######## design 1 ########
design_1/power_grid.png
The bar under the picture is 20 um long. Pins as bars on the die edge. Tap cells in gray.
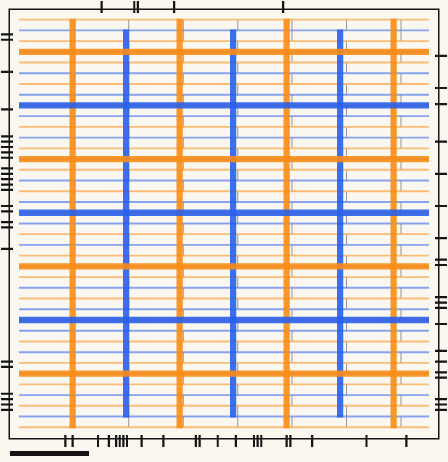
<file path="src/rtl/ram_copy_engine.sv">
// ram_copy_engine: copies len words from src to dst through a two-port word RAM,
// one word per cycle. Port x is the read port and port y is the write port.
// Requests that would overrun the RAM or corrupt their own source are rejected with err.
//
// Ports:
//   clk, rst_n          clock (rising edge), asynchronous active-low reset
//   start, src, dst,    request; src/dst/len are sampled with start while IDLE
//   len
//   busy                high while a copy is in flight (RUN and DRAIN)
//   done                1-cycle pulse: copy complete, or an accepted zero-length request
//   err                 1-cycle pulse: request rejected, the RAM is not touched
//   addr_x, data_x,     RAM port x (read only; data_x and we_x are tied low)
//   we_x, q_x
//   addr_y, data_y,     RAM port y (write); data_y is q_x passed straight through
//   we_y
module ram_copy_engine #(
    parameter int unsigned W = 8,
    parameter int unsigned M = 32
) (
    input  logic         clk,
    input  logic         rst_n,
    input  logic         start,
    input  logic [W-1:0] src,
    input  logic [W-1:0] dst,
    input  logic [W-1:0] len,
    output logic         busy,
    output logic         done,
    output logic         err,
    output logic [W-1:0] addr_x,
    output logic [W-1:0] data_x,
    output logic         we_x,
    input  logic [W-1:0] q_x,
    output logic [W-1:0] addr_y,
    output logic [W-1:0] data_y,
    output logic         we_y
);

    localparam int unsigned WE    = W + 1;
    localparam logic [WE-1:0] M_LIM = WE'(M);

    typedef enum logic [1:0] {
        S_IDLE  = 2'd0,
        S_RUN   = 2'd1,
        S_DRAIN = 2'd2
    } state_t;

    state_t       r_state;
    logic [W-1:0] r_dst;
    logic [W-1:0] r_len;
    logic [W-1:0] r_rd_cnt;
    logic [W-1:0] r_addr_x;
    logic [W-1:0] r_addr_y;
    logic         r_we_y;
    logic         r_busy;
    logic         r_done;
    logic         r_err;

    state_t       w_state_nxt;
    logic [W-1:0] w_dst_nxt;
    logic [W-1:0] w_len_nxt;
    logic [W-1:0] w_rd_cnt_nxt;
    logic [W-1:0] w_addr_x_nxt;
    logic [W-1:0] w_addr_y_nxt;
    logic         w_we_y_nxt;
    logic         w_busy_nxt;
    logic         w_done_nxt;
    logic         w_err_nxt;

    logic [WE-1:0] w_src_end;
    logic [WE-1:0] w_dst_end;
    logic [WE-1:0] w_src_p1;
    logic [WE-1:0] w_dst_ext;
    logic          w_bad;

    // Request validation in W+1 bits so a sum can never wrap past the RAM.
    // dst == src+1 is allowed: the read of src+k+1 and the write of dst+k share an edge,
    // and the RAM returns the old word.
    always_comb begin
        w_src_end = {1'b0, src} + {1'b0, len};
        w_dst_end = {1'b0, dst} + {1'b0, len};
        w_src_p1  = {1'b0, src} + WE'(1);
        w_dst_ext = {1'b0, dst};
        w_bad     = (w_src_end > M_LIM) || (w_dst_end > M_LIM) ||
                    ((w_dst_ext > w_src_p1) && (w_dst_ext < w_src_end));
    end

    // State and registered outputs.
    always_ff @(posedge clk or negedge rst_n) begin
        if (!rst_n) begin
            r_state  <= S_IDLE;
            r_dst    <= '0;
            r_len    <= '0;
            r_rd_cnt <= '0;
            r_addr_x <= '0;
            r_addr_y <= '0;
            r_we_y   <= 1'b0;
            r_busy   <= 1'b0;
            r_done   <= 1'b0;
            r_err    <= 1'b0;
        end else begin
            r_state  <= w_state_nxt;
            r_dst    <= w_dst_nxt;
            r_len    <= w_len_nxt;
            r_rd_cnt <= w_rd_cnt_nxt;
            r_addr_x <= w_addr_x_nxt;
            r_addr_y <= w_addr_y_nxt;
            r_we_y   <= w_we_y_nxt;
            r_busy   <= w_busy_nxt;
            r_done   <= w_done_nxt;
            r_err    <= w_err_nxt;
        end
    end

    // Next-state and output logic.
    always_comb begin
        w_state_nxt  = r_state;
        w_dst_nxt    = r_dst;
        w_len_nxt    = r_len;
        w_rd_cnt_nxt = r_rd_cnt;
        w_addr_x_nxt = r_addr_x;
        w_addr_y_nxt = r_addr_y;
        w_we_y_nxt   = 1'b0;
        w_busy_nxt   = r_busy;
        w_done_nxt   = 1'b0;
        w_err_nxt    = 1'b0;

        unique case (r_state)
            S_IDLE: begin
                if (start) begin
                    if (w_bad) begin
                        w_err_nxt = 1'b1;
                    end else if (len == '0) begin
                        w_done_nxt = 1'b1;
                    end else begin
                        w_dst_nxt    = dst;
                        w_len_nxt    = len;
                        w_rd_cnt_nxt = '0;
                        w_addr_x_nxt = src;
                        w_busy_nxt   = 1'b1;
                        w_state_nxt  = S_RUN;
                    end
                end
            end
            S_RUN: begin
                // Write address/enable trail the read address by one cycle to meet q_x.
                w_we_y_nxt   = 1'b1;
                w_addr_y_nxt = r_dst + r_rd_cnt;
                if (r_rd_cnt == (r_len - W'(1))) begin
                    w_state_nxt = S_DRAIN;
                end else begin
                    w_rd_cnt_nxt = r_rd_cnt + W'(1);
                    w_addr_x_nxt = r_addr_x + W'(1);
                end
            end
            S_DRAIN: begin
                // Last write commits at this edge.
                w_done_nxt  = 1'b1;
                w_busy_nxt  = 1'b0;
                w_state_nxt = S_IDLE;
            end
            default: begin
                w_busy_nxt  = 1'b0;
                w_state_nxt = S_IDLE;
            end
        endcase
    end

    assign busy   = r_busy;
    assign done   = r_done;
    assign err    = r_err;
    assign addr_x = r_addr_x;
    assign data_x = '0;
    assign we_x   = 1'b0;
    assign addr_y = r_addr_y;
    assign data_y = q_x;
    assign we_y   = r_we_y;

endmodule

</file>
<file path="config.mk">
export PLATFORM = sky130hd
export DESIGN_NAME = ram_copy_engine
export DESIGN_NICKNAME = d
export VERILOG_FILES = /design/src/rtl/ram_copy_engine.sv
export SDC_FILE = /design/constraint.sdc
export NUM_CORES = 1
export LEC_CHECK = 0
export CORE_MARGIN = 2
export CORE_UTILIZATION = 35
export CTS_CLUSTER_DIAMETER = 60
export DETAILED_ROUTE_END_ITERATION = 7
export PLACE_DENSITY_LB_ADDON = 0.25
export SLEW_MARGIN = 20
export SYNTH_ARGS = -nofsm -noshare
export SYNTH_HDL_FRONTEND = slang
export SYNTH_SLANG_ARGS = --single-unit
</file>
<file path="constraint.sdc">
create_clock -name clk -period 6 [get_ports clk]
set_clock_uncertainty 0.1 [all_clocks]
set_input_delay 1.2 -clock clk [delete_from_list [all_inputs] [get_ports clk]]
set_output_delay 1.2 -clock clk [all_outputs]
set_load 0.05 [all_outputs]
</file>
==> impl_metrics.yaml <==
# yosys + openroad results
clock_network:
  clk_latency_ns: 0.30
  clockRootBuffer: "clkbuf_8"
  cts_tree: "built"
layout:
  seq_cells: 46
  seq_share: 0.261
  n_all_inverters: 20
  finalNetCount: 513
yosys:
  top_area_frac: 0.301
  edf_count: 0
placement:
  place.gp.congestion: 0.839
  place_inst: 568
  io_buffers: 46
pwr:
  clockPowerShare: 0.258
  ir_drop_uv: 109
critical_path:
  worstReg2RegEnd: "addr_x[0]$_DFFE_PN0P_"
  cp_slowest_stage_delay_ns: 0.61
status:
  outcome: "completed"
run:
  cap_violations: 0
final_timing:
  fmax_mhz: 203
About design_1/power_grid.png:
legend:
  VDD:
    color: blue
  VSS:
    color: orange
met1 rails: 39
met4 straps: 7
rows: 38
tap cells: 140
signal pins: 72


######## design 2 ########
**src/rtl/sram_access_controller.sv**
```systemverilog
// In-order initiator for a single-port synchronous SRAM. It issues at most one access per cycle.
// Read data is returned through a response FIFO that is protected by a credit count.
module sram_access_controller #(
  parameter int ADDR_WIDTH = 16,
  parameter int DATA_WIDTH = 8,
  parameter int RSP_DEPTH  = 4
) (
  input  logic                  sram_clock,
  input  logic                  reset_n,
  input  logic                  req_valid,
  output logic                  req_ready,
  input  logic                  req_write,
  input  logic [ADDR_WIDTH-1:0] req_address,
  input  logic [DATA_WIDTH-1:0] req_data,
  output logic                  rsp_valid,
  input  logic                  rsp_ready,
  output logic [DATA_WIDTH-1:0] rsp_data,
  output logic                  idle,
  output logic                  sram_select,
  output logic                  sram_read_not_write,
  output logic                  sram_write_enable,
  output logic [ADDR_WIDTH-1:0] sram_address,
  output logic [DATA_WIDTH-1:0] sram_write_data,
  input  logic [DATA_WIDTH-1:0] sram_data_out
);

  localparam int PTR_W = (RSP_DEPTH > 1) ? $clog2(RSP_DEPTH) : 1;
  localparam int CNT_W = $clog2(RSP_DEPTH + 1);
  localparam int CRD_W = CNT_W + 1;

  logic                  sel_q, sel_d;
  logic                  rnw_q, rnw_d;
  logic                  we_q, we_d;
  logic [ADDR_WIDTH-1:0] addr_q, addr_d;
  logic [DATA_WIDTH-1:0] wdata_q, wdata_d;
  logic                  capture_q, capture_d;

  logic [PTR_W-1:0]      wr_ptr_q, wr_ptr_d;
  logic [PTR_W-1:0]      rd_ptr_q, rd_ptr_d;
  logic [CNT_W-1:0]      count_q, count_d;
  logic [DATA_WIDTH-1:0] last_q, last_d;
  logic [DATA_WIDTH-1:0] mem [RSP_DEPTH];

  logic                  issue_rd;
  logic                  accept;
  logic                  push;
  logic                  pop;
  logic [CRD_W-1:0]      credits;

  function automatic logic [PTR_W-1:0] ptr_inc(input logic [PTR_W-1:0] p);
    return (p == PTR_W'(RSP_DEPTH - 1)) ? '0 : p + PTR_W'(1);
  endfunction

  // Every read that has been accepted and not yet popped holds one FIFO slot.
  // This guarantees that a capture always has room in the FIFO.
  assign issue_rd  = sel_q & rnw_q;
  assign credits   = CRD_W'(count_q) + CRD_W'(issue_rd) + CRD_W'(capture_q);
  assign req_ready = credits < CRD_W'(RSP_DEPTH);
  assign accept    = req_valid & req_ready;

  assign push      = capture_q;
  assign rsp_valid = (count_q != '0);
  assign pop       = rsp_valid & rsp_ready;
  assign rsp_data  = rsp_valid ? mem[rd_ptr_q] : last_q;
  assign idle      = !sel_q && !capture_q && (count_q == '0);

  assign sram_select         = sel_q;
  assign sram_read_not_write = rnw_q;
  assign sram_write_enable   = we_q;
  assign sram_address        = addr_q;
  assign sram_write_data     = wdata_q;

  always_comb begin
    sel_d     = 1'b0;
    rnw_d     = 1'b0;
    we_d      = 1'b0;
    addr_d    = addr_q;
    wdata_d   = wdata_q;
    capture_d = issue_rd;
    if (accept) begin
      sel_d  = 1'b1;
      rnw_d  = !req_write;
      we_d   = req_write;
      addr_d = req_address;
      if (req_write) begin
        wdata_d = req_data;
      end
    end
  end

  always_comb begin
    wr_ptr_d = push ? ptr_inc(wr_ptr_q) : wr_ptr_q;
    rd_ptr_d = pop  ? ptr_inc(rd_ptr_q) : rd_ptr_q;
    last_d   = pop  ? mem[rd_ptr_q]     : last_q;
    count_d  = count_q;
    unique case ({push, pop})
      2'b10:   count_d = count_q + CNT_W'(1);
      2'b01:   count_d = count_q - CNT_W'(1);
      default: count_d = count_q;
    endcase
  end

  always_ff @(posedge sram_clock or negedge reset_n) begin
    if (!reset_n) begin
      sel_q     <= 1'b0;
      rnw_q     <= 1'b0;
      we_q      <= 1'b0;
      addr_q    <= '0;
      wdata_q   <= '0;
      capture_q <= 1'b0;
      wr_ptr_q  <= '0;
      rd_ptr_q  <= '0;
      count_q   <= '0;
      last_q    <= '0;
    end else begin
      sel_q     <= sel_d;
      rnw_q     <= rnw_d;
      we_q      <= we_d;
      addr_q    <= addr_d;
      wdata_q   <= wdata_d;
      capture_q <= capture_d;
      wr_ptr_q  <= wr_ptr_d;
      rd_ptr_q  <= rd_ptr_d;
      count_q   <= count_d;
      last_q    <= last_d;
    end
  end

  // sram_data_out is valid only in the cycle while capture_q is set.
  always_ff @(posedge sram_clock) begin
    if (push) begin
      mem[wr_ptr_q] <= sram_data_out;
    end
  end

endmodule

```
**config.mk**
```make
export PLATFORM = sky130hd
export DESIGN_NAME = sram_access_controller
export DESIGN_NICKNAME = d
export VERILOG_FILES = /design/src/rtl/sram_access_controller.sv
export SDC_FILE = /design/constraint.sdc
export NUM_CORES = 1
export LEC_CHECK = 0
export ABC_AREA = 1
export CAP_MARGIN = 10
export CORE_MARGIN = 8
export CORE_UTILIZATION = 40
export CTS_CLUSTER_SIZE = 10
export DETAILED_ROUTE_END_ITERATION = 8
export GPL_TIMING_DRIVEN = 1
export PLACE_DENSITY_LB_ADDON = 0.12
export SETUP_SLACK_MARGIN = 0.2
export SYNTH_ARGS = -nofsm -noshare
export SYNTH_HDL_FRONTEND = slang
export SYNTH_SLANG_ARGS = --single-unit
```
**constraint.sdc**
```tcl
create_clock -name sram_clock -period 3.9 [get_ports sram_clock]
set_input_delay 0.78 -clock sram_clock [delete_from_list [all_inputs] [get_ports sram_clock]]
set_output_delay 0.78 -clock sram_clock [all_outputs]
set_load 0.01 [all_outputs]
```
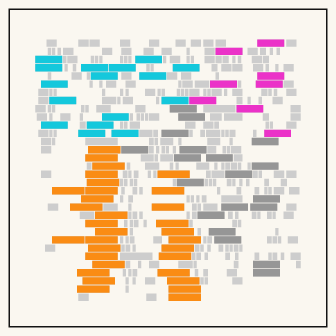
design_2/flops_by_reg.png
legend:
  sram_address:
    color: cyan
    sequential_cells: 16
  sram_write_data:
    color: magenta
    sequential_cells: 8
    where: north-east
  mem:
    color: orange
    sequential_cells: 32
not colored: 19

==> impl_metrics.yaml <==
# yosys + openroad results
status:
  outcome: "completed"
final_timing:
  slew_headroom: 0.365
  rsz0062_at_grt: "no"
  finalSetupTns_ns: 0
clock_network:
  numCtsBuffers: 9
layout:
  largest_reg_flops: 32
  instances_no_fill: 485
  comb.multi_input.count: 200
pwr:
  ir_drop_uv: 323
  leakage_uw: 0.00184
  pwr_density_cell_nw_per_um2: 769
  clockPowerShare: 0.215
die:
  die_area_um2: 11000
placement:
  io_buffers: 74
  place_inst: 469
  dpl_worst_slack_ns: 1.06
yosys:
  yosys_warnings: 0
  ys_ff: 75
  yosys_area_um2: 3160
  fa_ha_area_frac: 0.0341
  syn_area_um2: 3160
  ys_cells: 305
global_route:
  antenna_found_initial: 0
  use_met1: 0.153
  grt_pass1_wl_mm: 11.1
detailed_routing:
  highest_layer: "met4"
  antenna_left: 0
  routedWlPerCell_um: 13.7
critical_path:
  cp_cell_sequence: "clkinv_4, nand2_1, nand3_1, nand2_1, o21ai_0, clkdlybuf4s50_1"
  path_max_fanout: 19
  cp.depth: 6
worst_hold_path:
  hold_path_depth: 2
  hold_path_class: "reg -> reg"

######## design 3 ########
File: src/rtl/mac_pkg.sv
// Shared definitions for the MAC dot-product sequencer: state encodings,
// default datapath widths and the 2x2 Vedic building block.
package mac_pkg;

  localparam int unsigned DefDataW = 4;
  localparam int unsigned DefAccW  = 8;
  localparam int unsigned DefCntW  = 4;

  localparam logic [1:0] StIdle = 2'd0;
  localparam logic [1:0] StRun  = 2'd1;
  localparam logic [1:0] StDone = 2'd2;

  // Urdhva-Tiryagbhyam 2x2 multiply: vertical and crosswise partial products.
  function automatic logic [3:0] vedic_2x2(input logic [1:0] a, input logic [1:0] b);
    logic p0, p1, c1, p2, p3;
    p0 = a[0] & b[0];
    p1 = (a[1] & b[0]) ^ (a[0] & b[1]);
    c1 = (a[1] & b[0]) & (a[0] & b[1]);
    p2 = (a[1] & b[1]) ^ c1;
    p3 = (a[1] & b[1]) & c1;
    return {p3, p2, p1, p0};
  endfunction

endpackage

File: src/rtl/mac_accum_unit.sv
// Multiply-accumulate datapath: acc += a*b on en, with a sticky carry-out flag.
module mac_accum_unit
  import mac_pkg::*;
#(
  parameter int unsigned DATA_W = DefDataW,
  parameter int unsigned ACC_W  = DefAccW
) (
  input  logic              clk,
  input  logic              rst_n,
  input  logic [DATA_W-1:0] a,
  input  logic [DATA_W-1:0] b,
  input  logic              clr,
  input  logic              en,
  output logic [ACC_W-1:0]  acc,
  output logic              carry
);

  logic [2*DATA_W-1:0] prod;
  logic [ACC_W:0]      sum;
  logic [ACC_W-1:0]    acc_q, acc_d;
  logic                carry_q, carry_d;

  if (DATA_W == 4) begin : g_vedic
    vedic_mult4x4 u_mult (
      .a (a),
      .b (b),
      .p (prod)
    );
  end else begin : g_generic
    assign prod = {{DATA_W{1'b0}}, a} * {{DATA_W{1'b0}}, b};
  end

  assign sum = {1'b0, acc_q} + (ACC_W + 1)'(prod);

  always_comb begin
    acc_d   = acc_q;
    carry_d = carry_q;
    if (clr) begin
      acc_d   = '0;
      carry_d = 1'b0;
    end else if (en) begin
      acc_d   = sum[ACC_W-1:0];
      carry_d = carry_q | sum[ACC_W];
    end
  end

  always_ff @(posedge clk or negedge rst_n) begin
    if (!rst_n) begin
      acc_q   <= '0;
      carry_q <= 1'b0;
    end else begin
      acc_q   <= acc_d;
      carry_q <= carry_d;
    end
  end

  assign acc   = acc_q;
  assign carry = carry_q;

endmodule

File: src/rtl/vedic_mult4x4.sv
// 4x4 unsigned Vedic multiplier assembled from four 2x2 Vedic blocks.
module vedic_mult4x4
  import mac_pkg::*;
(
  input  logic [3:0] a,
  input  logic [3:0] b,
  output logic [7:0] p
);

  logic [3:0] q_ll, q_hl, q_lh, q_hh;

  assign q_ll = vedic_2x2(a[1:0], b[1:0]);
  assign q_hl = vedic_2x2(a[3:2], b[1:0]);
  assign q_lh = vedic_2x2(a[1:0], b[3:2]);
  assign q_hh = vedic_2x2(a[3:2], b[3:2]);

  // Cross terms land at weight 4, the high-high term at weight 16.
  assign p = 8'(q_ll) + (8'(q_hl) << 2) + (8'(q_lh) << 2) + (8'(q_hh) << 4);

endmodule

File: src/rtl/mac_dot_sequencer.sv
// Job sequencer for the MAC datapath: takes len operand pairs over valid/ready
// and returns the dot product with a sticky overflow flag.
module mac_dot_sequencer
  import mac_pkg::*;
#(
  parameter int unsigned DATA_W = DefDataW,
  parameter int unsigned ACC_W  = DefAccW,
  parameter int unsigned CNT_W  = DefCntW
) (
  input  logic              clk,
  input  logic              rst_n,
  input  logic              start,
  input  logic [CNT_W-1:0]  len,
  input  logic              in_valid,
  output logic              in_ready,
  input  logic [DATA_W-1:0] in_a,
  input  logic [DATA_W-1:0] in_b,
  output logic              out_valid,
  input  logic              out_ready,
  output logic [ACC_W-1:0]  out_acc,
  output logic              out_ovf,
  output logic              busy
);

  logic [1:0]       state_q, state_d;
  logic [CNT_W-1:0] cnt_q, cnt_d;
  logic             out_valid_q, out_valid_d;
  logic             acc_clr, acc_en;

  always_comb begin
    state_d     = state_q;
    cnt_d       = cnt_q;
    out_valid_d = out_valid_q;
    acc_clr     = 1'b0;
    acc_en      = 1'b0;
    case (state_q)
      StIdle: begin
        if (start) begin
          cnt_d   = len;
          acc_clr = 1'b1;
          if (len == '0) begin
            state_d     = StDone;
            out_valid_d = 1'b1;
          end else begin
            state_d = StRun;
          end
        end
      end
      StRun: begin
        if (in_valid) begin
          acc_en = 1'b1;
          cnt_d  = cnt_q - CNT_W'(1);
          // The last beat is folded in on the same edge that enters DONE.
          if (cnt_q == CNT_W'(1)) begin
            state_d     = StDone;
            out_valid_d = 1'b1;
          end
        end
      end
      StDone: begin
        if (out_ready) begin
          state_d     = StIdle;
          out_valid_d = 1'b0;
        end
      end
      default: begin
        state_d     = StIdle;
        out_valid_d = 1'b0;
      end
    endcase
  end

  always_ff @(posedge clk or negedge rst_n) begin
    if (!rst_n) begin
      state_q     <= StIdle;
      cnt_q       <= '0;
      out_valid_q <= 1'b0;
    end else begin
      state_q     <= state_d;
      cnt_q       <= cnt_d;
      out_valid_q <= out_valid_d;
    end
  end

  mac_accum_unit #(
    .DATA_W (DATA_W),
    .ACC_W  (ACC_W)
  ) u_accum (
    .clk   (clk),
    .rst_n (rst_n),
    .a     (in_a),
    .b     (in_b),
    .clr   (acc_clr),
    .en    (acc_en),
    .acc   (out_acc),
    .carry (out_ovf)
  );

  assign in_ready  = (state_q == StRun);
  assign busy      = (state_q == StRun) || (state_q == StDone);
  assign out_valid = out_valid_q;

endmodule

File: config.mk
export PLATFORM = sky130hd
export DESIGN_NAME = mac_dot_sequencer
export DESIGN_NICKNAME = d
export VERILOG_FILES = /design/src/rtl/mac_pkg.sv /design/src/rtl/mac_accum_unit.sv /design/src/rtl/vedic_mult4x4.sv /design/src/rtl/mac_dot_sequencer.sv
export SDC_FILE = /design/constraint.sdc
export NUM_CORES = 1
export LEC_CHECK = 0
export CORE_MARGIN = 2
export CORE_UTILIZATION = 36
export CTS_CLUSTER_SIZE = 8
export DETAILED_ROUTE_END_ITERATION = 12
export PLACE_DENSITY = 0.64
export SYNTH_ARGS = -nofsm -noshare
export SYNTH_HDL_FRONTEND = slang
export SYNTH_HIERARCHICAL = 1
export SYNTH_SLANG_ARGS = --single-unit
File: constraint.sdc
create_clock -name clk -period 2 [get_ports clk]
set_input_delay 0.4 -clock clk [delete_from_list [all_inputs] [get_ports clk]]
set_output_delay 0.4 -clock clk [all_outputs]
set_load 0.005 [all_outputs]
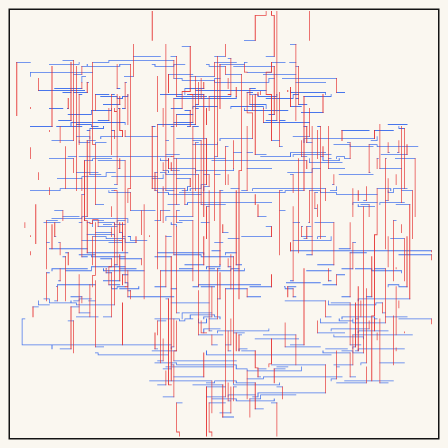
design_3/wires.png
Two of the layers only.
legend:
  metal 2:
    color: red
    wire_length: 1870 um
  metal 1:
    color: blue
    wire_length: 1630 um

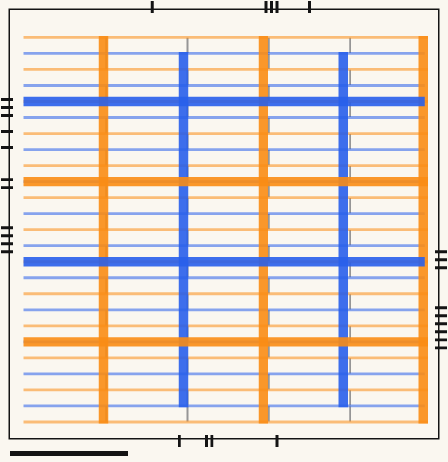
design_3/power_grid.png
The bar under the picture is 20 um long. Pins as bars on the die edge. Tap cells in gray.
legend:
  VDD:
    color: blue
  VSS:
    color: orange
signal pins: 29
tap cells: 52
met1 rails: 25
met4 straps: 5
rows: 24

==> impl_metrics.yaml <==
# yosys + openroad results
status:
  outcome: "finished with violations"
  failed_checks: "setup timing"
layout:
  largest_class: "multi-input combinational cells"
  n_all_buffers: 54
  seq_cells: 16
detailed_routing:
  dr_total_vias: 1439
  drt_pass1_iterations: 4
  dr_wl_met3_um: 125
placement:
  place.gp.congestion: 0.773
yosys:
  yosysUniqueCellTypes: 39
  avgSynthCellArea_um2: 9.07
  syn_inst: 187
  top_area_frac: 0.236
  synthesis.nets: 236
  fa_ha_area_frac: 0.263
  ff_type: "dfrtp_1"
global_route:
  grt_max_degree: 17
die:
  die_w_um: 72.7
  ios: 29
  die_area_um2: 5280
final_timing:
  skew_ns: 0.00126
  tightest_slew_ns: 0.451
  maxSlewViolCount: 0
  rsz0062_at_grt: "yes"
  setup_viol: 7
  setup_slack_ns: -1.24
pwr:
  seqPwrFrac: 0.202
  power_combinational_uw: 1980
  switching_share: 0.389
  p_total_uw: 2860
  power_frac_comb: 0.693
clock_network:
  post_cts_resized: 50
  clk_latency_ns: 0.25
  htree_levels: 1
  cts_setup_buffers: 3
critical_path:
  critical_path.slowest_cell: "fa_1"
  worstPathRequired_ns: 2.14
  reg2reg_depth: 7
  end_kind: "flop"

######## design 4 ########
design_4/wires.png
Two of the layers only.
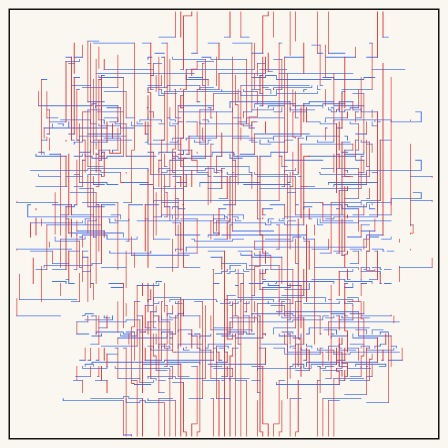
design_4/congestion.png
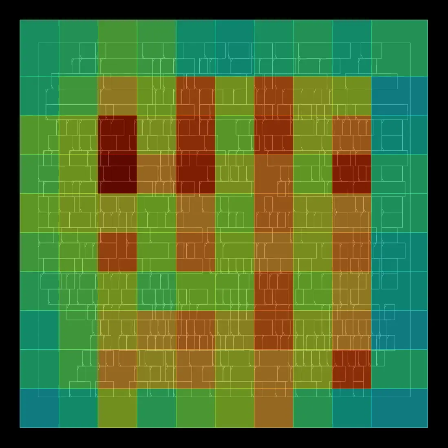
<file path="src/rtl/cpu_pkg.sv">
`default_nettype none
// ============================================================================
//  Module      : cpu_pkg
//  Description : Shared types and constants for the EX-stage pipeline control.
//  Revision    : 1.0 - initial release
// ============================================================================
package cpu_pkg;

    localparam int REG_W = 5;

    localparam logic [1:0] FWD_REG = 2'b00;
    localparam logic [1:0] FWD_WB  = 2'b01;
    localparam logic [1:0] FWD_MEM = 2'b10;

    typedef enum logic [0:0] {
        ST_IDLE = 1'b0,
        ST_BUSY = 1'b1
    } state_t;

    // EX/MEM wins over MEM/WB because it carries the younger result.
    function automatic logic [1:0] fwd_sel(
        input logic [REG_W-1:0] src,
        input logic             exmem_regwrite,
        input logic [REG_W-1:0] exmem_rd,
        input logic             memwb_regwrite,
        input logic [REG_W-1:0] memwb_rd
    );
        logic [1:0] sel;
        sel = FWD_REG;
        if (exmem_regwrite && (exmem_rd != '0) && (exmem_rd == src)) begin
            sel = FWD_MEM;
        end else if (memwb_regwrite && (memwb_rd != '0) && (memwb_rd == src)) begin
            sel = FWD_WB;
        end
        return sel;
    endfunction

endpackage
`default_nettype wire

</file>
<file path="src/rtl/ex_pipe_ctrl_if.sv">
`default_nettype none
// ============================================================================
//  Module      : ex_pipe_ctrl_if
//  Description : Hazard-detection inputs and pipeline-control outputs.
//  Revision    : 1.0 - initial release
// ============================================================================
interface ex_pipe_ctrl_if #(
    parameter int CNT_W = 16
);
    import cpu_pkg::*;

    logic [REG_W-1:0] id_rs;
    logic [REG_W-1:0] id_rt;
    logic [REG_W-1:0] idex_rs;
    logic [REG_W-1:0] idex_rt;
    logic             idex_memread;
    logic             ex_mul;
    logic             exmem_regwrite;
    logic [REG_W-1:0] exmem_rd;
    logic             memwb_regwrite;
    logic [REG_W-1:0] memwb_rd;
    logic             mem_branch;
    logic             mem_zero;

    logic [1:0]       fwd_a;
    logic [1:0]       fwd_b;
    logic             pc_write;
    logic             ifid_write;
    logic             idex_write;
    logic             idex_bubble;
    logic             exmem_bubble;
    logic             ifid_flush;
    logic             pcsrc;
    logic             mul_busy;
    logic             mul_done;
    logic [CNT_W-1:0] stall_count;

    modport master (
        output id_rs, id_rt, idex_rs, idex_rt, idex_memread, ex_mul,
               exmem_regwrite, exmem_rd, memwb_regwrite, memwb_rd,
               mem_branch, mem_zero,
        input  fwd_a, fwd_b, pc_write, ifid_write, idex_write, idex_bubble,
               exmem_bubble, ifid_flush, pcsrc, mul_busy, mul_done, stall_count
    );

    modport slave (
        input  id_rs, id_rt, idex_rs, idex_rt, idex_memread, ex_mul,
               exmem_regwrite, exmem_rd, memwb_regwrite, memwb_rd,
               mem_branch, mem_zero,
        output fwd_a, fwd_b, pc_write, ifid_write, idex_write, idex_bubble,
               exmem_bubble, ifid_flush, pcsrc, mul_busy, mul_done, stall_count
    );

endinterface
`default_nettype wire

</file>
<file path="src/rtl/ex_fwd_unit.sv">
`default_nettype none
// ============================================================================
//  Module      : ex_fwd_unit
//  Description : Combinational ALU operand forwarding selects.
//  Revision    : 1.0 - initial release
// ============================================================================
module ex_fwd_unit
    import cpu_pkg::*;
(
    input  wire logic [REG_W-1:0] idex_rs,
    input  wire logic [REG_W-1:0] idex_rt,
    input  wire logic             exmem_regwrite,
    input  wire logic [REG_W-1:0] exmem_rd,
    input  wire logic             memwb_regwrite,
    input  wire logic [REG_W-1:0] memwb_rd,
    output logic      [1:0]       fwd_a,
    output logic      [1:0]       fwd_b
);

    assign fwd_a = fwd_sel(idex_rs, exmem_regwrite, exmem_rd, memwb_regwrite, memwb_rd);
    assign fwd_b = fwd_sel(idex_rt, exmem_regwrite, exmem_rd, memwb_regwrite, memwb_rd);

endmodule
`default_nettype wire

</file>
<file path="src/rtl/ex_pipe_ctrl.sv">
`default_nettype none
// ============================================================================
//  Module      : ex_pipe_ctrl
//  Description : EX-stage sequencing: forwarding, load-use stall, multi-cycle
//                op hold, branch flush and saturating stall counter.
//  Revision    : 1.0 - initial release
// ============================================================================
module ex_pipe_ctrl
    import cpu_pkg::*;
#(
    parameter int MUL_CYCLES = 4,
    parameter int CNT_W      = 16
)(
    input  wire logic    clk,
    input  wire logic    rst,
    ex_pipe_ctrl_if.slave bus
);

    localparam logic [3:0] c_CNT_LOAD = 4'(MUL_CYCLES - 2);

    state_t           r_state;
    logic [3:0]       r_cnt;
    logic [CNT_W-1:0] r_stall_count;

    logic [1:0] w_fwd_a;
    logic [1:0] w_fwd_b;
    logic       w_take;
    logic       w_lu;
    logic       w_hold;
    logic       w_done;
    logic       w_pc_write;
    logic       w_ifid_write;
    logic       w_idex_write;
    logic       w_idex_bubble;
    logic       w_exmem_bubble;
    logic       w_ifid_flush;
    logic       w_pcsrc;

    ex_fwd_unit u_fwd (
        .idex_rs        (bus.idex_rs),
        .idex_rt        (bus.idex_rt),
        .exmem_regwrite (bus.exmem_regwrite),
        .exmem_rd       (bus.exmem_rd),
        .memwb_regwrite (bus.memwb_regwrite),
        .memwb_rd       (bus.memwb_rd),
        .fwd_a          (w_fwd_a),
        .fwd_b          (w_fwd_b)
    );

    assign w_take = bus.mem_branch & bus.mem_zero;
    assign w_lu   = bus.idex_memread && (bus.idex_rt != '0) &&
                    ((bus.idex_rt == bus.id_rs) || (bus.idex_rt == bus.id_rt));
    assign w_hold = ((r_state == ST_IDLE) && bus.ex_mul) ||
                    ((r_state == ST_BUSY) && (r_cnt != 4'd0));
    assign w_done = rst && !w_take && (r_state == ST_BUSY) && (r_cnt == 4'd0);

    // Outputs are forced to their idle values while reset is asserted.
    always_comb begin
        w_pc_write     = 1'b1;
        w_ifid_write   = 1'b1;
        w_idex_write   = 1'b1;
        w_idex_bubble  = 1'b0;
        w_exmem_bubble = 1'b0;
        w_ifid_flush   = 1'b0;
        w_pcsrc        = 1'b0;
        if (rst) begin
            if (w_take) begin
                w_pcsrc        = 1'b1;
                w_ifid_flush   = 1'b1;
                w_idex_bubble  = 1'b1;
                w_exmem_bubble = 1'b1;
            end else if (w_hold) begin
                w_pc_write     = 1'b0;
                w_ifid_write   = 1'b0;
                w_idex_write   = 1'b0;
                w_exmem_bubble = 1'b1;
            end else if (w_lu) begin
                w_pc_write     = 1'b0;
                w_ifid_write   = 1'b0;
                w_idex_bubble  = 1'b1;
            end
        end
    end

    always_ff @(posedge clk or negedge rst) begin
        if (!rst) begin
            r_state       <= ST_IDLE;
            r_cnt         <= 4'd0;
            r_stall_count <= '0;
        end else begin
            if (w_take) begin
                r_state <= ST_IDLE;
                r_cnt   <= 4'd0;
            end else begin
                case (r_state)
                    ST_IDLE: begin
                        if (bus.ex_mul) begin
                            r_state <= ST_BUSY;
                            r_cnt   <= c_CNT_LOAD;
                        end
                    end
                    ST_BUSY: begin
                        if (r_cnt != 4'd0) begin
                            r_cnt <= r_cnt - 4'd1;
                        end else begin
                            r_state <= ST_IDLE;
                        end
                    end
                    default: r_state <= ST_IDLE;
                endcase
            end
            if (!w_pc_write && (r_stall_count != '1)) begin
                r_stall_count <= r_stall_count + CNT_W'(1);
            end
        end
    end

    assign bus.fwd_a        = rst ? w_fwd_a : FWD_REG;
    assign bus.fwd_b        = rst ? w_fwd_b : FWD_REG;
    assign bus.pc_write     = w_pc_write;
    assign bus.ifid_write   = w_ifid_write;
    assign bus.idex_write   = w_idex_write;
    assign bus.idex_bubble  = w_idex_bubble;
    assign bus.exmem_bubble = w_exmem_bubble;
    assign bus.ifid_flush   = w_ifid_flush;
    assign bus.pcsrc        = w_pcsrc;
    assign bus.mul_busy     = (r_state == ST_BUSY);
    assign bus.mul_done     = w_done;
    assign bus.stall_count  = r_stall_count;

endmodule
`default_nettype wire

</file>
<file path="src/flat_wrapper.sv">
// flat-port wrapper written by rule: the top's interface ports become plain ports
module ex_pipe_ctrl_flat import cpu_pkg::*;
#(
    parameter int MUL_CYCLES = 4,
    parameter int CNT_W      = 16
)
  (clk, rst, bus_id_rs, bus_id_rt, bus_idex_rs, bus_idex_rt, bus_idex_memread, bus_ex_mul, bus_exmem_regwrite, bus_exmem_rd, bus_memwb_regwrite, bus_memwb_rd, bus_mem_branch, bus_mem_zero, bus_fwd_a, bus_fwd_b, bus_pc_write, bus_ifid_write, bus_idex_write, bus_idex_bubble, bus_exmem_bubble, bus_ifid_flush, bus_pcsrc, bus_mul_busy, bus_mul_done, bus_stall_count);
  ex_pipe_ctrl_if #(.CNT_W(CNT_W)) bus_i ();
  input  wire logic clk;
  input  wire logic rst;
  input wire logic [$bits(bus_i.id_rs)-1:0] bus_id_rs;
  input wire logic [$bits(bus_i.id_rt)-1:0] bus_id_rt;
  input wire logic [$bits(bus_i.idex_rs)-1:0] bus_idex_rs;
  input wire logic [$bits(bus_i.idex_rt)-1:0] bus_idex_rt;
  input wire logic [$bits(bus_i.idex_memread)-1:0] bus_idex_memread;
  input wire logic [$bits(bus_i.ex_mul)-1:0] bus_ex_mul;
  input wire logic [$bits(bus_i.exmem_regwrite)-1:0] bus_exmem_regwrite;
  input wire logic [$bits(bus_i.exmem_rd)-1:0] bus_exmem_rd;
  input wire logic [$bits(bus_i.memwb_regwrite)-1:0] bus_memwb_regwrite;
  input wire logic [$bits(bus_i.memwb_rd)-1:0] bus_memwb_rd;
  input wire logic [$bits(bus_i.mem_branch)-1:0] bus_mem_branch;
  input wire logic [$bits(bus_i.mem_zero)-1:0] bus_mem_zero;
  output wire logic [$bits(bus_i.fwd_a)-1:0] bus_fwd_a;
  output wire logic [$bits(bus_i.fwd_b)-1:0] bus_fwd_b;
  output wire logic [$bits(bus_i.pc_write)-1:0] bus_pc_write;
  output wire logic [$bits(bus_i.ifid_write)-1:0] bus_ifid_write;
  output wire logic [$bits(bus_i.idex_write)-1:0] bus_idex_write;
  output wire logic [$bits(bus_i.idex_bubble)-1:0] bus_idex_bubble;
  output wire logic [$bits(bus_i.exmem_bubble)-1:0] bus_exmem_bubble;
  output wire logic [$bits(bus_i.ifid_flush)-1:0] bus_ifid_flush;
  output wire logic [$bits(bus_i.pcsrc)-1:0] bus_pcsrc;
  output wire logic [$bits(bus_i.mul_busy)-1:0] bus_mul_busy;
  output wire logic [$bits(bus_i.mul_done)-1:0] bus_mul_done;
  output wire logic [$bits(bus_i.stall_count)-1:0] bus_stall_count;
  assign bus_i.id_rs = bus_id_rs;
  assign bus_i.id_rt = bus_id_rt;
  assign bus_i.idex_rs = bus_idex_rs;
  assign bus_i.idex_rt = bus_idex_rt;
  assign bus_i.idex_memread = bus_idex_memread;
  assign bus_i.ex_mul = bus_ex_mul;
  assign bus_i.exmem_regwrite = bus_exmem_regwrite;
  assign bus_i.exmem_rd = bus_exmem_rd;
  assign bus_i.memwb_regwrite = bus_memwb_regwrite;
  assign bus_i.memwb_rd = bus_memwb_rd;
  assign bus_i.mem_branch = bus_mem_branch;
  assign bus_i.mem_zero = bus_mem_zero;
  assign bus_fwd_a = bus_i.fwd_a;
  assign bus_fwd_b = bus_i.fwd_b;
  assign bus_pc_write = bus_i.pc_write;
  assign bus_ifid_write = bus_i.ifid_write;
  assign bus_idex_write = bus_i.idex_write;
  assign bus_idex_bubble = bus_i.idex_bubble;
  assign bus_exmem_bubble = bus_i.exmem_bubble;
  assign bus_ifid_flush = bus_i.ifid_flush;
  assign bus_pcsrc = bus_i.pcsrc;
  assign bus_mul_busy = bus_i.mul_busy;
  assign bus_mul_done = bus_i.mul_done;
  assign bus_stall_count = bus_i.stall_count;
  ex_pipe_ctrl #(.MUL_CYCLES(MUL_CYCLES), .CNT_W(CNT_W)) u_core (.clk(clk), .rst(rst), .bus(bus_i));
endmodule
</file>
<file path="config.mk">
export PLATFORM = sky130hd
export DESIGN_NAME = ex_pipe_ctrl_flat
export DESIGN_NICKNAME = d
export VERILOG_FILES = /design/src/rtl/cpu_pkg.sv /design/src/rtl/ex_pipe_ctrl_if.sv /design/src/rtl/ex_fwd_unit.sv /design/src/rtl/ex_pipe_ctrl.sv /design/src/flat_wrapper.sv
export SDC_FILE = /design/constraint.sdc
export NUM_CORES = 1
export LEC_CHECK = 0
export ABC_AREA = 1
export ABC_CLOCK_PERIOD_IN_PS = 2300
export CORE_MARGIN = 3
export CORE_UTILIZATION = 46
export DETAILED_ROUTE_END_ITERATION = 16
export HOLD_SLACK_MARGIN = 0.03
export PLACE_DENSITY = 0.8
export RECOVER_POWER = 50
export SETUP_SLACK_MARGIN = 0.3
export SLEW_MARGIN = 20
export SYNTH_ARGS = -nofsm -noshare
export SYNTH_HDL_FRONTEND = slang
export SYNTH_HIERARCHICAL = 1
export SYNTH_SLANG_ARGS = --single-unit
</file>
<file path="constraint.sdc">
create_clock -name clk -period 2.3 [get_ports clk]
set_clock_uncertainty 0.05 [all_clocks]
set_input_delay 0.46 -clock clk [delete_from_list [all_inputs] [get_ports clk]]
set_output_delay 0.46 -clock clk [all_outputs]
set_load 0.02 [all_outputs]
</file>
==> impl_metrics.yaml <==
# yosys + openroad results
yosys:
  synthesis.nets: 358
  yosys_warnings: 6
  ys_sh_xor: 0.0742
critical_path:
  cp_slowest_stage_delay_ns: 0.40
  reg2reg_depth: 11
  path_buffers: 5
  worstReg2RegEnd: "u_core/bus.stall_count[5]$_DFFE_PN0P_"
  cpLargestDelayFamily: "buffers and inverters"
layout:
  comb_share: 0.447
  seq_share: 0.183
  finalNetCount: 446
  area_growth_pct: 43.2
  lay_top_cells: "nand2_1 (116), inv_1 (41), buf_4 (25)"
final_timing:
  fin_crit_sh: 0.934
  finalSetupTns_ns: 0
status:
  outcome: "completed"
pwr:
  pwr_density_cell_nw_per_um2: 612
  powerSeq_uw: 529
detailed_routing:
  dr_total_vias: 2212
  routedWlPerCell_um: 11.7
  drt_iter0_drc: 146
clock_network:
  htree_levels: 1
die:
  core.rowCount: 23
About design_4/wires.png:
legend:
  metal 2:
    color: red
    wire_length: 2740 um
  metal 1:
    color: blue
    wire_length: 2370 um

About design_4/congestion.png:
grt peak-use layer: met2
GRT met1 Usage: 0.267
met3 usage: 0.0346


######## design 5 ########
design_5/power_grid.png
The bar under the picture is 50 um long. Pins as bars on the die edge. Tap cells in gray.
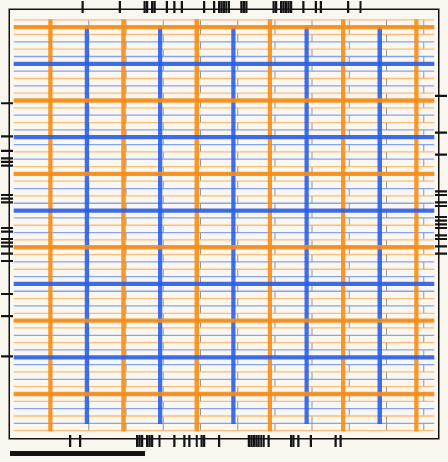
===== config.mk =====
export PLATFORM = sky130hd
export DESIGN_NAME = branch_queue
export DESIGN_NICKNAME = d
export VERILOG_FILES = /design/src/rtl/branch_queue.sv
export SDC_FILE = /design/constraint.sdc
export NUM_CORES = 1
export LEC_CHECK = 0
export CAP_MARGIN = 20
export CORE_UTILIZATION = 35
export CTS_CLUSTER_SIZE = 10
export DETAILED_ROUTE_END_ITERATION = 6
export PLACE_DENSITY = 0.54
export SYNTH_ARGS = -nofsm -noshare
export SYNTH_HDL_FRONTEND = slang
export SYNTH_SLANG_ARGS = --single-unit

===== constraint.sdc =====
create_clock -name clk -period 5.2 [get_ports clk]
set_input_delay 0.52 -clock clk [delete_from_list [all_inputs] [get_ports clk]]
set_output_delay 0.52 -clock clk [all_outputs]
set_load 0.005 [all_outputs]

===== src/rtl/branch_queue.sv =====
// branch_queue: circular buffer tracking in-flight conditional branches from fetch through in-order resolve to commit.
module branch_queue #(
  parameter int DEPTH          = 4,
  parameter int PATTERN_WIDTH  = 8,
  parameter int INST_MEM_WIDTH = 32
) (
  input  logic                      clk,
  input  logic                      reset,
  input  logic                      issue,
  input  logic [PATTERN_WIDTH-1:0]  issue_pattern,
  input  logic [1:0]                issue_prediction,
  input  logic [INST_MEM_WIDTH-1:0] issue_alt_addr,
  input  logic                      resolve,
  input  logic                      resolve_taken,
  input  logic                      commit,
  output logic                      full,
  output logic                      commit_ready,
  output logic                      b_commit,
  output logic [PATTERN_WIDTH-1:0]  pattern_end,
  output logic [1:0]                prediction_end,
  output logic                      failure,
  output logic [INST_MEM_WIDTH-1:0] addr_on_failure,
  output logic                      flush
);
  localparam int PW = $clog2(DEPTH);
  logic [PW-1:0] head_q, head_d, rptr_q, rptr_d, tail_q, tail_d;
  logic [PW:0] count_q, count_d;
  logic [PATTERN_WIDTH-1:0] pat_q [DEPTH];
  logic [PATTERN_WIDTH-1:0] pat_d [DEPTH];
  logic [1:0] pred_q [DEPTH];
  logic [1:0] pred_d [DEPTH];
  logic [INST_MEM_WIDTH-1:0] alt_q [DEPTH];
  logic [INST_MEM_WIDTH-1:0] alt_d [DEPTH];
  logic [DEPTH-1:0] resolved_q, resolved_d, mis_q, mis_d;
  logic b_commit_q, b_commit_d, failure_q, failure_d;
  logic [PATTERN_WIDTH-1:0] pattern_end_q, pattern_end_d;
  logic [1:0] prediction_end_q, prediction_end_d;
  logic [INST_MEM_WIDTH-1:0] addr_q, addr_d;
  logic commit_acc, mis_commit, quiet, issue_acc, resolve_acc;

  assign full            = count_q == (PW+1)'(DEPTH);
  assign commit_ready    = count_q != '0 && resolved_q[head_q];
  assign b_commit        = b_commit_q;
  assign failure         = failure_q;
  assign flush           = b_commit_q & failure_q;
  assign pattern_end     = pattern_end_q;
  assign prediction_end  = prediction_end_q;
  assign addr_on_failure = addr_q;

  always_comb begin
    commit_acc  = commit && commit_ready;
    mis_commit  = commit_acc && mis_q[head_q];
    quiet       = flush || mis_commit;
    issue_acc   = issue && !quiet && (!full || commit_acc);
    resolve_acc = resolve && !quiet && (rptr_q != tail_q || full) && !resolved_q[rptr_q];
    head_d = head_q;
    rptr_d = rptr_q;
    tail_d = tail_q;
    pat_d = pat_q;
    pred_d = pred_q;
    alt_d = alt_q;
    resolved_d = resolved_q;
    mis_d = mis_q;
    b_commit_d = commit_acc;
    failure_d = mis_commit;
    pattern_end_d = commit_acc ? pat_q[head_q] : pattern_end_q;
    prediction_end_d = commit_acc ? pred_q[head_q] : prediction_end_q;
    addr_d = commit_acc ? alt_q[head_q] : addr_q;
    count_d = count_q + (PW+1)'(issue_acc) - (PW+1)'(commit_acc);
    if (issue_acc) begin
      pat_d[tail_q] = issue_pattern;
      pred_d[tail_q] = issue_prediction;
      alt_d[tail_q] = issue_alt_addr;
      resolved_d[tail_q] = 1'b0;
      mis_d[tail_q] = 1'b0;
      tail_d = tail_q + 1'b1;
    end
    // the mispredict test uses the direction stored with the entry at issue time
    if (resolve_acc) begin
      resolved_d[rptr_q] = 1'b1;
      mis_d[rptr_q] = pred_q[rptr_q][1] ^ resolve_taken;
      rptr_d = rptr_q + 1'b1;
    end
    if (commit_acc) head_d = head_q + 1'b1;
    if (mis_commit) begin
      head_d = '0;
      rptr_d = '0;
      tail_d = '0;
      count_d = '0;
    end
  end

  always_ff @(posedge clk) begin
    pat_q <= pat_d;
    pred_q <= pred_d;
    alt_q <= alt_d;
    mis_q <= mis_d;
    if (reset) begin
      head_q <= '0;
      rptr_q <= '0;
      tail_q <= '0;
      count_q <= '0;
      resolved_q <= '0;
      b_commit_q <= 1'b0;
      failure_q <= 1'b0;
      pattern_end_q <= '0;
      prediction_end_q <= '0;
      addr_q <= '0;
    end else begin
      head_q <= head_d;
      rptr_q <= rptr_d;
      tail_q <= tail_d;
      count_q <= count_d;
      resolved_q <= resolved_d;
      b_commit_q <= b_commit_d;
      failure_q <= failure_d;
      pattern_end_q <= pattern_end_d;
      prediction_end_q <= prediction_end_d;
      addr_q <= addr_d;
    end
  end
endmodule


==> impl_metrics.yaml <==
# yosys + openroad results
status:
  outcome: "completed"
worst_hold_path:
  hold_path_depth: 2
detailed_routing:
  wl_met1_mm: 7.60
  drt_iter0_drc: 216
  drt_pass1_iterations: 6
  drc: 0
yosys:
  avgSynthCellArea_um2: 16.5
  synthesis.nets: 578
  yosysUniqueCellTypes: 32
  ys_ff: 229
  syn_inst: 520
  synth.most_common_cell: "edfxtp_1"
pwr:
  p_total_uw: 4590
  seqPwrFrac: 0.488
  leakage_uw: 0.00340
  ir_drop_uv: 236
  power_combinational_uw: 635
global_route:
  use_met1: 0.184
critical_path:
  arrival_ns: 3.79
  path_max_fanout: 27
layout:
  area_growth_pct: 24.6
  n_all_inverters: 11
  largest_register: "alt_q"
  buffer_area_frac: 0.0937
  clockNetworkAreaShare: 0.0751
Notes on design_5/power_grid.png above:
legend:
  VSS:
    color: orange
  VDD:
    color: blue
met4 straps: 11
met1 rails: 57
signal pins: 95


######## design 6 ########
design_6/wires.png
Two of the layers only.
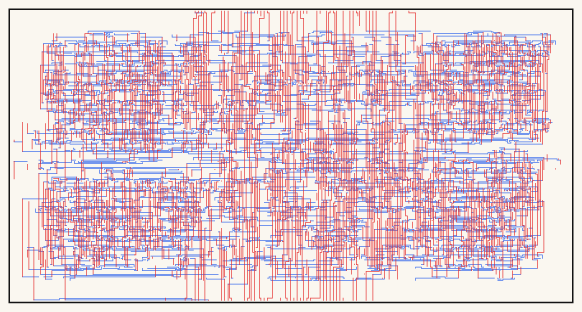
### config.mk
export PLATFORM = sky130hd
export DESIGN_NAME = des_sbox_sub_unit
export DESIGN_NICKNAME = d
export VERILOG_FILES = /design/src/rtl/des_sbox_sub_unit.sv
export SDC_FILE = /design/constraint.sdc
export NUM_CORES = 1
export LEC_CHECK = 0
export ABC_AREA = 1
export ABC_CLOCK_PERIOD_IN_PS = 4500
export CAP_MARGIN = 40
export CORE_ASPECT_RATIO = 0.5
export CORE_MARGIN = 3
export CORE_UTILIZATION = 60
export CTS_BUF_LIST = sky130_fd_sc_hd__clkbuf_8
export DETAILED_ROUTE_END_ITERATION = 6
export PLACE_DENSITY = 0.9
export SLEW_MARGIN = 0
export SYNTH_ARGS = -nofsm -noshare
export SYNTH_HDL_FRONTEND = slang
export SYNTH_SLANG_ARGS = --single-unit
### constraint.sdc
create_clock -name clk -period 4.5 [get_ports clk]
set_input_delay 0.675 -clock clk [delete_from_list [all_inputs] [get_ports clk]]
set_output_delay 0.675 -clock clk [all_outputs]
set_load 0.05 [all_outputs]
### src/rtl/des_sbox_sub_unit.sv
// ---------------------------------------------------------------------------
// des_sbox_sub_unit : DES S1..S8 substitution, LANES S-boxes looked up per cycle
// Rev 1.0
// ---------------------------------------------------------------------------
`default_nettype none

module des_sbox_sub_unit #(
  parameter int LANES = 4
) (
  input  logic        clk,
  input  logic        rst_n,
  input  logic        in_valid,
  output logic        in_ready,
  input  logic [47:0] in_data,
  output logic        out_valid,
  input  logic        out_ready,
  output logic [31:0] out_data,
  output logic        busy
);

  localparam int ITER  = 8 / LANES;
  localparam int CNT_W = (ITER > 1) ? $clog2(ITER) : 1;

  // One 256-bit row-major table per S-box; entry index is {row, col}.
  localparam logic [0:7][0:63][3:0] SBOX_ROM = {
    256'hE4D12FB83A6C5907_0F74E2D1A6CB9538_41E8D62BFC973A50_FC8249175B3EA06D,
    256'hF18E6B34972DC05A_3D47F28EC01A69B5_0E7BA4D158C6932F_D8A13F42B67C05E9,
    256'hA09E63F51DC7B428_D709346A285ECBF1_D6498F30B12C5AE7_1AD069874FE3B52C,
    256'h7DE3069A1285BC4F_D8B56F03472C1AE9_A690CB7DF13E5284_3F06A1D8945BC72E,
    256'h2C417AB6853FD0E9_EB2C47D150FA3986_421BAD78F9C5630E_B8C71E2D6F09A453,
    256'hC1AF92680D34E75B_AF427C9561DE0B38_9EF528C3704A1DB6_432C95FABE17608D,
    256'h4B2EF08D3C975A61_D0B7491AE35C2F86_14BDC37EAF680592_6BD814A7950FE23C,
    256'hD2846FB1A93E50C7_1FD8A374C56B0E92_7B419CE206ADF358_21E74A8DFC90356B
  };

  typedef enum logic [1:0] {
    IDLE = 2'd0,
    BUSY = 2'd1,
    DONE = 2'd2
  } state_t;

  state_t                 state_q, state_d;
  logic [CNT_W-1:0]       cnt_q, cnt_d;
  logic [0:7][5:0]        data_q, data_d;
  logic [0:7][3:0]        result_q, result_d;

  logic [2:0]             lane_sel   [LANES];
  logic [5:0]             lane_chunk [LANES];
  logic [3:0]             lane_nib   [LANES];

  if (!(LANES == 1 || LANES == 2 || LANES == 4 || LANES == 8)) begin : g_bad_lanes
    $error("des_sbox_sub_unit: LANES must be 1, 2, 4 or 8");
  end

  // Lane l of busy cycle c serves S-box c*LANES+l (0-based).
  for (genvar l = 0; l < LANES; l++) begin : g_lane
    assign lane_sel[l]   = 3'(int'(cnt_q) * LANES + l);
    assign lane_chunk[l] = data_q[lane_sel[l]];
    assign lane_nib[l]   = SBOX_ROM[lane_sel[l]][{lane_chunk[l][5], lane_chunk[l][0],
                                                   lane_chunk[l][4:1]}];
  end

  always_comb begin
    state_d   = state_q;
    cnt_d     = cnt_q;
    data_d    = data_q;
    result_d  = result_q;
    in_ready  = 1'b0;
    out_valid = 1'b0;
    busy      = 1'b0;
    unique case (state_q)
      IDLE: begin
        in_ready = 1'b1;
        if (in_valid) begin
          data_d  = in_data;
          cnt_d   = '0;
          state_d = BUSY;
        end
      end
      BUSY: begin
        busy = 1'b1;
        for (int l = 0; l < LANES; l++) begin
          result_d[lane_sel[l]] = lane_nib[l];
        end
        if (cnt_q == CNT_W'(ITER - 1)) begin
          cnt_d   = '0;
          state_d = DONE;
        end else begin
          cnt_d = cnt_q + 1'b1;
        end
      end
      DONE: begin
        out_valid = 1'b1;
        in_ready  = out_ready;
        if (out_ready) begin
          if (in_valid) begin
            data_d  = in_data;
            cnt_d   = '0;
            state_d = BUSY;
          end else begin
            state_d = IDLE;
          end
        end
      end
      default: state_d = IDLE;
    endcase
  end

  always_ff @(posedge clk or negedge rst_n) begin
    if (!rst_n) begin
      state_q  <= IDLE;
      cnt_q    <= '0;
      data_q   <= '0;
      result_q <= '0;
    end else begin
      state_q  <= state_d;
      cnt_q    <= cnt_d;
      data_q   <= data_d;
      result_q <= result_d;
    end
  end

  assign out_data = result_q;

endmodule

`default_nettype wire
==> impl_metrics.yaml <==
# yosys + openroad results
status:
  outcome: "finished with violations"
  failed_checks: "DRC"
layout:
  seq_cells: 83
  clockNetworkAreaShare: 0.0230
  comb_area_um2: 4210
  utilization: 0.741
  instances_no_fill: 1305
critical_path:
  cp_cell_sequence: "clkdlybuf4s50_1, inv_1, a21oi_1, clkdlybuf4s50_1"
  crit_path_frequent_cell: "clkdlybuf4s50_1"
global_route:
  met2_usage: 0.600
  busiest_layer: "met2"
detailed_routing:
  highest_layer: "met4"
  dr_total_vias: 8357
  drc: 6
  wl_met1_mm: 9.14
  drt_iter0_drc: 1437
worst_hold_path:
  hold_path_class: "in -> async"
die:
  die_area_um2: 12800
  initCoreUtil: 0.642
  core.rowCount: 26
  tap_cells: 140
  core-area_um2: 10700
clock_network:
  clk_pin_slew_ns: 0.10
placement:
  hpwlAfterDp_mm: 16.5
yosys:
  avgSynthCellArea_um2: 6.21
About design_6/wires.png:
legend:
  metal 2:
    color: red
    wire_length: 10700 um
  metal 1:
    color: blue
    wire_length: 9140 um


######## design 7 ########
`src/rtl/ahb_lite_decoder_mux.sv`:
```
// AHB-Lite address decoder and slave-response multiplexer with optional
// unmapped-access error log, built when AHB_DEC_ERRLOG_EN is defined.

module ahb_dec_cmp #(
  parameter logic [31:0] BASE = 32'h0,
  parameter logic [31:0] MASK = 32'h0
) (
  input  logic [31:0] addr,
  output logic        hit
);
  assign hit = ((addr ^ BASE) & MASK) == 32'h0;
endmodule

module ahb_lite_decoder_mux #(
  parameter int                    NUM_SLV  = 3,
  parameter logic [32*NUM_SLV-1:0] SLV_BASE = {32'h2000_0000, 32'h1000_0000, 32'h0000_0000},
  parameter logic [32*NUM_SLV-1:0] SLV_MASK = {3{32'hF000_0000}}
) (
  input  logic                    HCLK,
  input  logic                    HRESET,
  input  logic [31:0]             HADDR,
  input  logic [1:0]              HTRANS,
  output logic                    HREADY,
  output logic [NUM_SLV-1:0]      HSEL,
  output logic                    HSEL_DEF,
  input  logic [32*NUM_SLV-1:0]   S_HRDATA,
  input  logic [NUM_SLV-1:0]      S_HREADYOUT,
  input  logic [2*NUM_SLV-1:0]    S_HRESP,
  input  logic [31:0]             D_HRDATA,
  input  logic                    D_HREADYOUT,
  input  logic [1:0]              D_HRESP,
  output logic [31:0]             HRDATA,
  output logic [1:0]              HRESP,
  input  logic                    ERR_CLR,
  output logic                    ERR_VALID,
  output logic [31:0]             ERR_ADDR,
  output logic [7:0]              ERR_CNT
);
  localparam int IW = (NUM_SLV > 1) ? $clog2(NUM_SLV) : 1;

  localparam logic [1:0] D_NONE = 2'd0;
  localparam logic [1:0] D_SLV  = 2'd1;
  localparam logic [1:0] D_DEF  = 2'd2;

  typedef struct packed {
    logic [31:0] rdata;
    logic        ready;
    logic [1:0]  resp;
  } rsp_t;

  logic [NUM_SLV-1:0]       hit;
  logic [NUM_SLV-1:0]       sel;
  logic [IW-1:0]            sel_idx;
  logic                     found;
  logic [1:0]               dsel_kind;
  logic [IW-1:0]            dsel_idx;
  logic [NUM_SLV-1:0][31:0] s_rdata;
  logic [NUM_SLV-1:0][1:0]  s_resp;
  rsp_t                     rsp;
  logic                     unused;

  genvar g;
  generate
    for (g = 0; g < NUM_SLV; g++) begin : g_cmp
      ahb_dec_cmp #(
        .BASE (SLV_BASE[32*g +: 32]),
        .MASK (SLV_MASK[32*g +: 32])
      ) u_cmp (
        .addr (HADDR),
        .hit  (hit[g])
      );
    end
  endgenerate

  // Lowest index wins on overlapping regions, keeping HSEL one-hot.
  always_comb begin
    sel     = '0;
    sel_idx = '0;
    found   = 1'b0;
    for (int i = 0; i < NUM_SLV; i++) begin
      if (hit[i] && !found) begin
        sel[i]  = 1'b1;
        sel_idx = IW'(i);
        found   = 1'b1;
      end
    end
  end

  assign HSEL     = sel;
  assign HSEL_DEF = ~found;

  always_ff @(posedge HCLK) begin
    if (HRESET) begin
      dsel_kind <= D_NONE;
      dsel_idx  <= '0;
    end else if (HREADY) begin
      if (!HTRANS[1]) begin
        dsel_kind <= D_NONE;
        dsel_idx  <= '0;
      end else if (found) begin
        dsel_kind <= D_SLV;
        dsel_idx  <= sel_idx;
      end else begin
        dsel_kind <= D_DEF;
        dsel_idx  <= '0;
      end
    end
  end

  assign s_rdata = S_HRDATA;
  assign s_resp  = S_HRESP;

  always_comb begin
    rsp = '{rdata: 32'h0, ready: 1'b1, resp: 2'b00};
    case (dsel_kind)
      D_SLV:   rsp = '{rdata: s_rdata[dsel_idx], ready: S_HREADYOUT[dsel_idx], resp: s_resp[dsel_idx]};
      D_DEF:   rsp = '{rdata: D_HRDATA, ready: D_HREADYOUT, resp: D_HRESP};
      default: ;
    endcase
  end

  assign HRDATA = rsp.rdata;
  assign HREADY = rsp.ready;
  assign HRESP  = rsp.resp;

`ifdef AHB_DEC_ERRLOG_EN
  logic err_hit;
  assign err_hit = HREADY & HTRANS[1] & ~found;

  // A new error outranks a coincident clear: the log restarts at one.
  always_ff @(posedge HCLK) begin
    if (HRESET) begin
      ERR_VALID <= 1'b0;
      ERR_ADDR  <= 32'h0;
      ERR_CNT   <= 8'h0;
    end else if (err_hit) begin
      ERR_VALID <= 1'b1;
      ERR_ADDR  <= HADDR;
      if (ERR_CLR)             ERR_CNT <= 8'h1;
      else if (ERR_CNT != 8'hFF) ERR_CNT <= ERR_CNT + 8'h1;
    end else if (ERR_CLR) begin
      ERR_VALID <= 1'b0;
      ERR_ADDR  <= 32'h0;
      ERR_CNT   <= 8'h0;
    end
  end
`else
  assign ERR_VALID = 1'b0;
  assign ERR_ADDR  = 32'h0;
  assign ERR_CNT   = 8'h0;
`endif

  // HTRANS[0] never affects decode; ERR_CLR is idle without the log.
  assign unused = ^{HTRANS[0], ERR_CLR};

endmodule

```
`config.mk`:
```
export PLATFORM = sky130hd
export DESIGN_NAME = ahb_lite_decoder_mux
export DESIGN_NICKNAME = d
export VERILOG_FILES = /design/src/rtl/ahb_lite_decoder_mux.sv
export SDC_FILE = /design/constraint.sdc
export NUM_CORES = 1
export LEC_CHECK = 0
export ABC_AREA = 1
export CORE_AREA = 2 2 98 100
export CTS_CLUSTER_SIZE = 12
export DETAILED_ROUTE_END_ITERATION = 12
export DIE_AREA = 0 0 100 102
export GPL_ROUTABILITY_DRIVEN = 0
export HOLD_SLACK_MARGIN = 0.1
export PLACE_DENSITY = 0.82
export SYNTH_ARGS = -nofsm -noshare
export SYNTH_HDL_FRONTEND = slang
export SYNTH_HIERARCHICAL = 1
export SYNTH_SLANG_ARGS = --single-unit
```
`constraint.sdc`:
```
create_clock -name HCLK -period 1.9 [get_ports HCLK]
set_input_delay 0.57 -clock HCLK [delete_from_list [all_inputs] [get_ports HCLK]]
set_output_delay 0.57 -clock HCLK [all_outputs]
set_load 0.01 [all_outputs]
```
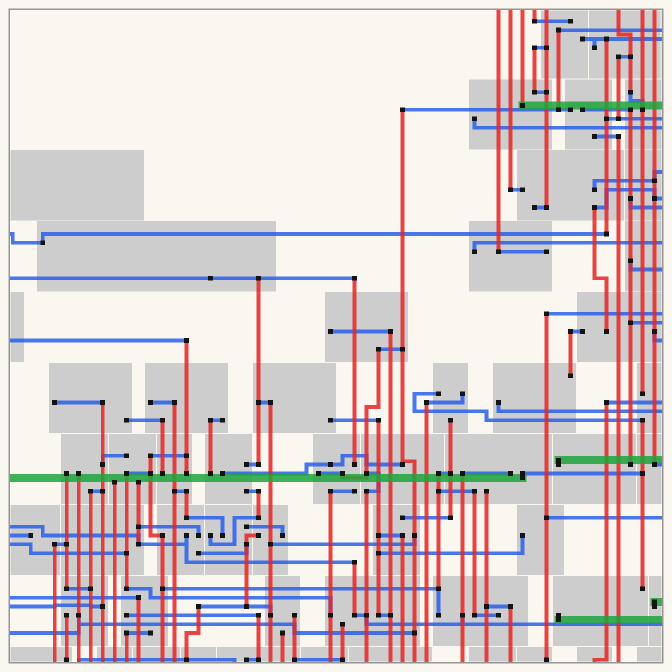
design_7/detail.png
Region (62, 13) to (87, 38) um. Cells in gray, sequential cells in the stronger gray; small squares are vias.
legend:
  metal 3:
    color: green
  metal 1:
    color: blue
  metal 2:
    color: red
cells with their middle in the window: 38
most frequent: dlygate4sd2_1 (10), o21ai_1 (7)
sequential cells in the window: 0

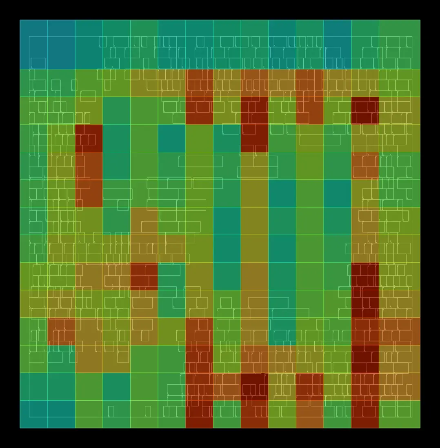
design_7/congestion.png
grt peak-use layer: met2
met3 usage: 0.0315

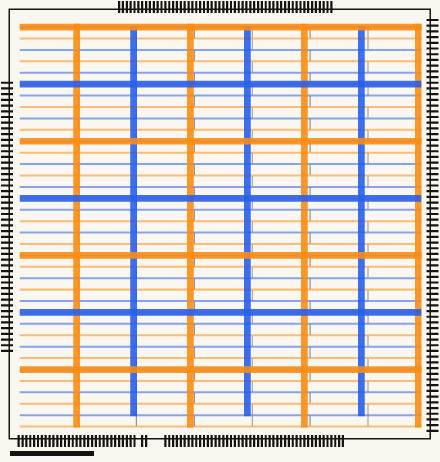
design_7/power_grid.png
The bar under the picture is 20 um long. Pins as bars on the die edge. Tap cells in gray.
legend:
  VDD:
    color: blue
  VSS:
    color: orange
rows: 35
met4 straps: 7
signal pins: 257

==> impl_metrics.yaml <==
# yosys + openroad results
final_timing:
  skew_ns: 0.00295
  fin_hold_ws_ns: 0.731
  setup_viol: 35
  setup_slack_ns: -0.179
  fin_crit_sh: 1.09
  rsz0062_at_grt: "yes"
  finalSetupTns_ns: -3.26
  maxSlewViolCount: 0
  fmax_mhz: 481
global_route:
  antenna_found_initial: 0
  grt_pass1_vias: 3238
  use_met1: 0.207
die:
  die_area_um2: 10200
  ios: 257
  core-area_um2: 9110
  die_w_um: 100
  tap_cells: 111
status:
  outcome: "finished with violations"
  failed_checks: "setup timing"
placement:
  place_inst: 678
  io_buffers: 185
critical_path:
  end_kind: "primary output"
  arrival_ns: 1.51
  critical_path.slowest_cell: "dfxtp_4"
  cp_slowest_stage_delay_ns: 0.35
  r2r_start: "dsel_idx[0]$_SDFFE_PP0P_"
  reg2reg_depth: 12
detailed_routing:
  wl_met2_mm: 5.39
  drt_pass1_iterations: 6
  dr_total_vias: 3290
clock_network:
  clockRootBuffer: "clkbuf_8"
  cts_tree: "built"
pwr:
  clk-power_uw: 183
  powerSeq_uw: 152
  intPower_uw: 1900
  switching_share: 0.513
layout:
  seq_cells: 4
  comb_share: 0.418
  layout_top_cell: "dlygate4sd2_1"
  fillers: 936
yosys:
  synthTopCellsByCount: "nand2_1 (81), buf_4 (46), nor2_1 (43), nand3_1 (39), o21ai_1 (39)"
  syn_inst: 377
  top_area_cell: "buf_4"
  synth.cellmix.simpleShare: 0.366
worst_hold_path:
  hold-path-endpoint: "dsel_kind[0]$_SDFFE_PP0P_"

######## design 8 ########
$ cat src/rtl/rd_arbiter.sv
// -----------------------------------------------------------------------------
// rd_arbiter
//
// Round-robin arbiter and sequencer in front of one shared read-handshake
// engine. It picks one requester, pulses the engine's go for one cycle, waits
// for the engine's ds strobe (or a timeout), and then returns a one-cycle
// done or err pulse to that requester. This block is the only driver of the
// engine's go.
//
// Handshake with clients: a client raises req[i] and holds it until it sees
// done[i] or err[i] for one cycle. gnt[i] is high from the ISSUE cycle through
// the RELEASE cycle inclusive, and gnt_id holds the matching binary index
// (0 when idle). A grant is never changed or withdrawn mid-transaction, even
// if the grantee drops req. A reset in the middle of a transaction drops it
// silently, with no done or err.
//
// Parameters:
//   N        number of requesters (2..16)
//   TIMEOUT  maximum cycles spent in WAIT_DS before abort (>= 4)
//
// Ports:
//   clk      system clock, rising edge
//   rst      asynchronous active-low reset
//   req      per-requester request level
//   gnt      one-hot grant
//   gnt_id   binary index of the current grantee
//   done     one-cycle completion pulse to the grantee
//   err      one-cycle timeout pulse to the grantee
//   busy     high in every state except IDLE
//   go       one-cycle start pulse to the read engine
//   eng_rd   read engine is in READ or WAIT
//   eng_ds   read engine is in DONE (one cycle)
//
// Every output is decoded from state and registers only. No input reaches an
// output combinationally.
// -----------------------------------------------------------------------------
module rd_arbiter #(
   parameter  int N       = 4,
   parameter  int TIMEOUT = 64,
   localparam int IDW     = $clog2(N),
   localparam int CW      = $clog2(TIMEOUT + 1)
) (
   input  logic           clk,
   input  logic           rst,
   input  logic [N-1:0]   req,
   output logic [N-1:0]   gnt,
   output logic [IDW-1:0] gnt_id,
   output logic [N-1:0]   done,
   output logic [N-1:0]   err,
   output logic           busy,
   output logic           go,
   input  logic           eng_rd,
   input  logic           eng_ds
);

   // One extra bit so that ptr + offset can be reduced modulo N without
   // overflow, also for values of N that are not a power of two.
   localparam int JW = IDW + 1;

   typedef enum logic [1:0] {
      IDLE    = 2'd0,
      ISSUE   = 2'd1,
      WAIT_DS = 2'd2,
      RELEASE = 2'd3
   } state_t;

   state_t         state;
   state_t         state_n;

   logic [N-1:0]   gnt_q;
   logic [IDW-1:0] id_q;
   logic [IDW-1:0] ptr;
   logic [CW-1:0]  cnt;
   logic           st_err;

   logic           win_found;
   logic [IDW-1:0] win_id;
   logic [N-1:0]   win_oh;
   logic [JW-1:0]  j;
   logic           timeout_hit;

   assign timeout_hit = (cnt == CW'(TIMEOUT - 1));

   // Winner search: the first set bit of req at or above ptr, wrapping
   // modulo N. The loop scans the offsets from the highest down to zero, so
   // the smallest offset that has a request is written last and wins.
   always_comb begin
      win_found = 1'b0;
      win_id    = '0;
      j         = '0;
      for (int i = N - 1; i >= 0; i--) begin
         j = {1'b0, ptr} + JW'(i);
         if (j >= JW'(N)) begin
            j = j - JW'(N);
         end
         if (req[j[IDW-1:0]]) begin
            win_found = 1'b1;
            win_id    = j[IDW-1:0];
         end
      end
      win_oh         = '0;
      win_oh[win_id] = 1'b1;
   end

   // Next state. IDLE will not start a new transaction while the engine is
   // still busy, for example when it is stuck after a timeout.
   always_comb begin
      state_n = state;
      case (state)
         IDLE:    if (win_found && !eng_rd && !eng_ds) state_n = ISSUE;
         ISSUE:   state_n = WAIT_DS;
         WAIT_DS: if (eng_ds || timeout_hit) state_n = RELEASE;
         RELEASE: state_n = IDLE;
         default: state_n = IDLE;
      endcase
   end

   always_ff @(posedge clk or negedge rst) begin
      if (!rst) begin
         state  <= IDLE;
         gnt_q  <= '0;
         id_q   <= '0;
         ptr    <= '0;
         cnt    <= '0;
         st_err <= 1'b0;
      end else begin
         state <= state_n;
         case (state)
            IDLE: begin
               if (state_n == ISSUE) begin
                  gnt_q <= win_oh;
                  id_q  <= win_id;
               end
            end
            ISSUE: begin
               cnt <= '0;
            end
            WAIT_DS: begin
               // The counter saturates instead of wrapping.
               if (cnt != '1) cnt <= cnt + CW'(1);
               // When ds and the timeout arrive together, ds wins and the
               // status is OK.
               if (state_n == RELEASE) st_err <= !eng_ds;
            end
            RELEASE: begin
               ptr   <= (id_q == IDW'(N - 1)) ? '0 : id_q + IDW'(1);
               gnt_q <= '0;
               id_q  <= '0;
            end
            default: begin
            end
         endcase
      end
   end

   assign gnt    = gnt_q;
   assign gnt_id = id_q;
   assign go     = (state == ISSUE);
   assign busy   = (state != IDLE);
   assign done   = (state == RELEASE && !st_err) ? gnt_q : '0;
   assign err    = (state == RELEASE &&  st_err) ? gnt_q : '0;

endmodule

$ cat config.mk
export PLATFORM = sky130hd
export DESIGN_NAME = rd_arbiter
export DESIGN_NICKNAME = d
export VERILOG_FILES = /design/src/rtl/rd_arbiter.sv
export SDC_FILE = /design/constraint.sdc
export NUM_CORES = 1
export LEC_CHECK = 0
export ABC_CLOCK_PERIOD_IN_PS = 4350
export CAP_MARGIN = 30
export CORE_ASPECT_RATIO = 1.4
export CORE_UTILIZATION = 53
export DETAILED_ROUTE_END_ITERATION = 10
export HOLD_SLACK_MARGIN = 0.15
export PLACE_DENSITY = 0.84
export SYNTH_ARGS = -nofsm -noshare
export SYNTH_HDL_FRONTEND = slang
export SYNTH_SLANG_ARGS = --single-unit
export TNS_END_PERCENT = 50
$ cat constraint.sdc
create_clock -name clk -period 4.35 [get_ports clk]
set_input_delay 0.6525 -clock clk [delete_from_list [all_inputs] [get_ports clk]]
set_output_delay 0.6525 -clock clk [all_outputs]
set_load 0.005 [all_outputs]
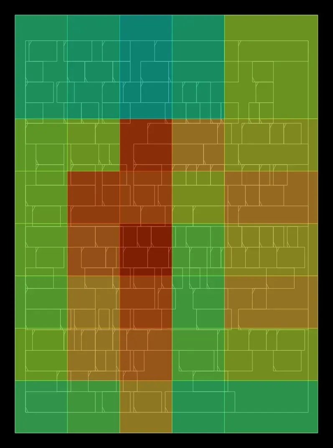
design_8/congestion.png
grt peak-use layer: met2
GRT Util Overall: 0.258
met2 usage: 0.500
WL/cell: 15.4 um

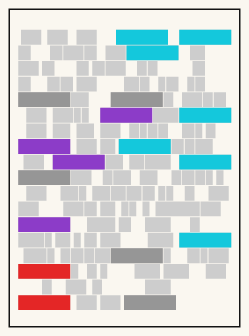
design_8/flops_by_reg.png
legend:
  ptr:
    color: red
    sequential_cells: 2
  cnt:
    color: cyan
    sequential_cells: 7
  gnt:
    color: purple
    sequential_cells: 4
    where: west
not colored: 5

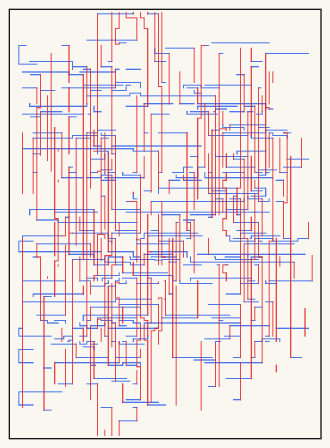
design_8/wires.png
Two of the layers only.
legend:
  metal 1:
    color: blue
    wire_length: 964 um
  metal 2:
    color: red
    wire_length: 1310 um

==> impl_metrics.yaml <==
# yosys + openroad results
critical_path:
  reg2reg_depth: 6
  worstSetupPathType: "reg -> out"
  critical_path.startpoint: "state[0]$_DFF_PN0_"
  worstPathRequired_ns: 3.70
  crit_end: "done[1]"
  r2r_start: "state[0]$_DFF_PN0_"
  path_buffers: 1
  cp.depth: 4
  critical_path.slowest_cell: "clkdlybuf4s50_1"
final_timing:
  rsz0062_at_grt: "no"
  finalSetupTns_ns: 0
  fin_crit_ns: 2.71
clock_network:
  post_cts_resized: 0
  hold_buffers: 0
  clk_path_buf_depth: 2
  htree_levels: 1
  clk_latency_ns: 0.29
die:
  core-area_um2: 1820
global_route:
  gr-total-overflow: 0
  grt_pass1_vias: 941
pwr:
  clk-power_uw: 103
  power-top-group: "combinational logic"
  switching_share: 0.407
  p_total_uw: 806
placement:
  io_buffers: 23
layout:
  largest_class: "multi-input combinational cells"
  largest_reg_flops: 7
  clockNetworkAreaShare: 0.0268
  drive_above_1_share: 0.0657
  comb_share: 0.430
  utilization: 0.742
  clkbuf_count: 4
  n_all_buffers: 23
detailed_routing:
  drt-vias-per-instance: 6.01
  antenna_left: 0
yosys:
  fa_ha_area_frac: 0.0822
  avgSynthCellArea_um2: 9.60
  ys_sh_aoi: 0.219
  ys_ff: 18
  top_logic_kind: "AND-OR/OR-AND gates"
  synth.cellmix.simpleShare: 0.215
worst_hold_path:
  hold_path_depth: 2
  hold_path_class: "reg -> reg"
status:
  outcome: "completed"

######## design 9 ########
<file path="config.mk">
export PLATFORM = sky130hd
export DESIGN_NAME = pipe_decode_execute
export DESIGN_NICKNAME = d
export VERILOG_FILES = /design/src/rtl/pipe_decode_execute_pkg.sv /design/src/rtl/fwd_select.sv /design/src/rtl/pipe_decode_execute.sv
export SDC_FILE = /design/constraint.sdc
export NUM_CORES = 1
export LEC_CHECK = 0
export CAP_MARGIN = 20
export CORE_AREA = 2 2 151 153
export CTS_CLUSTER_DIAMETER = 100
export DETAILED_ROUTE_END_ITERATION = 6
export DIE_AREA = 0 0 153 155
export MAX_ROUTING_LAYER = met4
export PLACE_DENSITY = 0.76
export SETUP_SLACK_MARGIN = 0.3
export SYNTH_ARGS = -nofsm -noshare
export SYNTH_HDL_FRONTEND = slang
export SYNTH_HIERARCHICAL = 1
export SYNTH_SLANG_ARGS = --single-unit
</file>
<file path="constraint.sdc">
create_clock -name clk -period 4.2 [get_ports clk]
set_input_delay 0.42 -clock clk [delete_from_list [all_inputs] [get_ports clk]]
set_output_delay 0.42 -clock clk [all_outputs]
set_load 0.02 [all_outputs]
</file>
<file path="src/rtl/pipe_decode_execute_pkg.sv">
// rtl/pipe_decode_execute_pkg.sv - shared ALU/source encodings and register-update selector
package pipe_decode_execute_pkg;

  localparam logic [1:0] ALU_OP_ADD  = 2'd0;
  localparam logic [1:0] ALU_OP_SUB  = 2'd1;
  localparam logic [1:0] ALU_OP_OR   = 2'd2;
  localparam logic [1:0] ALU_OP_SL16 = 2'd3;

  localparam logic ALU_SRC1_RT  = 1'b0;
  localparam logic ALU_SRC1_IMM = 1'b1;

  localparam logic [4:0] REG_ZERO = 5'd0;

  typedef enum logic [1:0] {
    UPD_RESET,
    UPD_FLUSH,
    UPD_STALL,
    UPD_LOAD
  } upd_e;

endpackage

</file>
<file path="src/rtl/fwd_select.sv">
// rtl/fwd_select.sv - one operand forwarding mux; M beats W, register 0 always reads 0
module fwd_select
  import pipe_decode_execute_pkg::*;
#(
  parameter int DATA_W = 32,
  parameter int REG_W  = 5
) (
  input  logic [REG_W-1:0]  addr,
  input  logic [DATA_W-1:0] q,
  input  logic              m_wr_en,
  input  logic [REG_W-1:0]  m_wr_addr,
  input  logic [DATA_W-1:0] m_wr_data,
  input  logic              w_wr_en,
  input  logic [REG_W-1:0]  w_wr_addr,
  input  logic [DATA_W-1:0] w_wr_data,
  output logic [DATA_W-1:0] out
);

  always_comb begin
    out = q;
    if (addr == REG_W'(REG_ZERO)) begin
      out = '0;
    end else if (m_wr_en && (m_wr_addr == addr)) begin
      out = m_wr_data;
    end else if (w_wr_en && (w_wr_addr == addr)) begin
      out = w_wr_data;
    end
  end

endmodule

</file>
<file path="src/rtl/pipe_decode_execute.sv">
// rtl/pipe_decode_execute.sv - decode->execute pipeline register with stall, flush and operand forwarding
module pipe_decode_execute
  import pipe_decode_execute_pkg::*;
#(
  parameter int DATA_W = 32,
  parameter int REG_W  = 5,
  parameter int OP_W   = 2
) (
  input  logic              clk,
  input  logic              reset,
  input  logic              stall,
  input  logic              flush,
  input  logic              d_valid,
  input  logic [DATA_W-1:0] d_pc,
  input  logic [REG_W-1:0]  d_rs_addr,
  input  logic [REG_W-1:0]  d_rt_addr,
  input  logic [DATA_W-1:0] d_rs_data,
  input  logic [DATA_W-1:0] d_rt_data,
  input  logic              d_alu_src1,
  input  logic [OP_W-1:0]   d_alu_op,
  input  logic [DATA_W-1:0] d_ext_imm,
  input  logic              d_wr_en,
  input  logic [REG_W-1:0]  d_wr_addr,
  input  logic              m_wr_en,
  input  logic [REG_W-1:0]  m_wr_addr,
  input  logic [DATA_W-1:0] m_wr_data,
  input  logic              w_wr_en,
  input  logic [REG_W-1:0]  w_wr_addr,
  input  logic [DATA_W-1:0] w_wr_data,
  output logic              e_valid,
  output logic [DATA_W-1:0] e_pc,
  output logic [DATA_W-1:0] e_grf_in0,
  output logic [DATA_W-1:0] e_grf_in1,
  output logic              e_alu_src1,
  output logic [OP_W-1:0]   e_alu_op,
  output logic [DATA_W-1:0] e_ext_imm,
  output logic              e_wr_en,
  output logic [REG_W-1:0]  e_wr_addr,
  output logic [REG_W-1:0]  e_rs_addr,
  output logic [REG_W-1:0]  e_rt_addr,
  output logic [15:0]       bubble_cnt
);

  logic [DATA_W-1:0] rs_q;
  logic [DATA_W-1:0] rt_q;
  upd_e              upd;

  fwd_select #(.DATA_W(DATA_W), .REG_W(REG_W)) u_fwd_rs (
    .addr      (e_rs_addr),
    .q         (rs_q),
    .m_wr_en   (m_wr_en),
    .m_wr_addr (m_wr_addr),
    .m_wr_data (m_wr_data),
    .w_wr_en   (w_wr_en),
    .w_wr_addr (w_wr_addr),
    .w_wr_data (w_wr_data),
    .out       (e_grf_in0)
  );

  fwd_select #(.DATA_W(DATA_W), .REG_W(REG_W)) u_fwd_rt (
    .addr      (e_rt_addr),
    .q         (rt_q),
    .m_wr_en   (m_wr_en),
    .m_wr_addr (m_wr_addr),
    .m_wr_data (m_wr_data),
    .w_wr_en   (w_wr_en),
    .w_wr_addr (w_wr_addr),
    .w_wr_data (w_wr_data),
    .out       (e_grf_in1)
  );

  always_comb begin
    upd = UPD_LOAD;
    if (reset) begin
      upd = UPD_RESET;
    end else if (flush) begin
      upd = UPD_FLUSH;
    end else if (stall) begin
      upd = UPD_STALL;
    end
  end

  // Reset and flush both leave an all-zero bubble; only flush is counted.
  always_ff @(posedge clk) begin
    case (upd)
      UPD_RESET, UPD_FLUSH: begin
        e_valid    <= 1'b0;
        e_pc       <= '0;
        e_rs_addr  <= '0;
        e_rt_addr  <= '0;
        rs_q       <= '0;
        rt_q       <= '0;
        e_alu_src1 <= 1'b0;
        e_alu_op   <= '0;
        e_ext_imm  <= '0;
        e_wr_en    <= 1'b0;
        e_wr_addr  <= '0;
      end
      UPD_STALL: begin
        // A producer visible now may retire before the stall releases.
        rs_q <= e_grf_in0;
        rt_q <= e_grf_in1;
      end
      default: begin
        e_valid    <= d_valid;
        e_pc       <= d_pc;
        e_rs_addr  <= d_rs_addr;
        e_rt_addr  <= d_rt_addr;
        rs_q       <= d_rs_data;
        rt_q       <= d_rt_data;
        e_alu_src1 <= d_alu_src1;
        e_alu_op   <= d_alu_op;
        e_ext_imm  <= d_ext_imm;
        e_wr_en    <= d_wr_en & d_valid;
        e_wr_addr  <= d_wr_addr;
      end
    endcase
  end

  always_ff @(posedge clk) begin
    if (upd == UPD_RESET) begin
      bubble_cnt <= '0;
    end else if (upd == UPD_FLUSH) begin
      bubble_cnt <= bubble_cnt + 16'd1;
    end
  end

endmodule
</file>
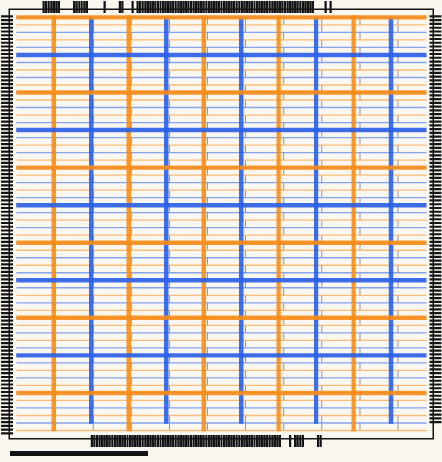
design_9/power_grid.png
The bar under the picture is 50 um long. Pins as bars on the die edge. Tap cells in gray.
legend:
  VSS:
    color: orange
  VDD:
    color: blue
tap cells: 285
met5 straps: 11

==> impl_metrics.yaml <==
# yosys + openroad results
clock_network:
  htree_levels: 4
status:
  failed_checks: "DRC"
  outcome: "finished with violations"
yosys:
  fa_ha_area_frac: 0.00145
  ys_cells: 861
  syn_inst: 861
critical_path:
  path_buffers: 3
  r2r_start: "e_rt_addr[3]$_SDFFCE_PP0P_"
  worstPathRequired_ns: 3.78
  path_max_fanout: 32
worst_hold_path:
  hold-path-endpoint: "bubble_cnt[13]$_SDFFE_PN0N_"
  hold_start: "bubble_cnt[12]$_SDFFE_PN0N_"
die:
  initCoreUtil: 0.388
detailed_routing:
  drc: 1
final_timing:
  finalSetupTns_ns: 0
  setup_slack_ns: 0.441
placement:
  place_inst: 1472

######## design 10 ########
===== src/rtl/inv_key_expansion_if.sv =====
// Handshake bundle for inv_key_expansion: key-byte load channel and round-key byte stream.
// master = key source / round-key consumer, slave = the key schedule block.
interface inv_key_expansion_if;
  logic [7:0] key_in;
  logic       key_valid;
  logic       key_ready;
  logic [7:0] rk_out;
  logic       rk_valid;
  logic       rk_ready;
  logic [3:0] rk_round;
  logic       rk_last;
  logic       done;
  logic       busy;

  modport master (
    output key_in, key_valid, rk_ready,
    input  key_ready, rk_out, rk_valid, rk_round, rk_last, done, busy
  );

  modport slave (
    input  key_in, key_valid, rk_ready,
    output key_ready, rk_out, rk_valid, rk_round, rk_last, done, busy
  );
endinterface


===== src/rtl/inv_key_expansion.sv =====
// Byte-serial AES-128 inverse key schedule: loads the round-10 key, streams round keys 10..0.
// Optional INVKEY_ABORT_EN adds an abort input that returns the block to idle.
module inv_key_expansion #(
  parameter int unsigned NR = 10
) (
  input logic clk,
  input logic rst,
`ifdef INVKEY_ABORT_EN
  input logic abort,
`endif
  inv_key_expansion_if.slave bus
);

  typedef enum logic [1:0] {StIdle, StLoad, StEmit, StCalc} state_e;

  localparam logic [3:0] RoundInit = 4'(NR);

  state_e     state_q;
  logic [7:0] s_q [16];
  logic [3:0] cnt_q;
  logic [3:0] round_q;
  logic       done_q;

  logic       key_ready_w;
  logic       rk_valid_w;
  logic       key_hs;
  logic       rk_hs;
  logic       abort_req;
  logic [1:0] j;
  logic [1:0] sel;
  logic [7:0] sbox_in;
  logic [7:0] sbox_out;
  logic [7:0] rcon_byte;

  function automatic logic [7:0] xtime(input logic [7:0] a);
    return {a[6:0], 1'b0} ^ (a[7] ? 8'h1b : 8'h00);
  endfunction

  function automatic logic [7:0] gf_mul(input logic [7:0] a, input logic [7:0] b);
    logic [7:0] p;
    logic [7:0] x;
    p = 8'h00;
    x = a;
    for (int i = 0; i < 8; i++) begin
      if (b[i]) p = p ^ x;
      x = xtime(x);
    end
    return p;
  endfunction

  // Multiplicative inverse as x^254 (maps 0 to 0), then the AES affine transform.
  function automatic logic [7:0] sbox_f(input logic [7:0] x);
    logic [7:0] r;
    logic [7:0] p;
    r = 8'h01;
    p = x;
    for (int i = 1; i < 8; i++) begin
      p = gf_mul(p, p);
      r = gf_mul(r, p);
    end
    return r ^ {r[6:0], r[7]} ^ {r[5:0], r[7:6]} ^ {r[4:0], r[7:5]} ^ {r[3:0], r[7:4]} ^ 8'h63;
  endfunction

  function automatic logic [7:0] rcon_f(input logic [3:0] rnd);
    logic [7:0] v;
    unique case (rnd)
      4'd1:    v = 8'h01;
      4'd2:    v = 8'h02;
      4'd3:    v = 8'h04;
      4'd4:    v = 8'h08;
      4'd5:    v = 8'h10;
      4'd6:    v = 8'h20;
      4'd7:    v = 8'h40;
      4'd8:    v = 8'h80;
      4'd9:    v = 8'h1b;
      4'd10:   v = 8'h36;
      default: v = 8'h00;
    endcase
    return v;
  endfunction

`ifdef INVKEY_ABORT_EN
  assign abort_req = abort;
`else
  assign abort_req = 1'b0;
`endif

  assign key_ready_w = (state_q == StIdle) || (state_q == StLoad);
  assign rk_valid_w  = (state_q == StEmit);
  assign key_hs      = bus.key_valid && key_ready_w;
  assign rk_hs       = rk_valid_w && bus.rk_ready;

  // Sbox phase of CALC: counter 3..0 selects target byte j = 0..3.
  always_comb begin
    j         = 2'd3 - cnt_q[1:0];
    sel       = j + 2'd1;
    sbox_in   = s_q[{2'b11, sel}];
    sbox_out  = sbox_f(sbox_in);
    rcon_byte = (j == 2'd0) ? rcon_f(round_q) : 8'h00;
  end

  assign bus.key_ready = key_ready_w;
  assign bus.rk_valid  = rk_valid_w;
  assign bus.rk_out    = rk_valid_w ? s_q[cnt_q] : 8'h00;
  assign bus.rk_round  = round_q;
  assign bus.rk_last   = rk_valid_w && (cnt_q == 4'd15);
  assign bus.done      = done_q;
  assign bus.busy      = (state_q != StIdle);

  always_ff @(posedge clk or posedge rst) begin
    if (rst) begin
      state_q <= StIdle;
      cnt_q   <= '0;
      round_q <= RoundInit;
      done_q  <= 1'b0;
      for (int i = 0; i < 16; i++) s_q[i] <= '0;
    end else begin
      done_q <= 1'b0;
      if (abort_req && (state_q != StIdle)) begin
        state_q <= StIdle;
        cnt_q   <= '0;
        round_q <= RoundInit;
      end else begin
        unique case (state_q)
          StIdle: begin
            if (key_hs) begin
              s_q[0]  <= bus.key_in;
              cnt_q   <= 4'd1;
              state_q <= StLoad;
            end
          end
          StLoad: begin
            if (key_hs) begin
              s_q[cnt_q] <= bus.key_in;
              cnt_q      <= cnt_q + 4'd1;
              if (cnt_q == 4'd15) state_q <= StEmit;
            end
          end
          StEmit: begin
            if (rk_hs) begin
              cnt_q <= cnt_q + 4'd1;
              if (cnt_q == 4'd15) begin
                if (round_q == 4'd0) begin
                  state_q <= StIdle;
                  done_q  <= 1'b1;
                  round_q <= RoundInit;
                end else begin
                  state_q <= StCalc;
                  cnt_q   <= 4'd15;
                end
              end
            end
          end
          StCalc: begin
            // Descending k keeps s[k-4] at its old value when it is read.
            if (cnt_q >= 4'd4) begin
              s_q[cnt_q] <= s_q[cnt_q] ^ s_q[cnt_q - 4'd4];
            end else begin
              s_q[{2'b00, j}] <= s_q[{2'b00, j}] ^ sbox_out ^ rcon_byte;
            end
            if (cnt_q == 4'd0) begin
              round_q <= round_q - 4'd1;
              state_q <= StEmit;
            end else begin
              cnt_q <= cnt_q - 4'd1;
            end
          end
          default: state_q <= StIdle;
        endcase
      end
    end
  end

endmodule


===== src/flat_wrapper.sv =====
// flat-port wrapper written by rule: the top's interface ports become plain ports
module inv_key_expansion_flat 
#(
  parameter int unsigned NR = 10
)
  (clk, rst, bus_key_in, bus_key_valid, bus_rk_ready, bus_key_ready, bus_rk_out, bus_rk_valid, bus_rk_round, bus_rk_last, bus_done, bus_busy);
  inv_key_expansion_if bus_i ();
  input logic clk;
  input logic rst;
  input wire logic [$bits(bus_i.key_in)-1:0] bus_key_in;
  input wire logic [$bits(bus_i.key_valid)-1:0] bus_key_valid;
  input wire logic [$bits(bus_i.rk_ready)-1:0] bus_rk_ready;
  output wire logic [$bits(bus_i.key_ready)-1:0] bus_key_ready;
  output wire logic [$bits(bus_i.rk_out)-1:0] bus_rk_out;
  output wire logic [$bits(bus_i.rk_valid)-1:0] bus_rk_valid;
  output wire logic [$bits(bus_i.rk_round)-1:0] bus_rk_round;
  output wire logic [$bits(bus_i.rk_last)-1:0] bus_rk_last;
  output wire logic [$bits(bus_i.done)-1:0] bus_done;
  output wire logic [$bits(bus_i.busy)-1:0] bus_busy;
  assign bus_i.key_in = bus_key_in;
  assign bus_i.key_valid = bus_key_valid;
  assign bus_i.rk_ready = bus_rk_ready;
  assign bus_key_ready = bus_i.key_ready;
  assign bus_rk_out = bus_i.rk_out;
  assign bus_rk_valid = bus_i.rk_valid;
  assign bus_rk_round = bus_i.rk_round;
  assign bus_rk_last = bus_i.rk_last;
  assign bus_done = bus_i.done;
  assign bus_busy = bus_i.busy;
  inv_key_expansion #(.NR(NR)) u_core (.clk(clk), .rst(rst), .bus(bus_i));
endmodule

===== config.mk =====
export PLATFORM = sky130hd
export DESIGN_NAME = inv_key_expansion_flat
export DESIGN_NICKNAME = d
export VERILOG_FILES = /design/src/rtl/inv_key_expansion_if.sv /design/src/rtl/inv_key_expansion.sv /design/src/flat_wrapper.sv
export SDC_FILE = /design/constraint.sdc
export NUM_CORES = 1
export LEC_CHECK = 0
export ABC_CLOCK_PERIOD_IN_PS = 18800
export CAP_MARGIN = 20
export CORE_ASPECT_RATIO = 0.7
export CORE_MARGIN = 3
export CORE_UTILIZATION = 45
export DETAILED_ROUTE_END_ITERATION = 6
export PLACE_DENSITY_LB_ADDON = 0.25
export SETUP_SLACK_MARGIN = 0.05
export SYNTH_ARGS = -nofsm -noshare
export SYNTH_HDL_FRONTEND = slang
export SYNTH_SLANG_ARGS = --single-unit

===== constraint.sdc =====
create_clock -name clk -period 18.8 [get_ports clk]
set_input_delay 2.82 -clock clk [delete_from_list [all_inputs] [get_ports clk]]
set_output_delay 2.82 -clock clk [all_outputs]
set_load 0.1 [all_outputs]

==> impl_metrics.yaml <==
# yosys + openroad results
clock_network:
  htree_levels: 4
  cts_tree: "built"
  post_cts_resized: 6
layout:
  lay_top_cells: "nand2_1 (386), xnor2_1 (351), nor2_1 (310)"
  clockNetworkAreaShare: 0.0222
  buffer_area_frac: 0.0439
  instances_no_fill: 3448
  comb_area_um2: 18900
  stdcell_area_um2: 25000
final_timing:
  setup_viol: 0
  finalSetupTns_ns: 0
  maxSlewViolCount: 0
die:
  tap_cells: 665
yosys:
  avgSynthCellArea_um2: 8.18
  synth.area.top_cells: "dfrtp_1 (15%), xnor2_1 (14%), xnor3_1 (8.6%)"
  top_area_frac: 0.148
  yosys-mux-area-fraction: 0.0979
  ys_ff: 139
  ys_seq_share: 0.151
detailed_routing:
  drt_wl_total_mm: 72.7
  drt_iter0_drc: 2927
  dr_total_vias: 21500
  dr_wl_met3_mm: 6.88
global_route:
  use_met1: 0.403
  met2_usage: 0.389
status:
  outcome: "completed"
critical_path:
  cpLargestDelayFamily: "XOR/XNOR gates"
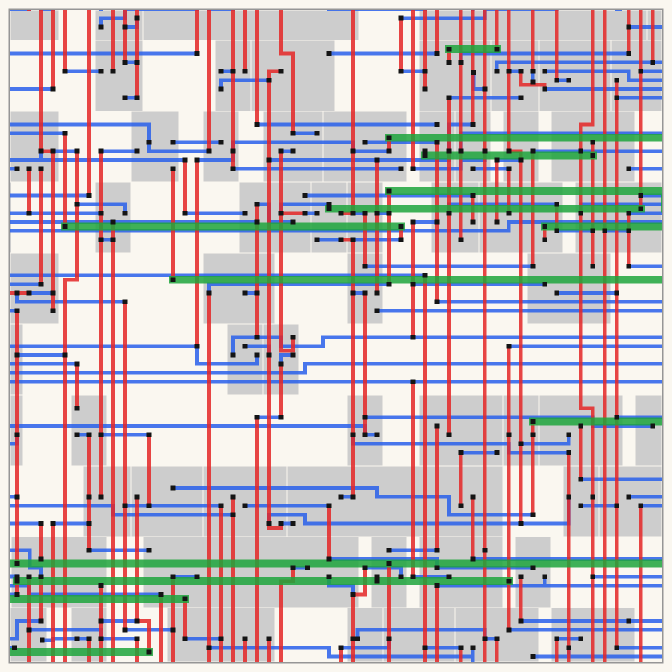
design_10/detail.png
Region (195, 36) to (220, 61) um. Cells in gray, sequential cells in the stronger gray; small squares are vias.
legend:
  metal 3:
    color: green
  metal 2:
    color: red
  metal 1:
    color: blue
most frequent: xnor2_1 (12), nand2_1 (11), nor2_1 (7)
cells with their middle in the window: 51
sequential cells in the window: 0


######## design 11 ########
design_11/detail.png
Region (62, 12) to (87, 37) um. Cells in gray, sequential cells in the stronger gray; small squares are vias.
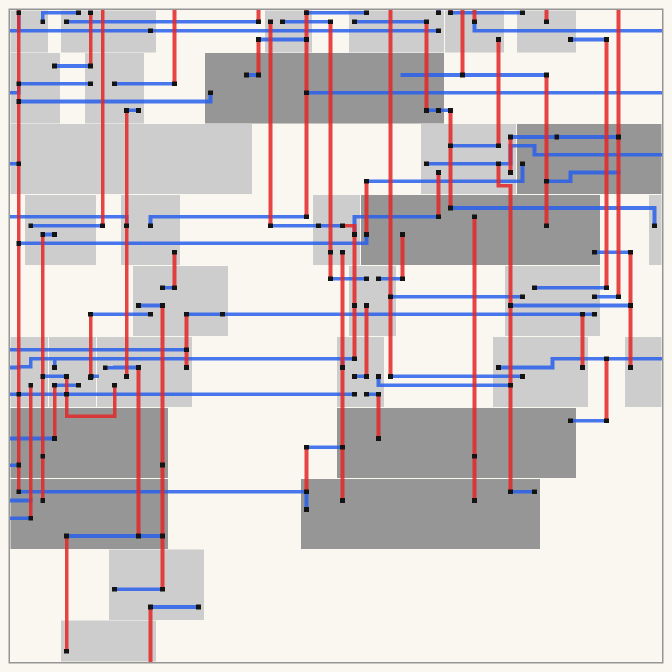
design_11/flops_by_reg.png
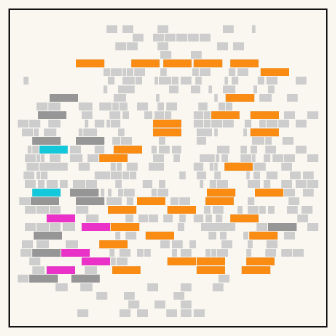
## src/rtl/lsu_load_unit_if.sv

```systemverilog
// Bus bundle for lsu_load_unit: core request, data-memory response and writeback.
// slave = the load unit itself, master = the core/memory side driving it.
interface lsu_load_unit_if;
  logic        req_valid_i;
  logic        req_we_i;
  logic [1:0]  req_size_i;
  logic        req_unsigned_i;
  logic [1:0]  req_offset_i;
  logic [4:0]  req_rd_i;
  logic        data_gnt_i;
  logic        data_rvalid_i;
  logic [31:0] data_rdata_i;
  logic        busy_o;
  logic        wb_valid_o;
  logic [4:0]  wb_rd_o;
  logic [31:0] wb_data_o;
  logic        err_o;

  modport slave (
    input  req_valid_i, req_we_i, req_size_i, req_unsigned_i, req_offset_i, req_rd_i,
    input  data_gnt_i, data_rvalid_i, data_rdata_i,
    output busy_o, wb_valid_o, wb_rd_o, wb_data_o, err_o
  );

  modport master (
    output req_valid_i, req_we_i, req_size_i, req_unsigned_i, req_offset_i, req_rd_i,
    output data_gnt_i, data_rvalid_i, data_rdata_i,
    input  busy_o, wb_valid_o, wb_rd_o, wb_data_o, err_o
  );
endinterface

```

## src/rtl/lsu_load_unit.sv

```systemverilog
// LSU load unit: tracks one outstanding data-memory transaction and produces the
// aligned, sign/zero-extended load writeback.
// Optional watchdog enabled by defining LSU_LOAD_TIMEOUT_EN (limit TIMEOUT_CYCLES).
module lsu_load_unit #(
  parameter int unsigned TIMEOUT_CYCLES = 255
) (
  input logic           clk,
  input logic           rst_n,
  lsu_load_unit_if.slave bus
);

  typedef enum logic [1:0] {StIdle, StWaitGnt, StWaitRvalid} state_e;

  state_e      state_q, state_d;
  logic        we_q, unsigned_q;
  logic [1:0]  size_q, offset_q;
  logic [4:0]  rd_q;
  logic        wb_valid_q, wb_valid_d;
  logic [4:0]  wb_rd_q, wb_rd_d;
  logic [31:0] wb_data_q, wb_data_d;
  logic        err_q, err_d;
  logic        accept;
  logic        expire;
  logic [7:0]  byte_lane;
  logic [15:0] half_lane;
  logic [31:0] load_data;

  // Size 00 is a no-op and never starts a transaction.
  assign accept = (state_q == StIdle) && bus.req_valid_i && (bus.req_size_i != 2'b00);

`ifdef LSU_LOAD_TIMEOUT_EN
  logic [15:0] cnt_q, cnt_d;

  // Watchdog counter: cleared on acceptance, counts every cycle spent waiting.
  always_comb begin
    cnt_d = cnt_q;
    if (accept) begin
      cnt_d = '0;
    end else if (state_q != StIdle) begin
      cnt_d = cnt_q + 16'd1;
    end
  end

  // Watchdog counter register.
  always_ff @(posedge clk or negedge rst_n) begin
    if (!rst_n) begin
      cnt_q <= '0;
    end else begin
      cnt_q <= cnt_d;
    end
  end

  // Expires on the TIMEOUT_CYCLES-th waiting cycle.
  assign expire = (state_q != StIdle) && (cnt_q == 16'(TIMEOUT_CYCLES - 1));
`else
  logic [15:0] unused_timeout;
  assign unused_timeout = 16'(TIMEOUT_CYCLES);
  assign expire         = 1'b0;
`endif

  // Lane extraction and extension from the latched request context.
  always_comb begin
    byte_lane = bus.data_rdata_i[7:0];
    unique case (offset_q)
      2'd0: byte_lane = bus.data_rdata_i[7:0];
      2'd1: byte_lane = bus.data_rdata_i[15:8];
      2'd2: byte_lane = bus.data_rdata_i[23:16];
      2'd3: byte_lane = bus.data_rdata_i[31:24];
      default: byte_lane = bus.data_rdata_i[7:0];
    endcase
    half_lane = offset_q[1] ? bus.data_rdata_i[31:16] : bus.data_rdata_i[15:0];
    unique case (size_q)
      2'b01:   load_data = {{24{~unsigned_q & byte_lane[7]}}, byte_lane};
      2'b10:   load_data = {{16{~unsigned_q & half_lane[15]}}, half_lane};
      default: load_data = bus.data_rdata_i;
    endcase
  end

  // Next-state and writeback/error strobes; progress beats watchdog expiry.
  always_comb begin
    state_d    = state_q;
    wb_valid_d = 1'b0;
    wb_rd_d    = wb_rd_q;
    wb_data_d  = wb_data_q;
    err_d      = 1'b0;
    unique case (state_q)
      StIdle: begin
        if (accept) state_d = StWaitGnt;
      end
      StWaitGnt: begin
        if (bus.data_gnt_i) begin
          state_d = StWaitRvalid;
        end else if (expire) begin
          state_d = StIdle;
          err_d   = 1'b1;
        end
      end
      StWaitRvalid: begin
        if (bus.data_rvalid_i) begin
          state_d = StIdle;
          if (!we_q) begin
            wb_valid_d = 1'b1;
            wb_rd_d    = rd_q;
            wb_data_d  = load_data;
          end
        end else if (expire) begin
          state_d = StIdle;
          err_d   = 1'b1;
        end
      end
      default: state_d = StIdle;
    endcase
  end

  // State, request context and registered outputs.
  always_ff @(posedge clk or negedge rst_n) begin
    if (!rst_n) begin
      state_q    <= StIdle;
      we_q       <= 1'b0;
      unsigned_q <= 1'b0;
      size_q     <= 2'b00;
      offset_q   <= 2'b00;
      rd_q       <= 5'd0;
      wb_valid_q <= 1'b0;
      wb_rd_q    <= 5'd0;
      wb_data_q  <= 32'd0;
      err_q      <= 1'b0;
    end else begin
      state_q    <= state_d;
      wb_valid_q <= wb_valid_d;
      wb_rd_q    <= wb_rd_d;
      wb_data_q  <= wb_data_d;
      err_q      <= err_d;
      if (accept) begin
        we_q       <= bus.req_we_i;
        unsigned_q <= bus.req_unsigned_i;
        size_q     <= bus.req_size_i;
        offset_q   <= bus.req_offset_i;
        rd_q       <= bus.req_rd_i;
      end
    end
  end

  assign bus.busy_o     = (state_q != StIdle) || accept;
  assign bus.wb_valid_o = wb_valid_q;
  assign bus.wb_rd_o    = wb_rd_q;
  assign bus.wb_data_o  = wb_data_q;
  assign bus.err_o      = err_q;

endmodule

```

## src/flat_wrapper.sv

```systemverilog
// flat-port wrapper written by rule: the top's interface ports become plain ports
module lsu_load_unit_flat 
#(
  parameter int unsigned TIMEOUT_CYCLES = 255
)
  (clk, rst_n, bus_req_valid_i, bus_req_we_i, bus_req_size_i, bus_req_unsigned_i, bus_req_offset_i, bus_req_rd_i, bus_data_gnt_i, bus_data_rvalid_i, bus_data_rdata_i, bus_busy_o, bus_wb_valid_o, bus_wb_rd_o, bus_wb_data_o, bus_err_o);
  lsu_load_unit_if bus_i ();
  input logic clk;
  input logic rst_n;
  input wire logic [$bits(bus_i.req_valid_i)-1:0] bus_req_valid_i;
  input wire logic [$bits(bus_i.req_we_i)-1:0] bus_req_we_i;
  input wire logic [$bits(bus_i.req_size_i)-1:0] bus_req_size_i;
  input wire logic [$bits(bus_i.req_unsigned_i)-1:0] bus_req_unsigned_i;
  input wire logic [$bits(bus_i.req_offset_i)-1:0] bus_req_offset_i;
  input wire logic [$bits(bus_i.req_rd_i)-1:0] bus_req_rd_i;
  input wire logic [$bits(bus_i.data_gnt_i)-1:0] bus_data_gnt_i;
  input wire logic [$bits(bus_i.data_rvalid_i)-1:0] bus_data_rvalid_i;
  input wire logic [$bits(bus_i.data_rdata_i)-1:0] bus_data_rdata_i;
  output wire logic [$bits(bus_i.busy_o)-1:0] bus_busy_o;
  output wire logic [$bits(bus_i.wb_valid_o)-1:0] bus_wb_valid_o;
  output wire logic [$bits(bus_i.wb_rd_o)-1:0] bus_wb_rd_o;
  output wire logic [$bits(bus_i.wb_data_o)-1:0] bus_wb_data_o;
  output wire logic [$bits(bus_i.err_o)-1:0] bus_err_o;
  assign bus_i.req_valid_i = bus_req_valid_i;
  assign bus_i.req_we_i = bus_req_we_i;
  assign bus_i.req_size_i = bus_req_size_i;
  assign bus_i.req_unsigned_i = bus_req_unsigned_i;
  assign bus_i.req_offset_i = bus_req_offset_i;
  assign bus_i.req_rd_i = bus_req_rd_i;
  assign bus_i.data_gnt_i = bus_data_gnt_i;
  assign bus_i.data_rvalid_i = bus_data_rvalid_i;
  assign bus_i.data_rdata_i = bus_data_rdata_i;
  assign bus_busy_o = bus_i.busy_o;
  assign bus_wb_valid_o = bus_i.wb_valid_o;
  assign bus_wb_rd_o = bus_i.wb_rd_o;
  assign bus_wb_data_o = bus_i.wb_data_o;
  assign bus_err_o = bus_i.err_o;
  lsu_load_unit #(.TIMEOUT_CYCLES(TIMEOUT_CYCLES)) u_core (.clk(clk), .rst_n(rst_n), .bus(bus_i));
endmodule
```

## config.mk

```make
export PLATFORM = sky130hd
export DESIGN_NAME = lsu_load_unit_flat
export DESIGN_NICKNAME = d
export VERILOG_FILES = /design/src/rtl/lsu_load_unit_if.sv /design/src/rtl/lsu_load_unit.sv /design/src/flat_wrapper.sv
export SDC_FILE = /design/constraint.sdc
export NUM_CORES = 1
export LEC_CHECK = 0
export ABC_CLOCK_PERIOD_IN_PS = 3700
export CAP_MARGIN = 10
export CORE_MARGIN = 2
export CORE_UTILIZATION = 30
export DETAILED_ROUTE_END_ITERATION = 16
export SLEW_MARGIN = 0
export SYNTH_ARGS = -nofsm -noshare
export SYNTH_HDL_FRONTEND = slang
export SYNTH_SLANG_ARGS = --single-unit
```

## constraint.sdc

```tcl
create_clock -name clk -period 3.7 [get_ports clk]
set_input_delay 0.74 -clock clk [delete_from_list [all_inputs] [get_ports clk]]
set_output_delay 0.74 -clock clk [all_outputs]
set_load 0.01 [all_outputs]
```

==> impl_metrics.yaml <==
# yosys + openroad results
yosys:
  fa_ha_area_frac: 0.00908
  synth.cellmix.simpleShare: 0.153
  synthTopCellsByCount: "dfrtp_1 (51), mux2i_1 (32), mux2_2 (27), nand2_1 (19), nand2b_1 (18)"
  yosys_area_um2: 2760
  ys_async_sr_fraction: 1.00
global_route:
  grt_pass1_wl_mm: 11.6
  busiest_layer: "met2"
  grtUsageMet3: 0.0481
  gr-total-overflow: 0
layout:
  layout_top_cell: "clkdlybuf4s50_1"
  instances_no_fill: 439
  clkbuf_count: 5
  utilization: 0.433
  buffer_area_frac: 0.234
  stdcell_area_um2: 3820
  area_growth_pct: 38.4
  finalNetCount: 380
  lay_top_cells: "clkdlybuf4s50_1 (85), dfrtp_1 (51), mux2i_1 (32)"
  seq_share: 0.334
  largest_reg_flops: 32
pwr:
  clockPowerShare: 0.140
  power_combinational_uw: 1450
  ir_drop_uv: 370
  clk-power_uw: 399
final_timing:
  fin_hold_ws_ns: 0.403
  rsz0062_at_grt: "no"
clock_network:
  hold_buffers: 0
  cts_setup_buffers: 0
placement:
  place_inst: 431
critical_path:
  cp_cell_sequence: "clkdlybuf4s50_1, o21ai_0, nand2_1, clkdlybuf4s50_1"
  path_max_fanout: 3
  crit_end: "bus_busy_o"
die:
  core.rowCount: 34
status:
  outcome: "completed"
About design_11/detail.png:
legend:
  metal 2:
    color: red
  metal 1:
    color: blue
sequential cells in the window: 7
netlist names of flops here include: u_core.bus.wb_data_o (6), u_core.bus.wb_valid_o (1)
cells with their middle in the window: 30
most frequent: mux2i_1 (7), dfrtp_1 (7), o21ai_1 (6)

About design_11/flops_by_reg.png:
legend:
  u_core.state_q:
    color: cyan
    sequential_cells: 2
  u_core.bus.wb_data_o:
    color: orange
    sequential_cells: 32
  u_core.bus.wb_rd_o:
    color: magenta
    sequential_cells: 5
    where: south-west
not colored: 12


######## design 12 ########
design_12/power_grid.png
The bar under the picture is 20 um long. Pins as bars on the die edge. Tap cells in gray.
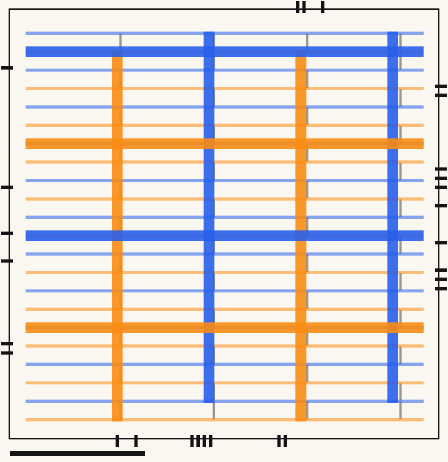
design_12/wires.png
Two of the layers only.
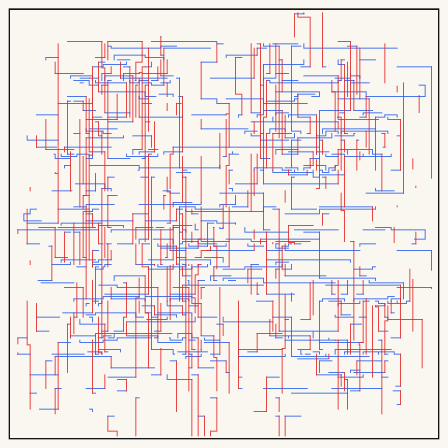
[src/rtl/traffic_lamp_monitor.sv]
// traffic_lamp_monitor
// Registers the controller's six light requests onto the lamp drives, with one
// cycle of latency. It checks the request stream for unsafe patterns. On a
// violation it latches a fault and forces both red lamps to flash together.
// An operator clear returns the block through a steady all-red interval.
// Optional build macro: TRAFFIC_LAMP_MONITOR_AUTO_RECOVER_EN. When defined, the
// block also leaves FAULT on its own after RECOVER_CYC cycles.
// Handshake: none; every input is sampled on each rising clk edge.
module traffic_lamp_monitor #(
    parameter int CONFLICT_PERSIST = 2,
    parameter int MIN_YELLOW       = 3,
    parameter int FLASH_HALF       = 32,
    parameter int ALLRED_CYC       = 16,
    parameter int RECOVER_CYC      = 1024
) (
    input  logic       clk,
    input  logic       rst,
    input  logic       ns_green,
    input  logic       ns_yellow,
    input  logic       ns_red,
    input  logic       ew_green,
    input  logic       ew_yellow,
    input  logic       ew_red,
    input  logic       fault_clr,
    output logic       lamp_ns_g,
    output logic       lamp_ns_y,
    output logic       lamp_ns_r,
    output logic       lamp_ew_g,
    output logic       lamp_ew_y,
    output logic       lamp_ew_r,
    output logic       fault,
    output logic [2:0] fault_code,
    output logic [7:0] fault_count
);

    localparam int AW = $clog2(ALLRED_CYC + 1);
    localparam int YW = $clog2(MIN_YELLOW + 1);
    localparam int PW = $clog2(CONFLICT_PERSIST + 1);
    localparam int FW = $clog2(FLASH_HALF + 1);
    localparam int DW = $clog2(RECOVER_CYC + 1);
    localparam logic [AW-1:0] AR_LAST = AW'(ALLRED_CYC - 1);
    localparam logic [YW-1:0] MIN_Y   = YW'(MIN_YELLOW);
    localparam logic [FW-1:0] FH_LAST = FW'(FLASH_HALF - 1);

    // Every timing parameter must be at least one cycle.
    if (CONFLICT_PERSIST < 1 || MIN_YELLOW < 1 || FLASH_HALF < 1 ||
        ALLRED_CYC < 1 || RECOVER_CYC < 1 || DW < 1) begin : g_bad_param
        $error("traffic_lamp_monitor: timing parameters must be >= 1");
    end

    typedef enum logic [1:0] {ALL_RED = 2'd0, MON = 2'd1, FAULT = 2'd2} state_t;

    state_t          state, state_nxt;
    logic [2:0]      code_nxt;
    logic [2:0]      ns_in, ew_in, prev_ns, prev_ew;
    logic [AW-1:0]   allred_cnt;
    logic [YW-1:0]   yrun_ns, yrun_ew;
    logic [PW-1:0]   persist_cnt;
    logic [FW-1:0]   flash_cnt, flash_cnt_nxt;
    logic            flash_on, flash_on_nxt;
    logic [5:0]      lamps, lamp_nxt;
    logic            ns_ok, ew_ok, conflict, encoding, static_bad, persist_hit;
    logic            skipped, short_y, legal;

    assign ns_in = {ns_green, ns_yellow, ns_red};
    assign ew_in = {ew_green, ew_yellow, ew_red};

    // Static checks look at the current requests only.
    assign ns_ok       = $onehot(ns_in);
    assign ew_ok       = $onehot(ew_in);
    assign conflict    = !ns_red && !ew_red;
    assign encoding    = !ns_ok || !ew_ok;
    assign static_bad  = conflict || encoding;
    assign persist_hit = static_bad && (int'(persist_cnt) + 1 >= CONFLICT_PERSIST);
    assign legal       = ns_ok && ew_ok && (ns_red || ew_red);

    // A green that disappears without turning yellow counts as a skipped yellow.
    // This also catches green going dark.
    assign skipped = (prev_ns[2] && !ns_green && !ns_yellow) ||
                     (prev_ew[2] && !ew_green && !ew_yellow);
    assign short_y = (prev_ns[1] && !ns_yellow && (yrun_ns < MIN_Y)) ||
                     (prev_ew[1] && !ew_yellow && (yrun_ew < MIN_Y));

`ifdef TRAFFIC_LAMP_MONITOR_AUTO_RECOVER_EN
    localparam logic [DW-1:0] RC_LAST = DW'(RECOVER_CYC - 1);
    logic [DW-1:0] dwell_cnt;

    // Count the cycles spent in FAULT, for the automatic exit.
    always_ff @(posedge clk or posedge rst) begin
        if (rst) dwell_cnt <= '0;
        else if (state != FAULT) dwell_cnt <= '0;
        else dwell_cnt <= dwell_cnt + 1'b1;
    end
`endif

    // Compute the next state, and the fault cause when entering FAULT.
    // Priority: conflict > encoding > skipped yellow > short yellow.
    always_comb begin
        state_nxt = state;
        code_nxt  = fault_code;
        case (state)
            ALL_RED: if (allred_cnt == AR_LAST && legal) state_nxt = MON;
            MON: begin
                if (persist_hit) begin
                    state_nxt = FAULT;
                    code_nxt  = conflict ? 3'd2 : 3'd1;
                end else if (skipped) begin
                    state_nxt = FAULT;
                    code_nxt  = 3'd3;
                end else if (short_y) begin
                    state_nxt = FAULT;
                    code_nxt  = 3'd4;
                end
            end
            FAULT: begin
                if (fault_clr) state_nxt = ALL_RED;
`ifdef TRAFFIC_LAMP_MONITOR_AUTO_RECOVER_EN
                else if (dwell_cnt == RC_LAST) state_nxt = ALL_RED;
`endif
            end
            default: state_nxt = ALL_RED;
        endcase
    end

    // Flash phase: ON in the first FAULT cycle, then toggles every FLASH_HALF cycles.
    always_comb begin
        flash_cnt_nxt = '0;
        flash_on_nxt  = 1'b1;
        if (state == FAULT && state_nxt == FAULT) begin
            if (flash_cnt == FH_LAST) begin
                flash_on_nxt = !flash_on;
            end else begin
                flash_cnt_nxt = flash_cnt + 1'b1;
                flash_on_nxt  = flash_on;
            end
        end
    end

    // Lamp values for the coming cycle follow the state being entered.
    always_comb begin
        lamp_nxt = 6'b001_001;
        case (state_nxt)
            MON:     lamp_nxt = {ns_in, ew_in};
            FAULT:   lamp_nxt = {2'b00, flash_on_nxt, 2'b00, flash_on_nxt};
            default: lamp_nxt = 6'b001_001;
        endcase
    end

    // State register, lamp drives and fault bookkeeping.
    always_ff @(posedge clk or posedge rst) begin
        if (rst) begin
            state       <= ALL_RED;
            lamps       <= 6'b001_001;
            flash_cnt   <= '0;
            flash_on    <= 1'b1;
            fault_code  <= 3'd0;
            fault_count <= 8'd0;
        end else begin
            state     <= state_nxt;
            lamps     <= lamp_nxt;
            flash_cnt <= flash_cnt_nxt;
            flash_on  <= flash_on_nxt;
            if (state != FAULT && state_nxt == FAULT) begin
                fault_code <= code_nxt;
                if (fault_count != 8'hFF) fault_count <= fault_count + 1'b1;
            end
        end
    end

    // All-red dwell counter and static-violation persistence counter.
    always_ff @(posedge clk or posedge rst) begin
        if (rst) begin
            allred_cnt  <= '0;
            persist_cnt <= '0;
        end else begin
            if (state != ALL_RED) allred_cnt <= '0;
            else if (allred_cnt != AR_LAST) allred_cnt <= allred_cnt + 1'b1;
            if (state == MON && static_bad && !persist_hit) persist_cnt <= persist_cnt + 1'b1;
            else persist_cnt <= '0;
        end
    end

    // Previous requests and yellow run lengths feed the transition checks.
    // In ALL_RED these registers track the live requests, so they hold
    // matching values when MON begins.
    always_ff @(posedge clk or posedge rst) begin
        if (rst) begin
            prev_ns <= 3'b000;
            prev_ew <= 3'b000;
            yrun_ns <= '0;
            yrun_ew <= '0;
        end else begin
            prev_ns <= ns_in;
            prev_ew <= ew_in;
            if (state == ALL_RED) begin
                yrun_ns <= YW'(ns_yellow);
                yrun_ew <= YW'(ew_yellow);
            end else begin
                if (!ns_yellow) yrun_ns <= '0;
                else if (yrun_ns != MIN_Y) yrun_ns <= yrun_ns + 1'b1;
                if (!ew_yellow) yrun_ew <= '0;
                else if (yrun_ew != MIN_Y) yrun_ew <= yrun_ew + 1'b1;
            end
        end
    end

    assign {lamp_ns_g, lamp_ns_y, lamp_ns_r, lamp_ew_g, lamp_ew_y, lamp_ew_r} = lamps;
    assign fault = (state == FAULT);

endmodule

[config.mk]
export PLATFORM = sky130hd
export DESIGN_NAME = traffic_lamp_monitor
export DESIGN_NICKNAME = d
export VERILOG_FILES = /design/src/rtl/traffic_lamp_monitor.sv
export SDC_FILE = /design/constraint.sdc
export NUM_CORES = 1
export LEC_CHECK = 0
export ABC_AREA = 1
export CORE_MARGIN = 2
export CORE_UTILIZATION = 59
export DETAILED_ROUTE_END_ITERATION = 8
export MAX_ROUTING_LAYER = met4
export PLACE_DENSITY_LB_ADDON = 0.05
export SLEW_MARGIN = 0
export SYNTH_ARGS = -nofsm -noshare
export SYNTH_HDL_FRONTEND = slang
export SYNTH_SLANG_ARGS = --single-unit
[constraint.sdc]
create_clock -name clk -period 3.95 [get_ports clk]
set_clock_uncertainty 0.15 [all_clocks]
set_input_delay 0.79 -clock clk [delete_from_list [all_inputs] [get_ports clk]]
set_output_delay 0.79 -clock clk [all_outputs]
set_load 0.03 [all_outputs]
==> impl_metrics.yaml <==
# yosys + openroad results
critical_path:
  cp_cell_sequence: "clkdlybuf4s50_1, inv_1, fa_1, nor2_1, nand3_2, nand2_1, nand3_2, nor2_1, nand2_1, nand2_2, inv_1, ha_1, inv_2, nor2_8, nand2_4, nor2_4, xor2_2"
  reg2reg_depth: 15
  worstPathRequired_ns: 4.04
detailed_routing:
  drc: 0
  drt_wl_total_mm: 3.48
placement:
  place_inst: 298
  place.gp.congestion: 0.829
worst_hold_path:
  hold-path-endpoint: "persist_cnt[0]$_DFF_PP0_"
layout:
  largest_register: "fault_count"
  largest_reg_flops: 8
  seq_share: 0.421
global_route:
  use_met1: 0.255
yosys:
  synth.area.top_cells: "dfrtp_1 (46%), nand2_1 (7.8%), inv_1 (6.0%)"
  yosysUniqueCellTypes: 30
status:
  outcome: "completed"
final_timing:
  slew_headroom: 0.663
clock_network:
  clockRootBuffer: "clkbuf_4"
  post_cts_resized: 0
  clk_pin_slew_ns: 0.12
## Picture notes: design_12/power_grid.png
legend:
  VSS:
    color: orange
  VDD:
    color: blue
met5 straps: 4
signal pins: 27
tap cells: 46
met4 straps: 4

## Picture notes: design_12/wires.png
legend:
  metal 1:
    color: blue
    wire_length: 1640 um
  metal 2:
    color: red
    wire_length: 1660 um


######## design 13 ########
design_13/detail.png
Region (28, 6) to (53, 31) um. Cells in gray, sequential cells in the stronger gray; small squares are vias.
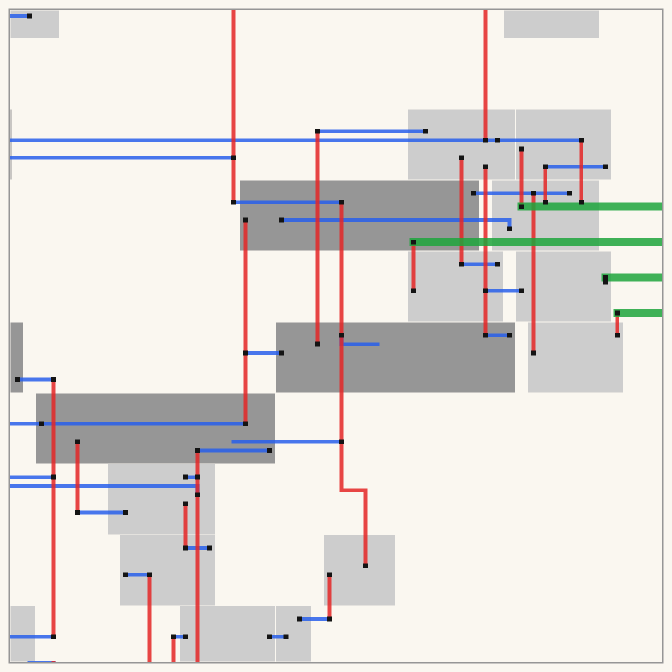
$ cat config.mk
export PLATFORM = sky130hd
export DESIGN_NAME = regfile_dump
export DESIGN_NICKNAME = d
export VERILOG_FILES = /design/src/rtl/regfile_dump_pkg.sv /design/src/rtl/regfile_dump.sv
export SDC_FILE = /design/constraint.sdc
export NUM_CORES = 1
export LEC_CHECK = 0
export CAP_MARGIN = 5
export CORE_ASPECT_RATIO = 1.4
export CORE_MARGIN = 1
export CORE_UTILIZATION = 25
export CTS_CLUSTER_SIZE = 8
export DETAILED_ROUTE_END_ITERATION = 8
export PLACE_DENSITY = 0.5
export SLEW_MARGIN = 20
export SYNTH_ARGS = -nofsm -noshare
export SYNTH_HDL_FRONTEND = slang
export SYNTH_SLANG_ARGS = --single-unit
$ cat constraint.sdc
create_clock -name clk -period 2 [get_ports clk]
set_clock_uncertainty 0.2 [all_clocks]
set_input_delay 0.3 -clock clk [delete_from_list [all_inputs] [get_ports clk]]
set_output_delay 0.3 -clock clk [all_outputs]
set_load 0.01 [all_outputs]
$ cat src/rtl/regfile_dump_pkg.sv
// Shared definitions for the register-file dump sequencer: state encoding
// and default geometry matching the register file instance.
package regfile_dump_pkg;

  localparam int unsigned DEF_DATA_WIDTH = 8;
  localparam int unsigned DEF_ADDR_WIDTH = 3;

  typedef enum logic [1:0] {
    IDLE = 2'd0,
    READ = 2'd1,
    SEND = 2'd2,
    DONE = 2'd3
  } dump_state_e;

endpackage

$ cat src/rtl/regfile_dump.sv
// Read-side dump sequencer for the register file. Walks a wrapping address
// range, captures each read word and presents it as an addr/data beat under
// valid/ready. Optional out_parity port when REGFILE_DUMP_PARITY_EN is defined.
module regfile_dump
  import regfile_dump_pkg::*;
#(
  parameter int unsigned DATA_WIDTH = DEF_DATA_WIDTH,
  parameter int unsigned ADDR_WIDTH = DEF_ADDR_WIDTH
) (
  input  logic                  clk,
  input  logic                  reset,
  input  logic                  start,
  input  logic [ADDR_WIDTH-1:0] start_addr,
  input  logic [ADDR_WIDTH:0]   count,
  output logic [ADDR_WIDTH-1:0] r_addr,
  input  logic [DATA_WIDTH-1:0] r_data,
  output logic                  out_valid,
  input  logic                  out_ready,
  output logic [ADDR_WIDTH-1:0] out_addr,
  output logic [DATA_WIDTH-1:0] out_data,
  output logic                  busy,
  output logic                  done
`ifdef REGFILE_DUMP_PARITY_EN
  ,
  output logic                  out_parity
`endif
);

  localparam logic [ADDR_WIDTH:0]   REM_ONE  = (ADDR_WIDTH+1)'(1);
  localparam logic [ADDR_WIDTH-1:0] ADDR_ONE = ADDR_WIDTH'(1);

  dump_state_e           state_q;
  logic [ADDR_WIDTH-1:0] cur_addr_q;
  logic [ADDR_WIDTH:0]   remaining_q;
  logic [ADDR_WIDTH-1:0] out_addr_q;
  logic [DATA_WIDTH-1:0] out_data_q;

  // Sequencer: load range on start, capture in READ, hold beat in SEND until accepted.
  always_ff @(posedge clk or posedge reset) begin
    if (reset) begin
      state_q     <= IDLE;
      cur_addr_q  <= '0;
      remaining_q <= '0;
      out_addr_q  <= '0;
      out_data_q  <= '0;
    end else begin
      case (state_q)
        IDLE: begin
          if (start) begin
            cur_addr_q  <= start_addr;
            remaining_q <= count;
            state_q     <= (count == '0) ? DONE : READ;
          end
        end
        READ: begin
          out_data_q <= r_data;
          out_addr_q <= cur_addr_q;
          state_q    <= SEND;
        end
        SEND: begin
          if (out_ready) begin
            if (remaining_q == REM_ONE) begin
              state_q <= DONE;
            end else begin
              remaining_q <= remaining_q - REM_ONE;
              cur_addr_q  <= cur_addr_q + ADDR_ONE;
              state_q     <= READ;
            end
          end
        end
        DONE: begin
          state_q <= IDLE;
        end
        default: begin
          state_q <= IDLE;
        end
      endcase
    end
  end

`ifdef REGFILE_DUMP_PARITY_EN
  logic parity_q;

  // Parity captured alongside out_data so it stays stable through SEND.
  always_ff @(posedge clk or posedge reset) begin
    if (reset) begin
      parity_q <= 1'b0;
    end else if (state_q == READ) begin
      parity_q <= ^r_data;
    end
  end

  assign out_parity = parity_q;
`endif

  // Status decodes come straight from the state register, so an async reset
  // clears them immediately.
  assign r_addr    = cur_addr_q;
  assign out_addr  = out_addr_q;
  assign out_data  = out_data_q;
  assign out_valid = (state_q == SEND);
  assign busy      = (state_q != IDLE);
  assign done      = (state_q == DONE);

endmodule

==> impl_metrics.yaml <==
# yosys + openroad results
status:
  outcome: "completed"
clock_network:
  htree_levels: 1
  numCtsBuffers: 3
  clk_path_buf_depth: 2
layout:
  n_all_inverters: 7
  seq_share: 0.344
  seq_cells: 20
  area_growth_pct: 50.4
yosys:
  fa_ha_area_frac: 0.0388
  synthesis.nets: 108
detailed_routing:
  drc: 0
  drt-vias-per-instance: 4.54
pwr:
  ir_drop_uv: 711
  clockPowerShare: 0.113
  switching_share: 0.345
critical_path:
  start_kind: "flop"
Notes on design_13/detail.png above:
legend:
  metal 3:
    color: green
  metal 2:
    color: red
  metal 1:
    color: blue
cells with their middle in the window: 14
most frequent: clkdlybuf4s50_1 (6), mux2_2 (3), dfrtp_1 (3)
sequential cells in the window: 3
netlist names of flops here include: out_data (3)



## Gallery

Track usage over the die.
panel A
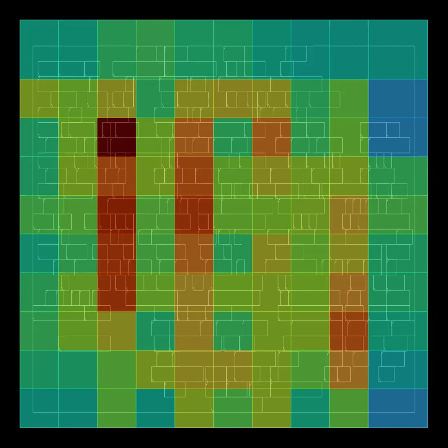
panel B
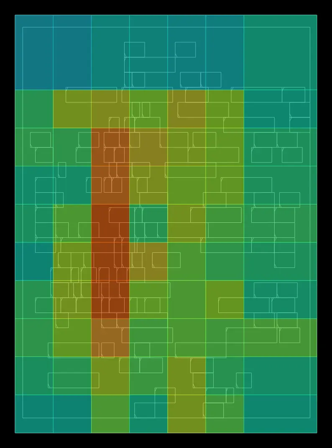
panel C
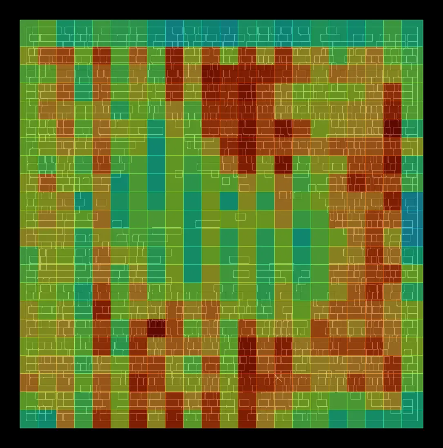
panel D
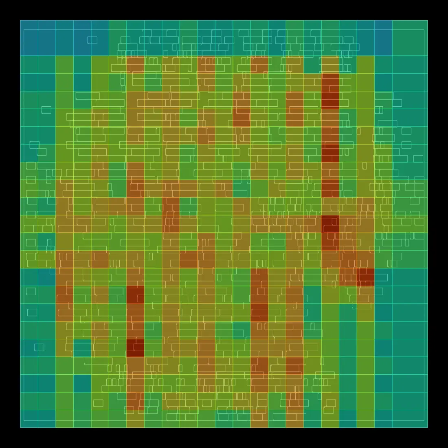
panel E
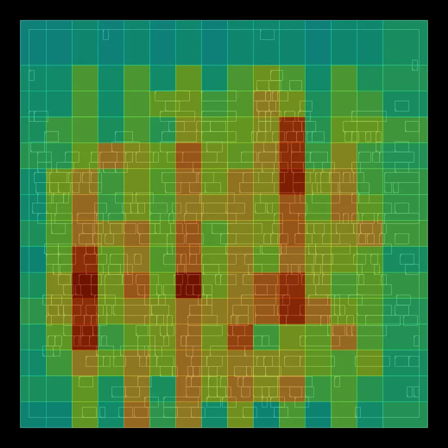
panel F
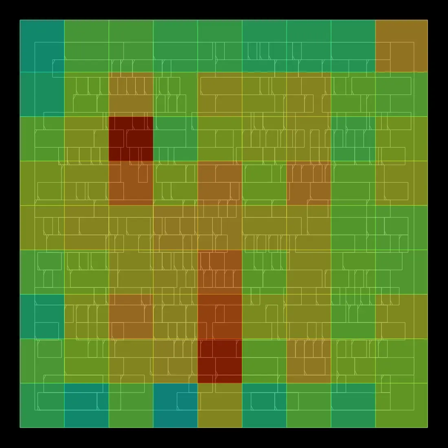
Of these, highest track usage: panel C
- panel D = design 5
- panel F = design 12
- panel E = design 1
- panel B = design 13
- panel A = design 3
- panel C = design 9


==> screenshots <==
Sequential cells grouped by signal name.
shot_01.png
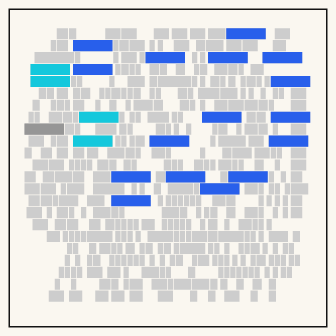
shot_02.png
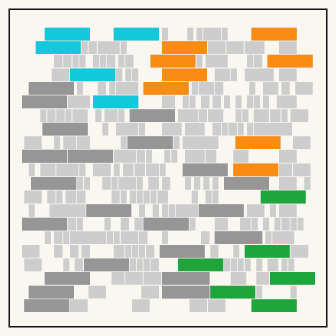
shot_03.png
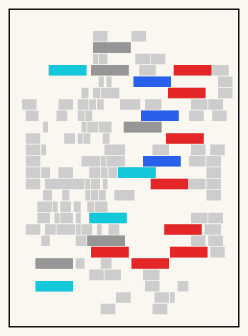
shot_04.png
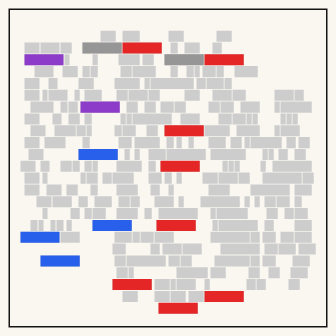
design 4 -> shot_01.png
design 12 -> shot_02.png
design 13 -> shot_03.png
design 3 -> shot_04.png

Key to shot_01.png:
legend:
  u_core/bus.stall_count:
    color: blue
    sequential_cells: 16
  u_core/r_cnt:
    color: cyan
    sequential_cells: 4
    where: north-west

No activity file was given, so power comes from the tool's default toggle rates.
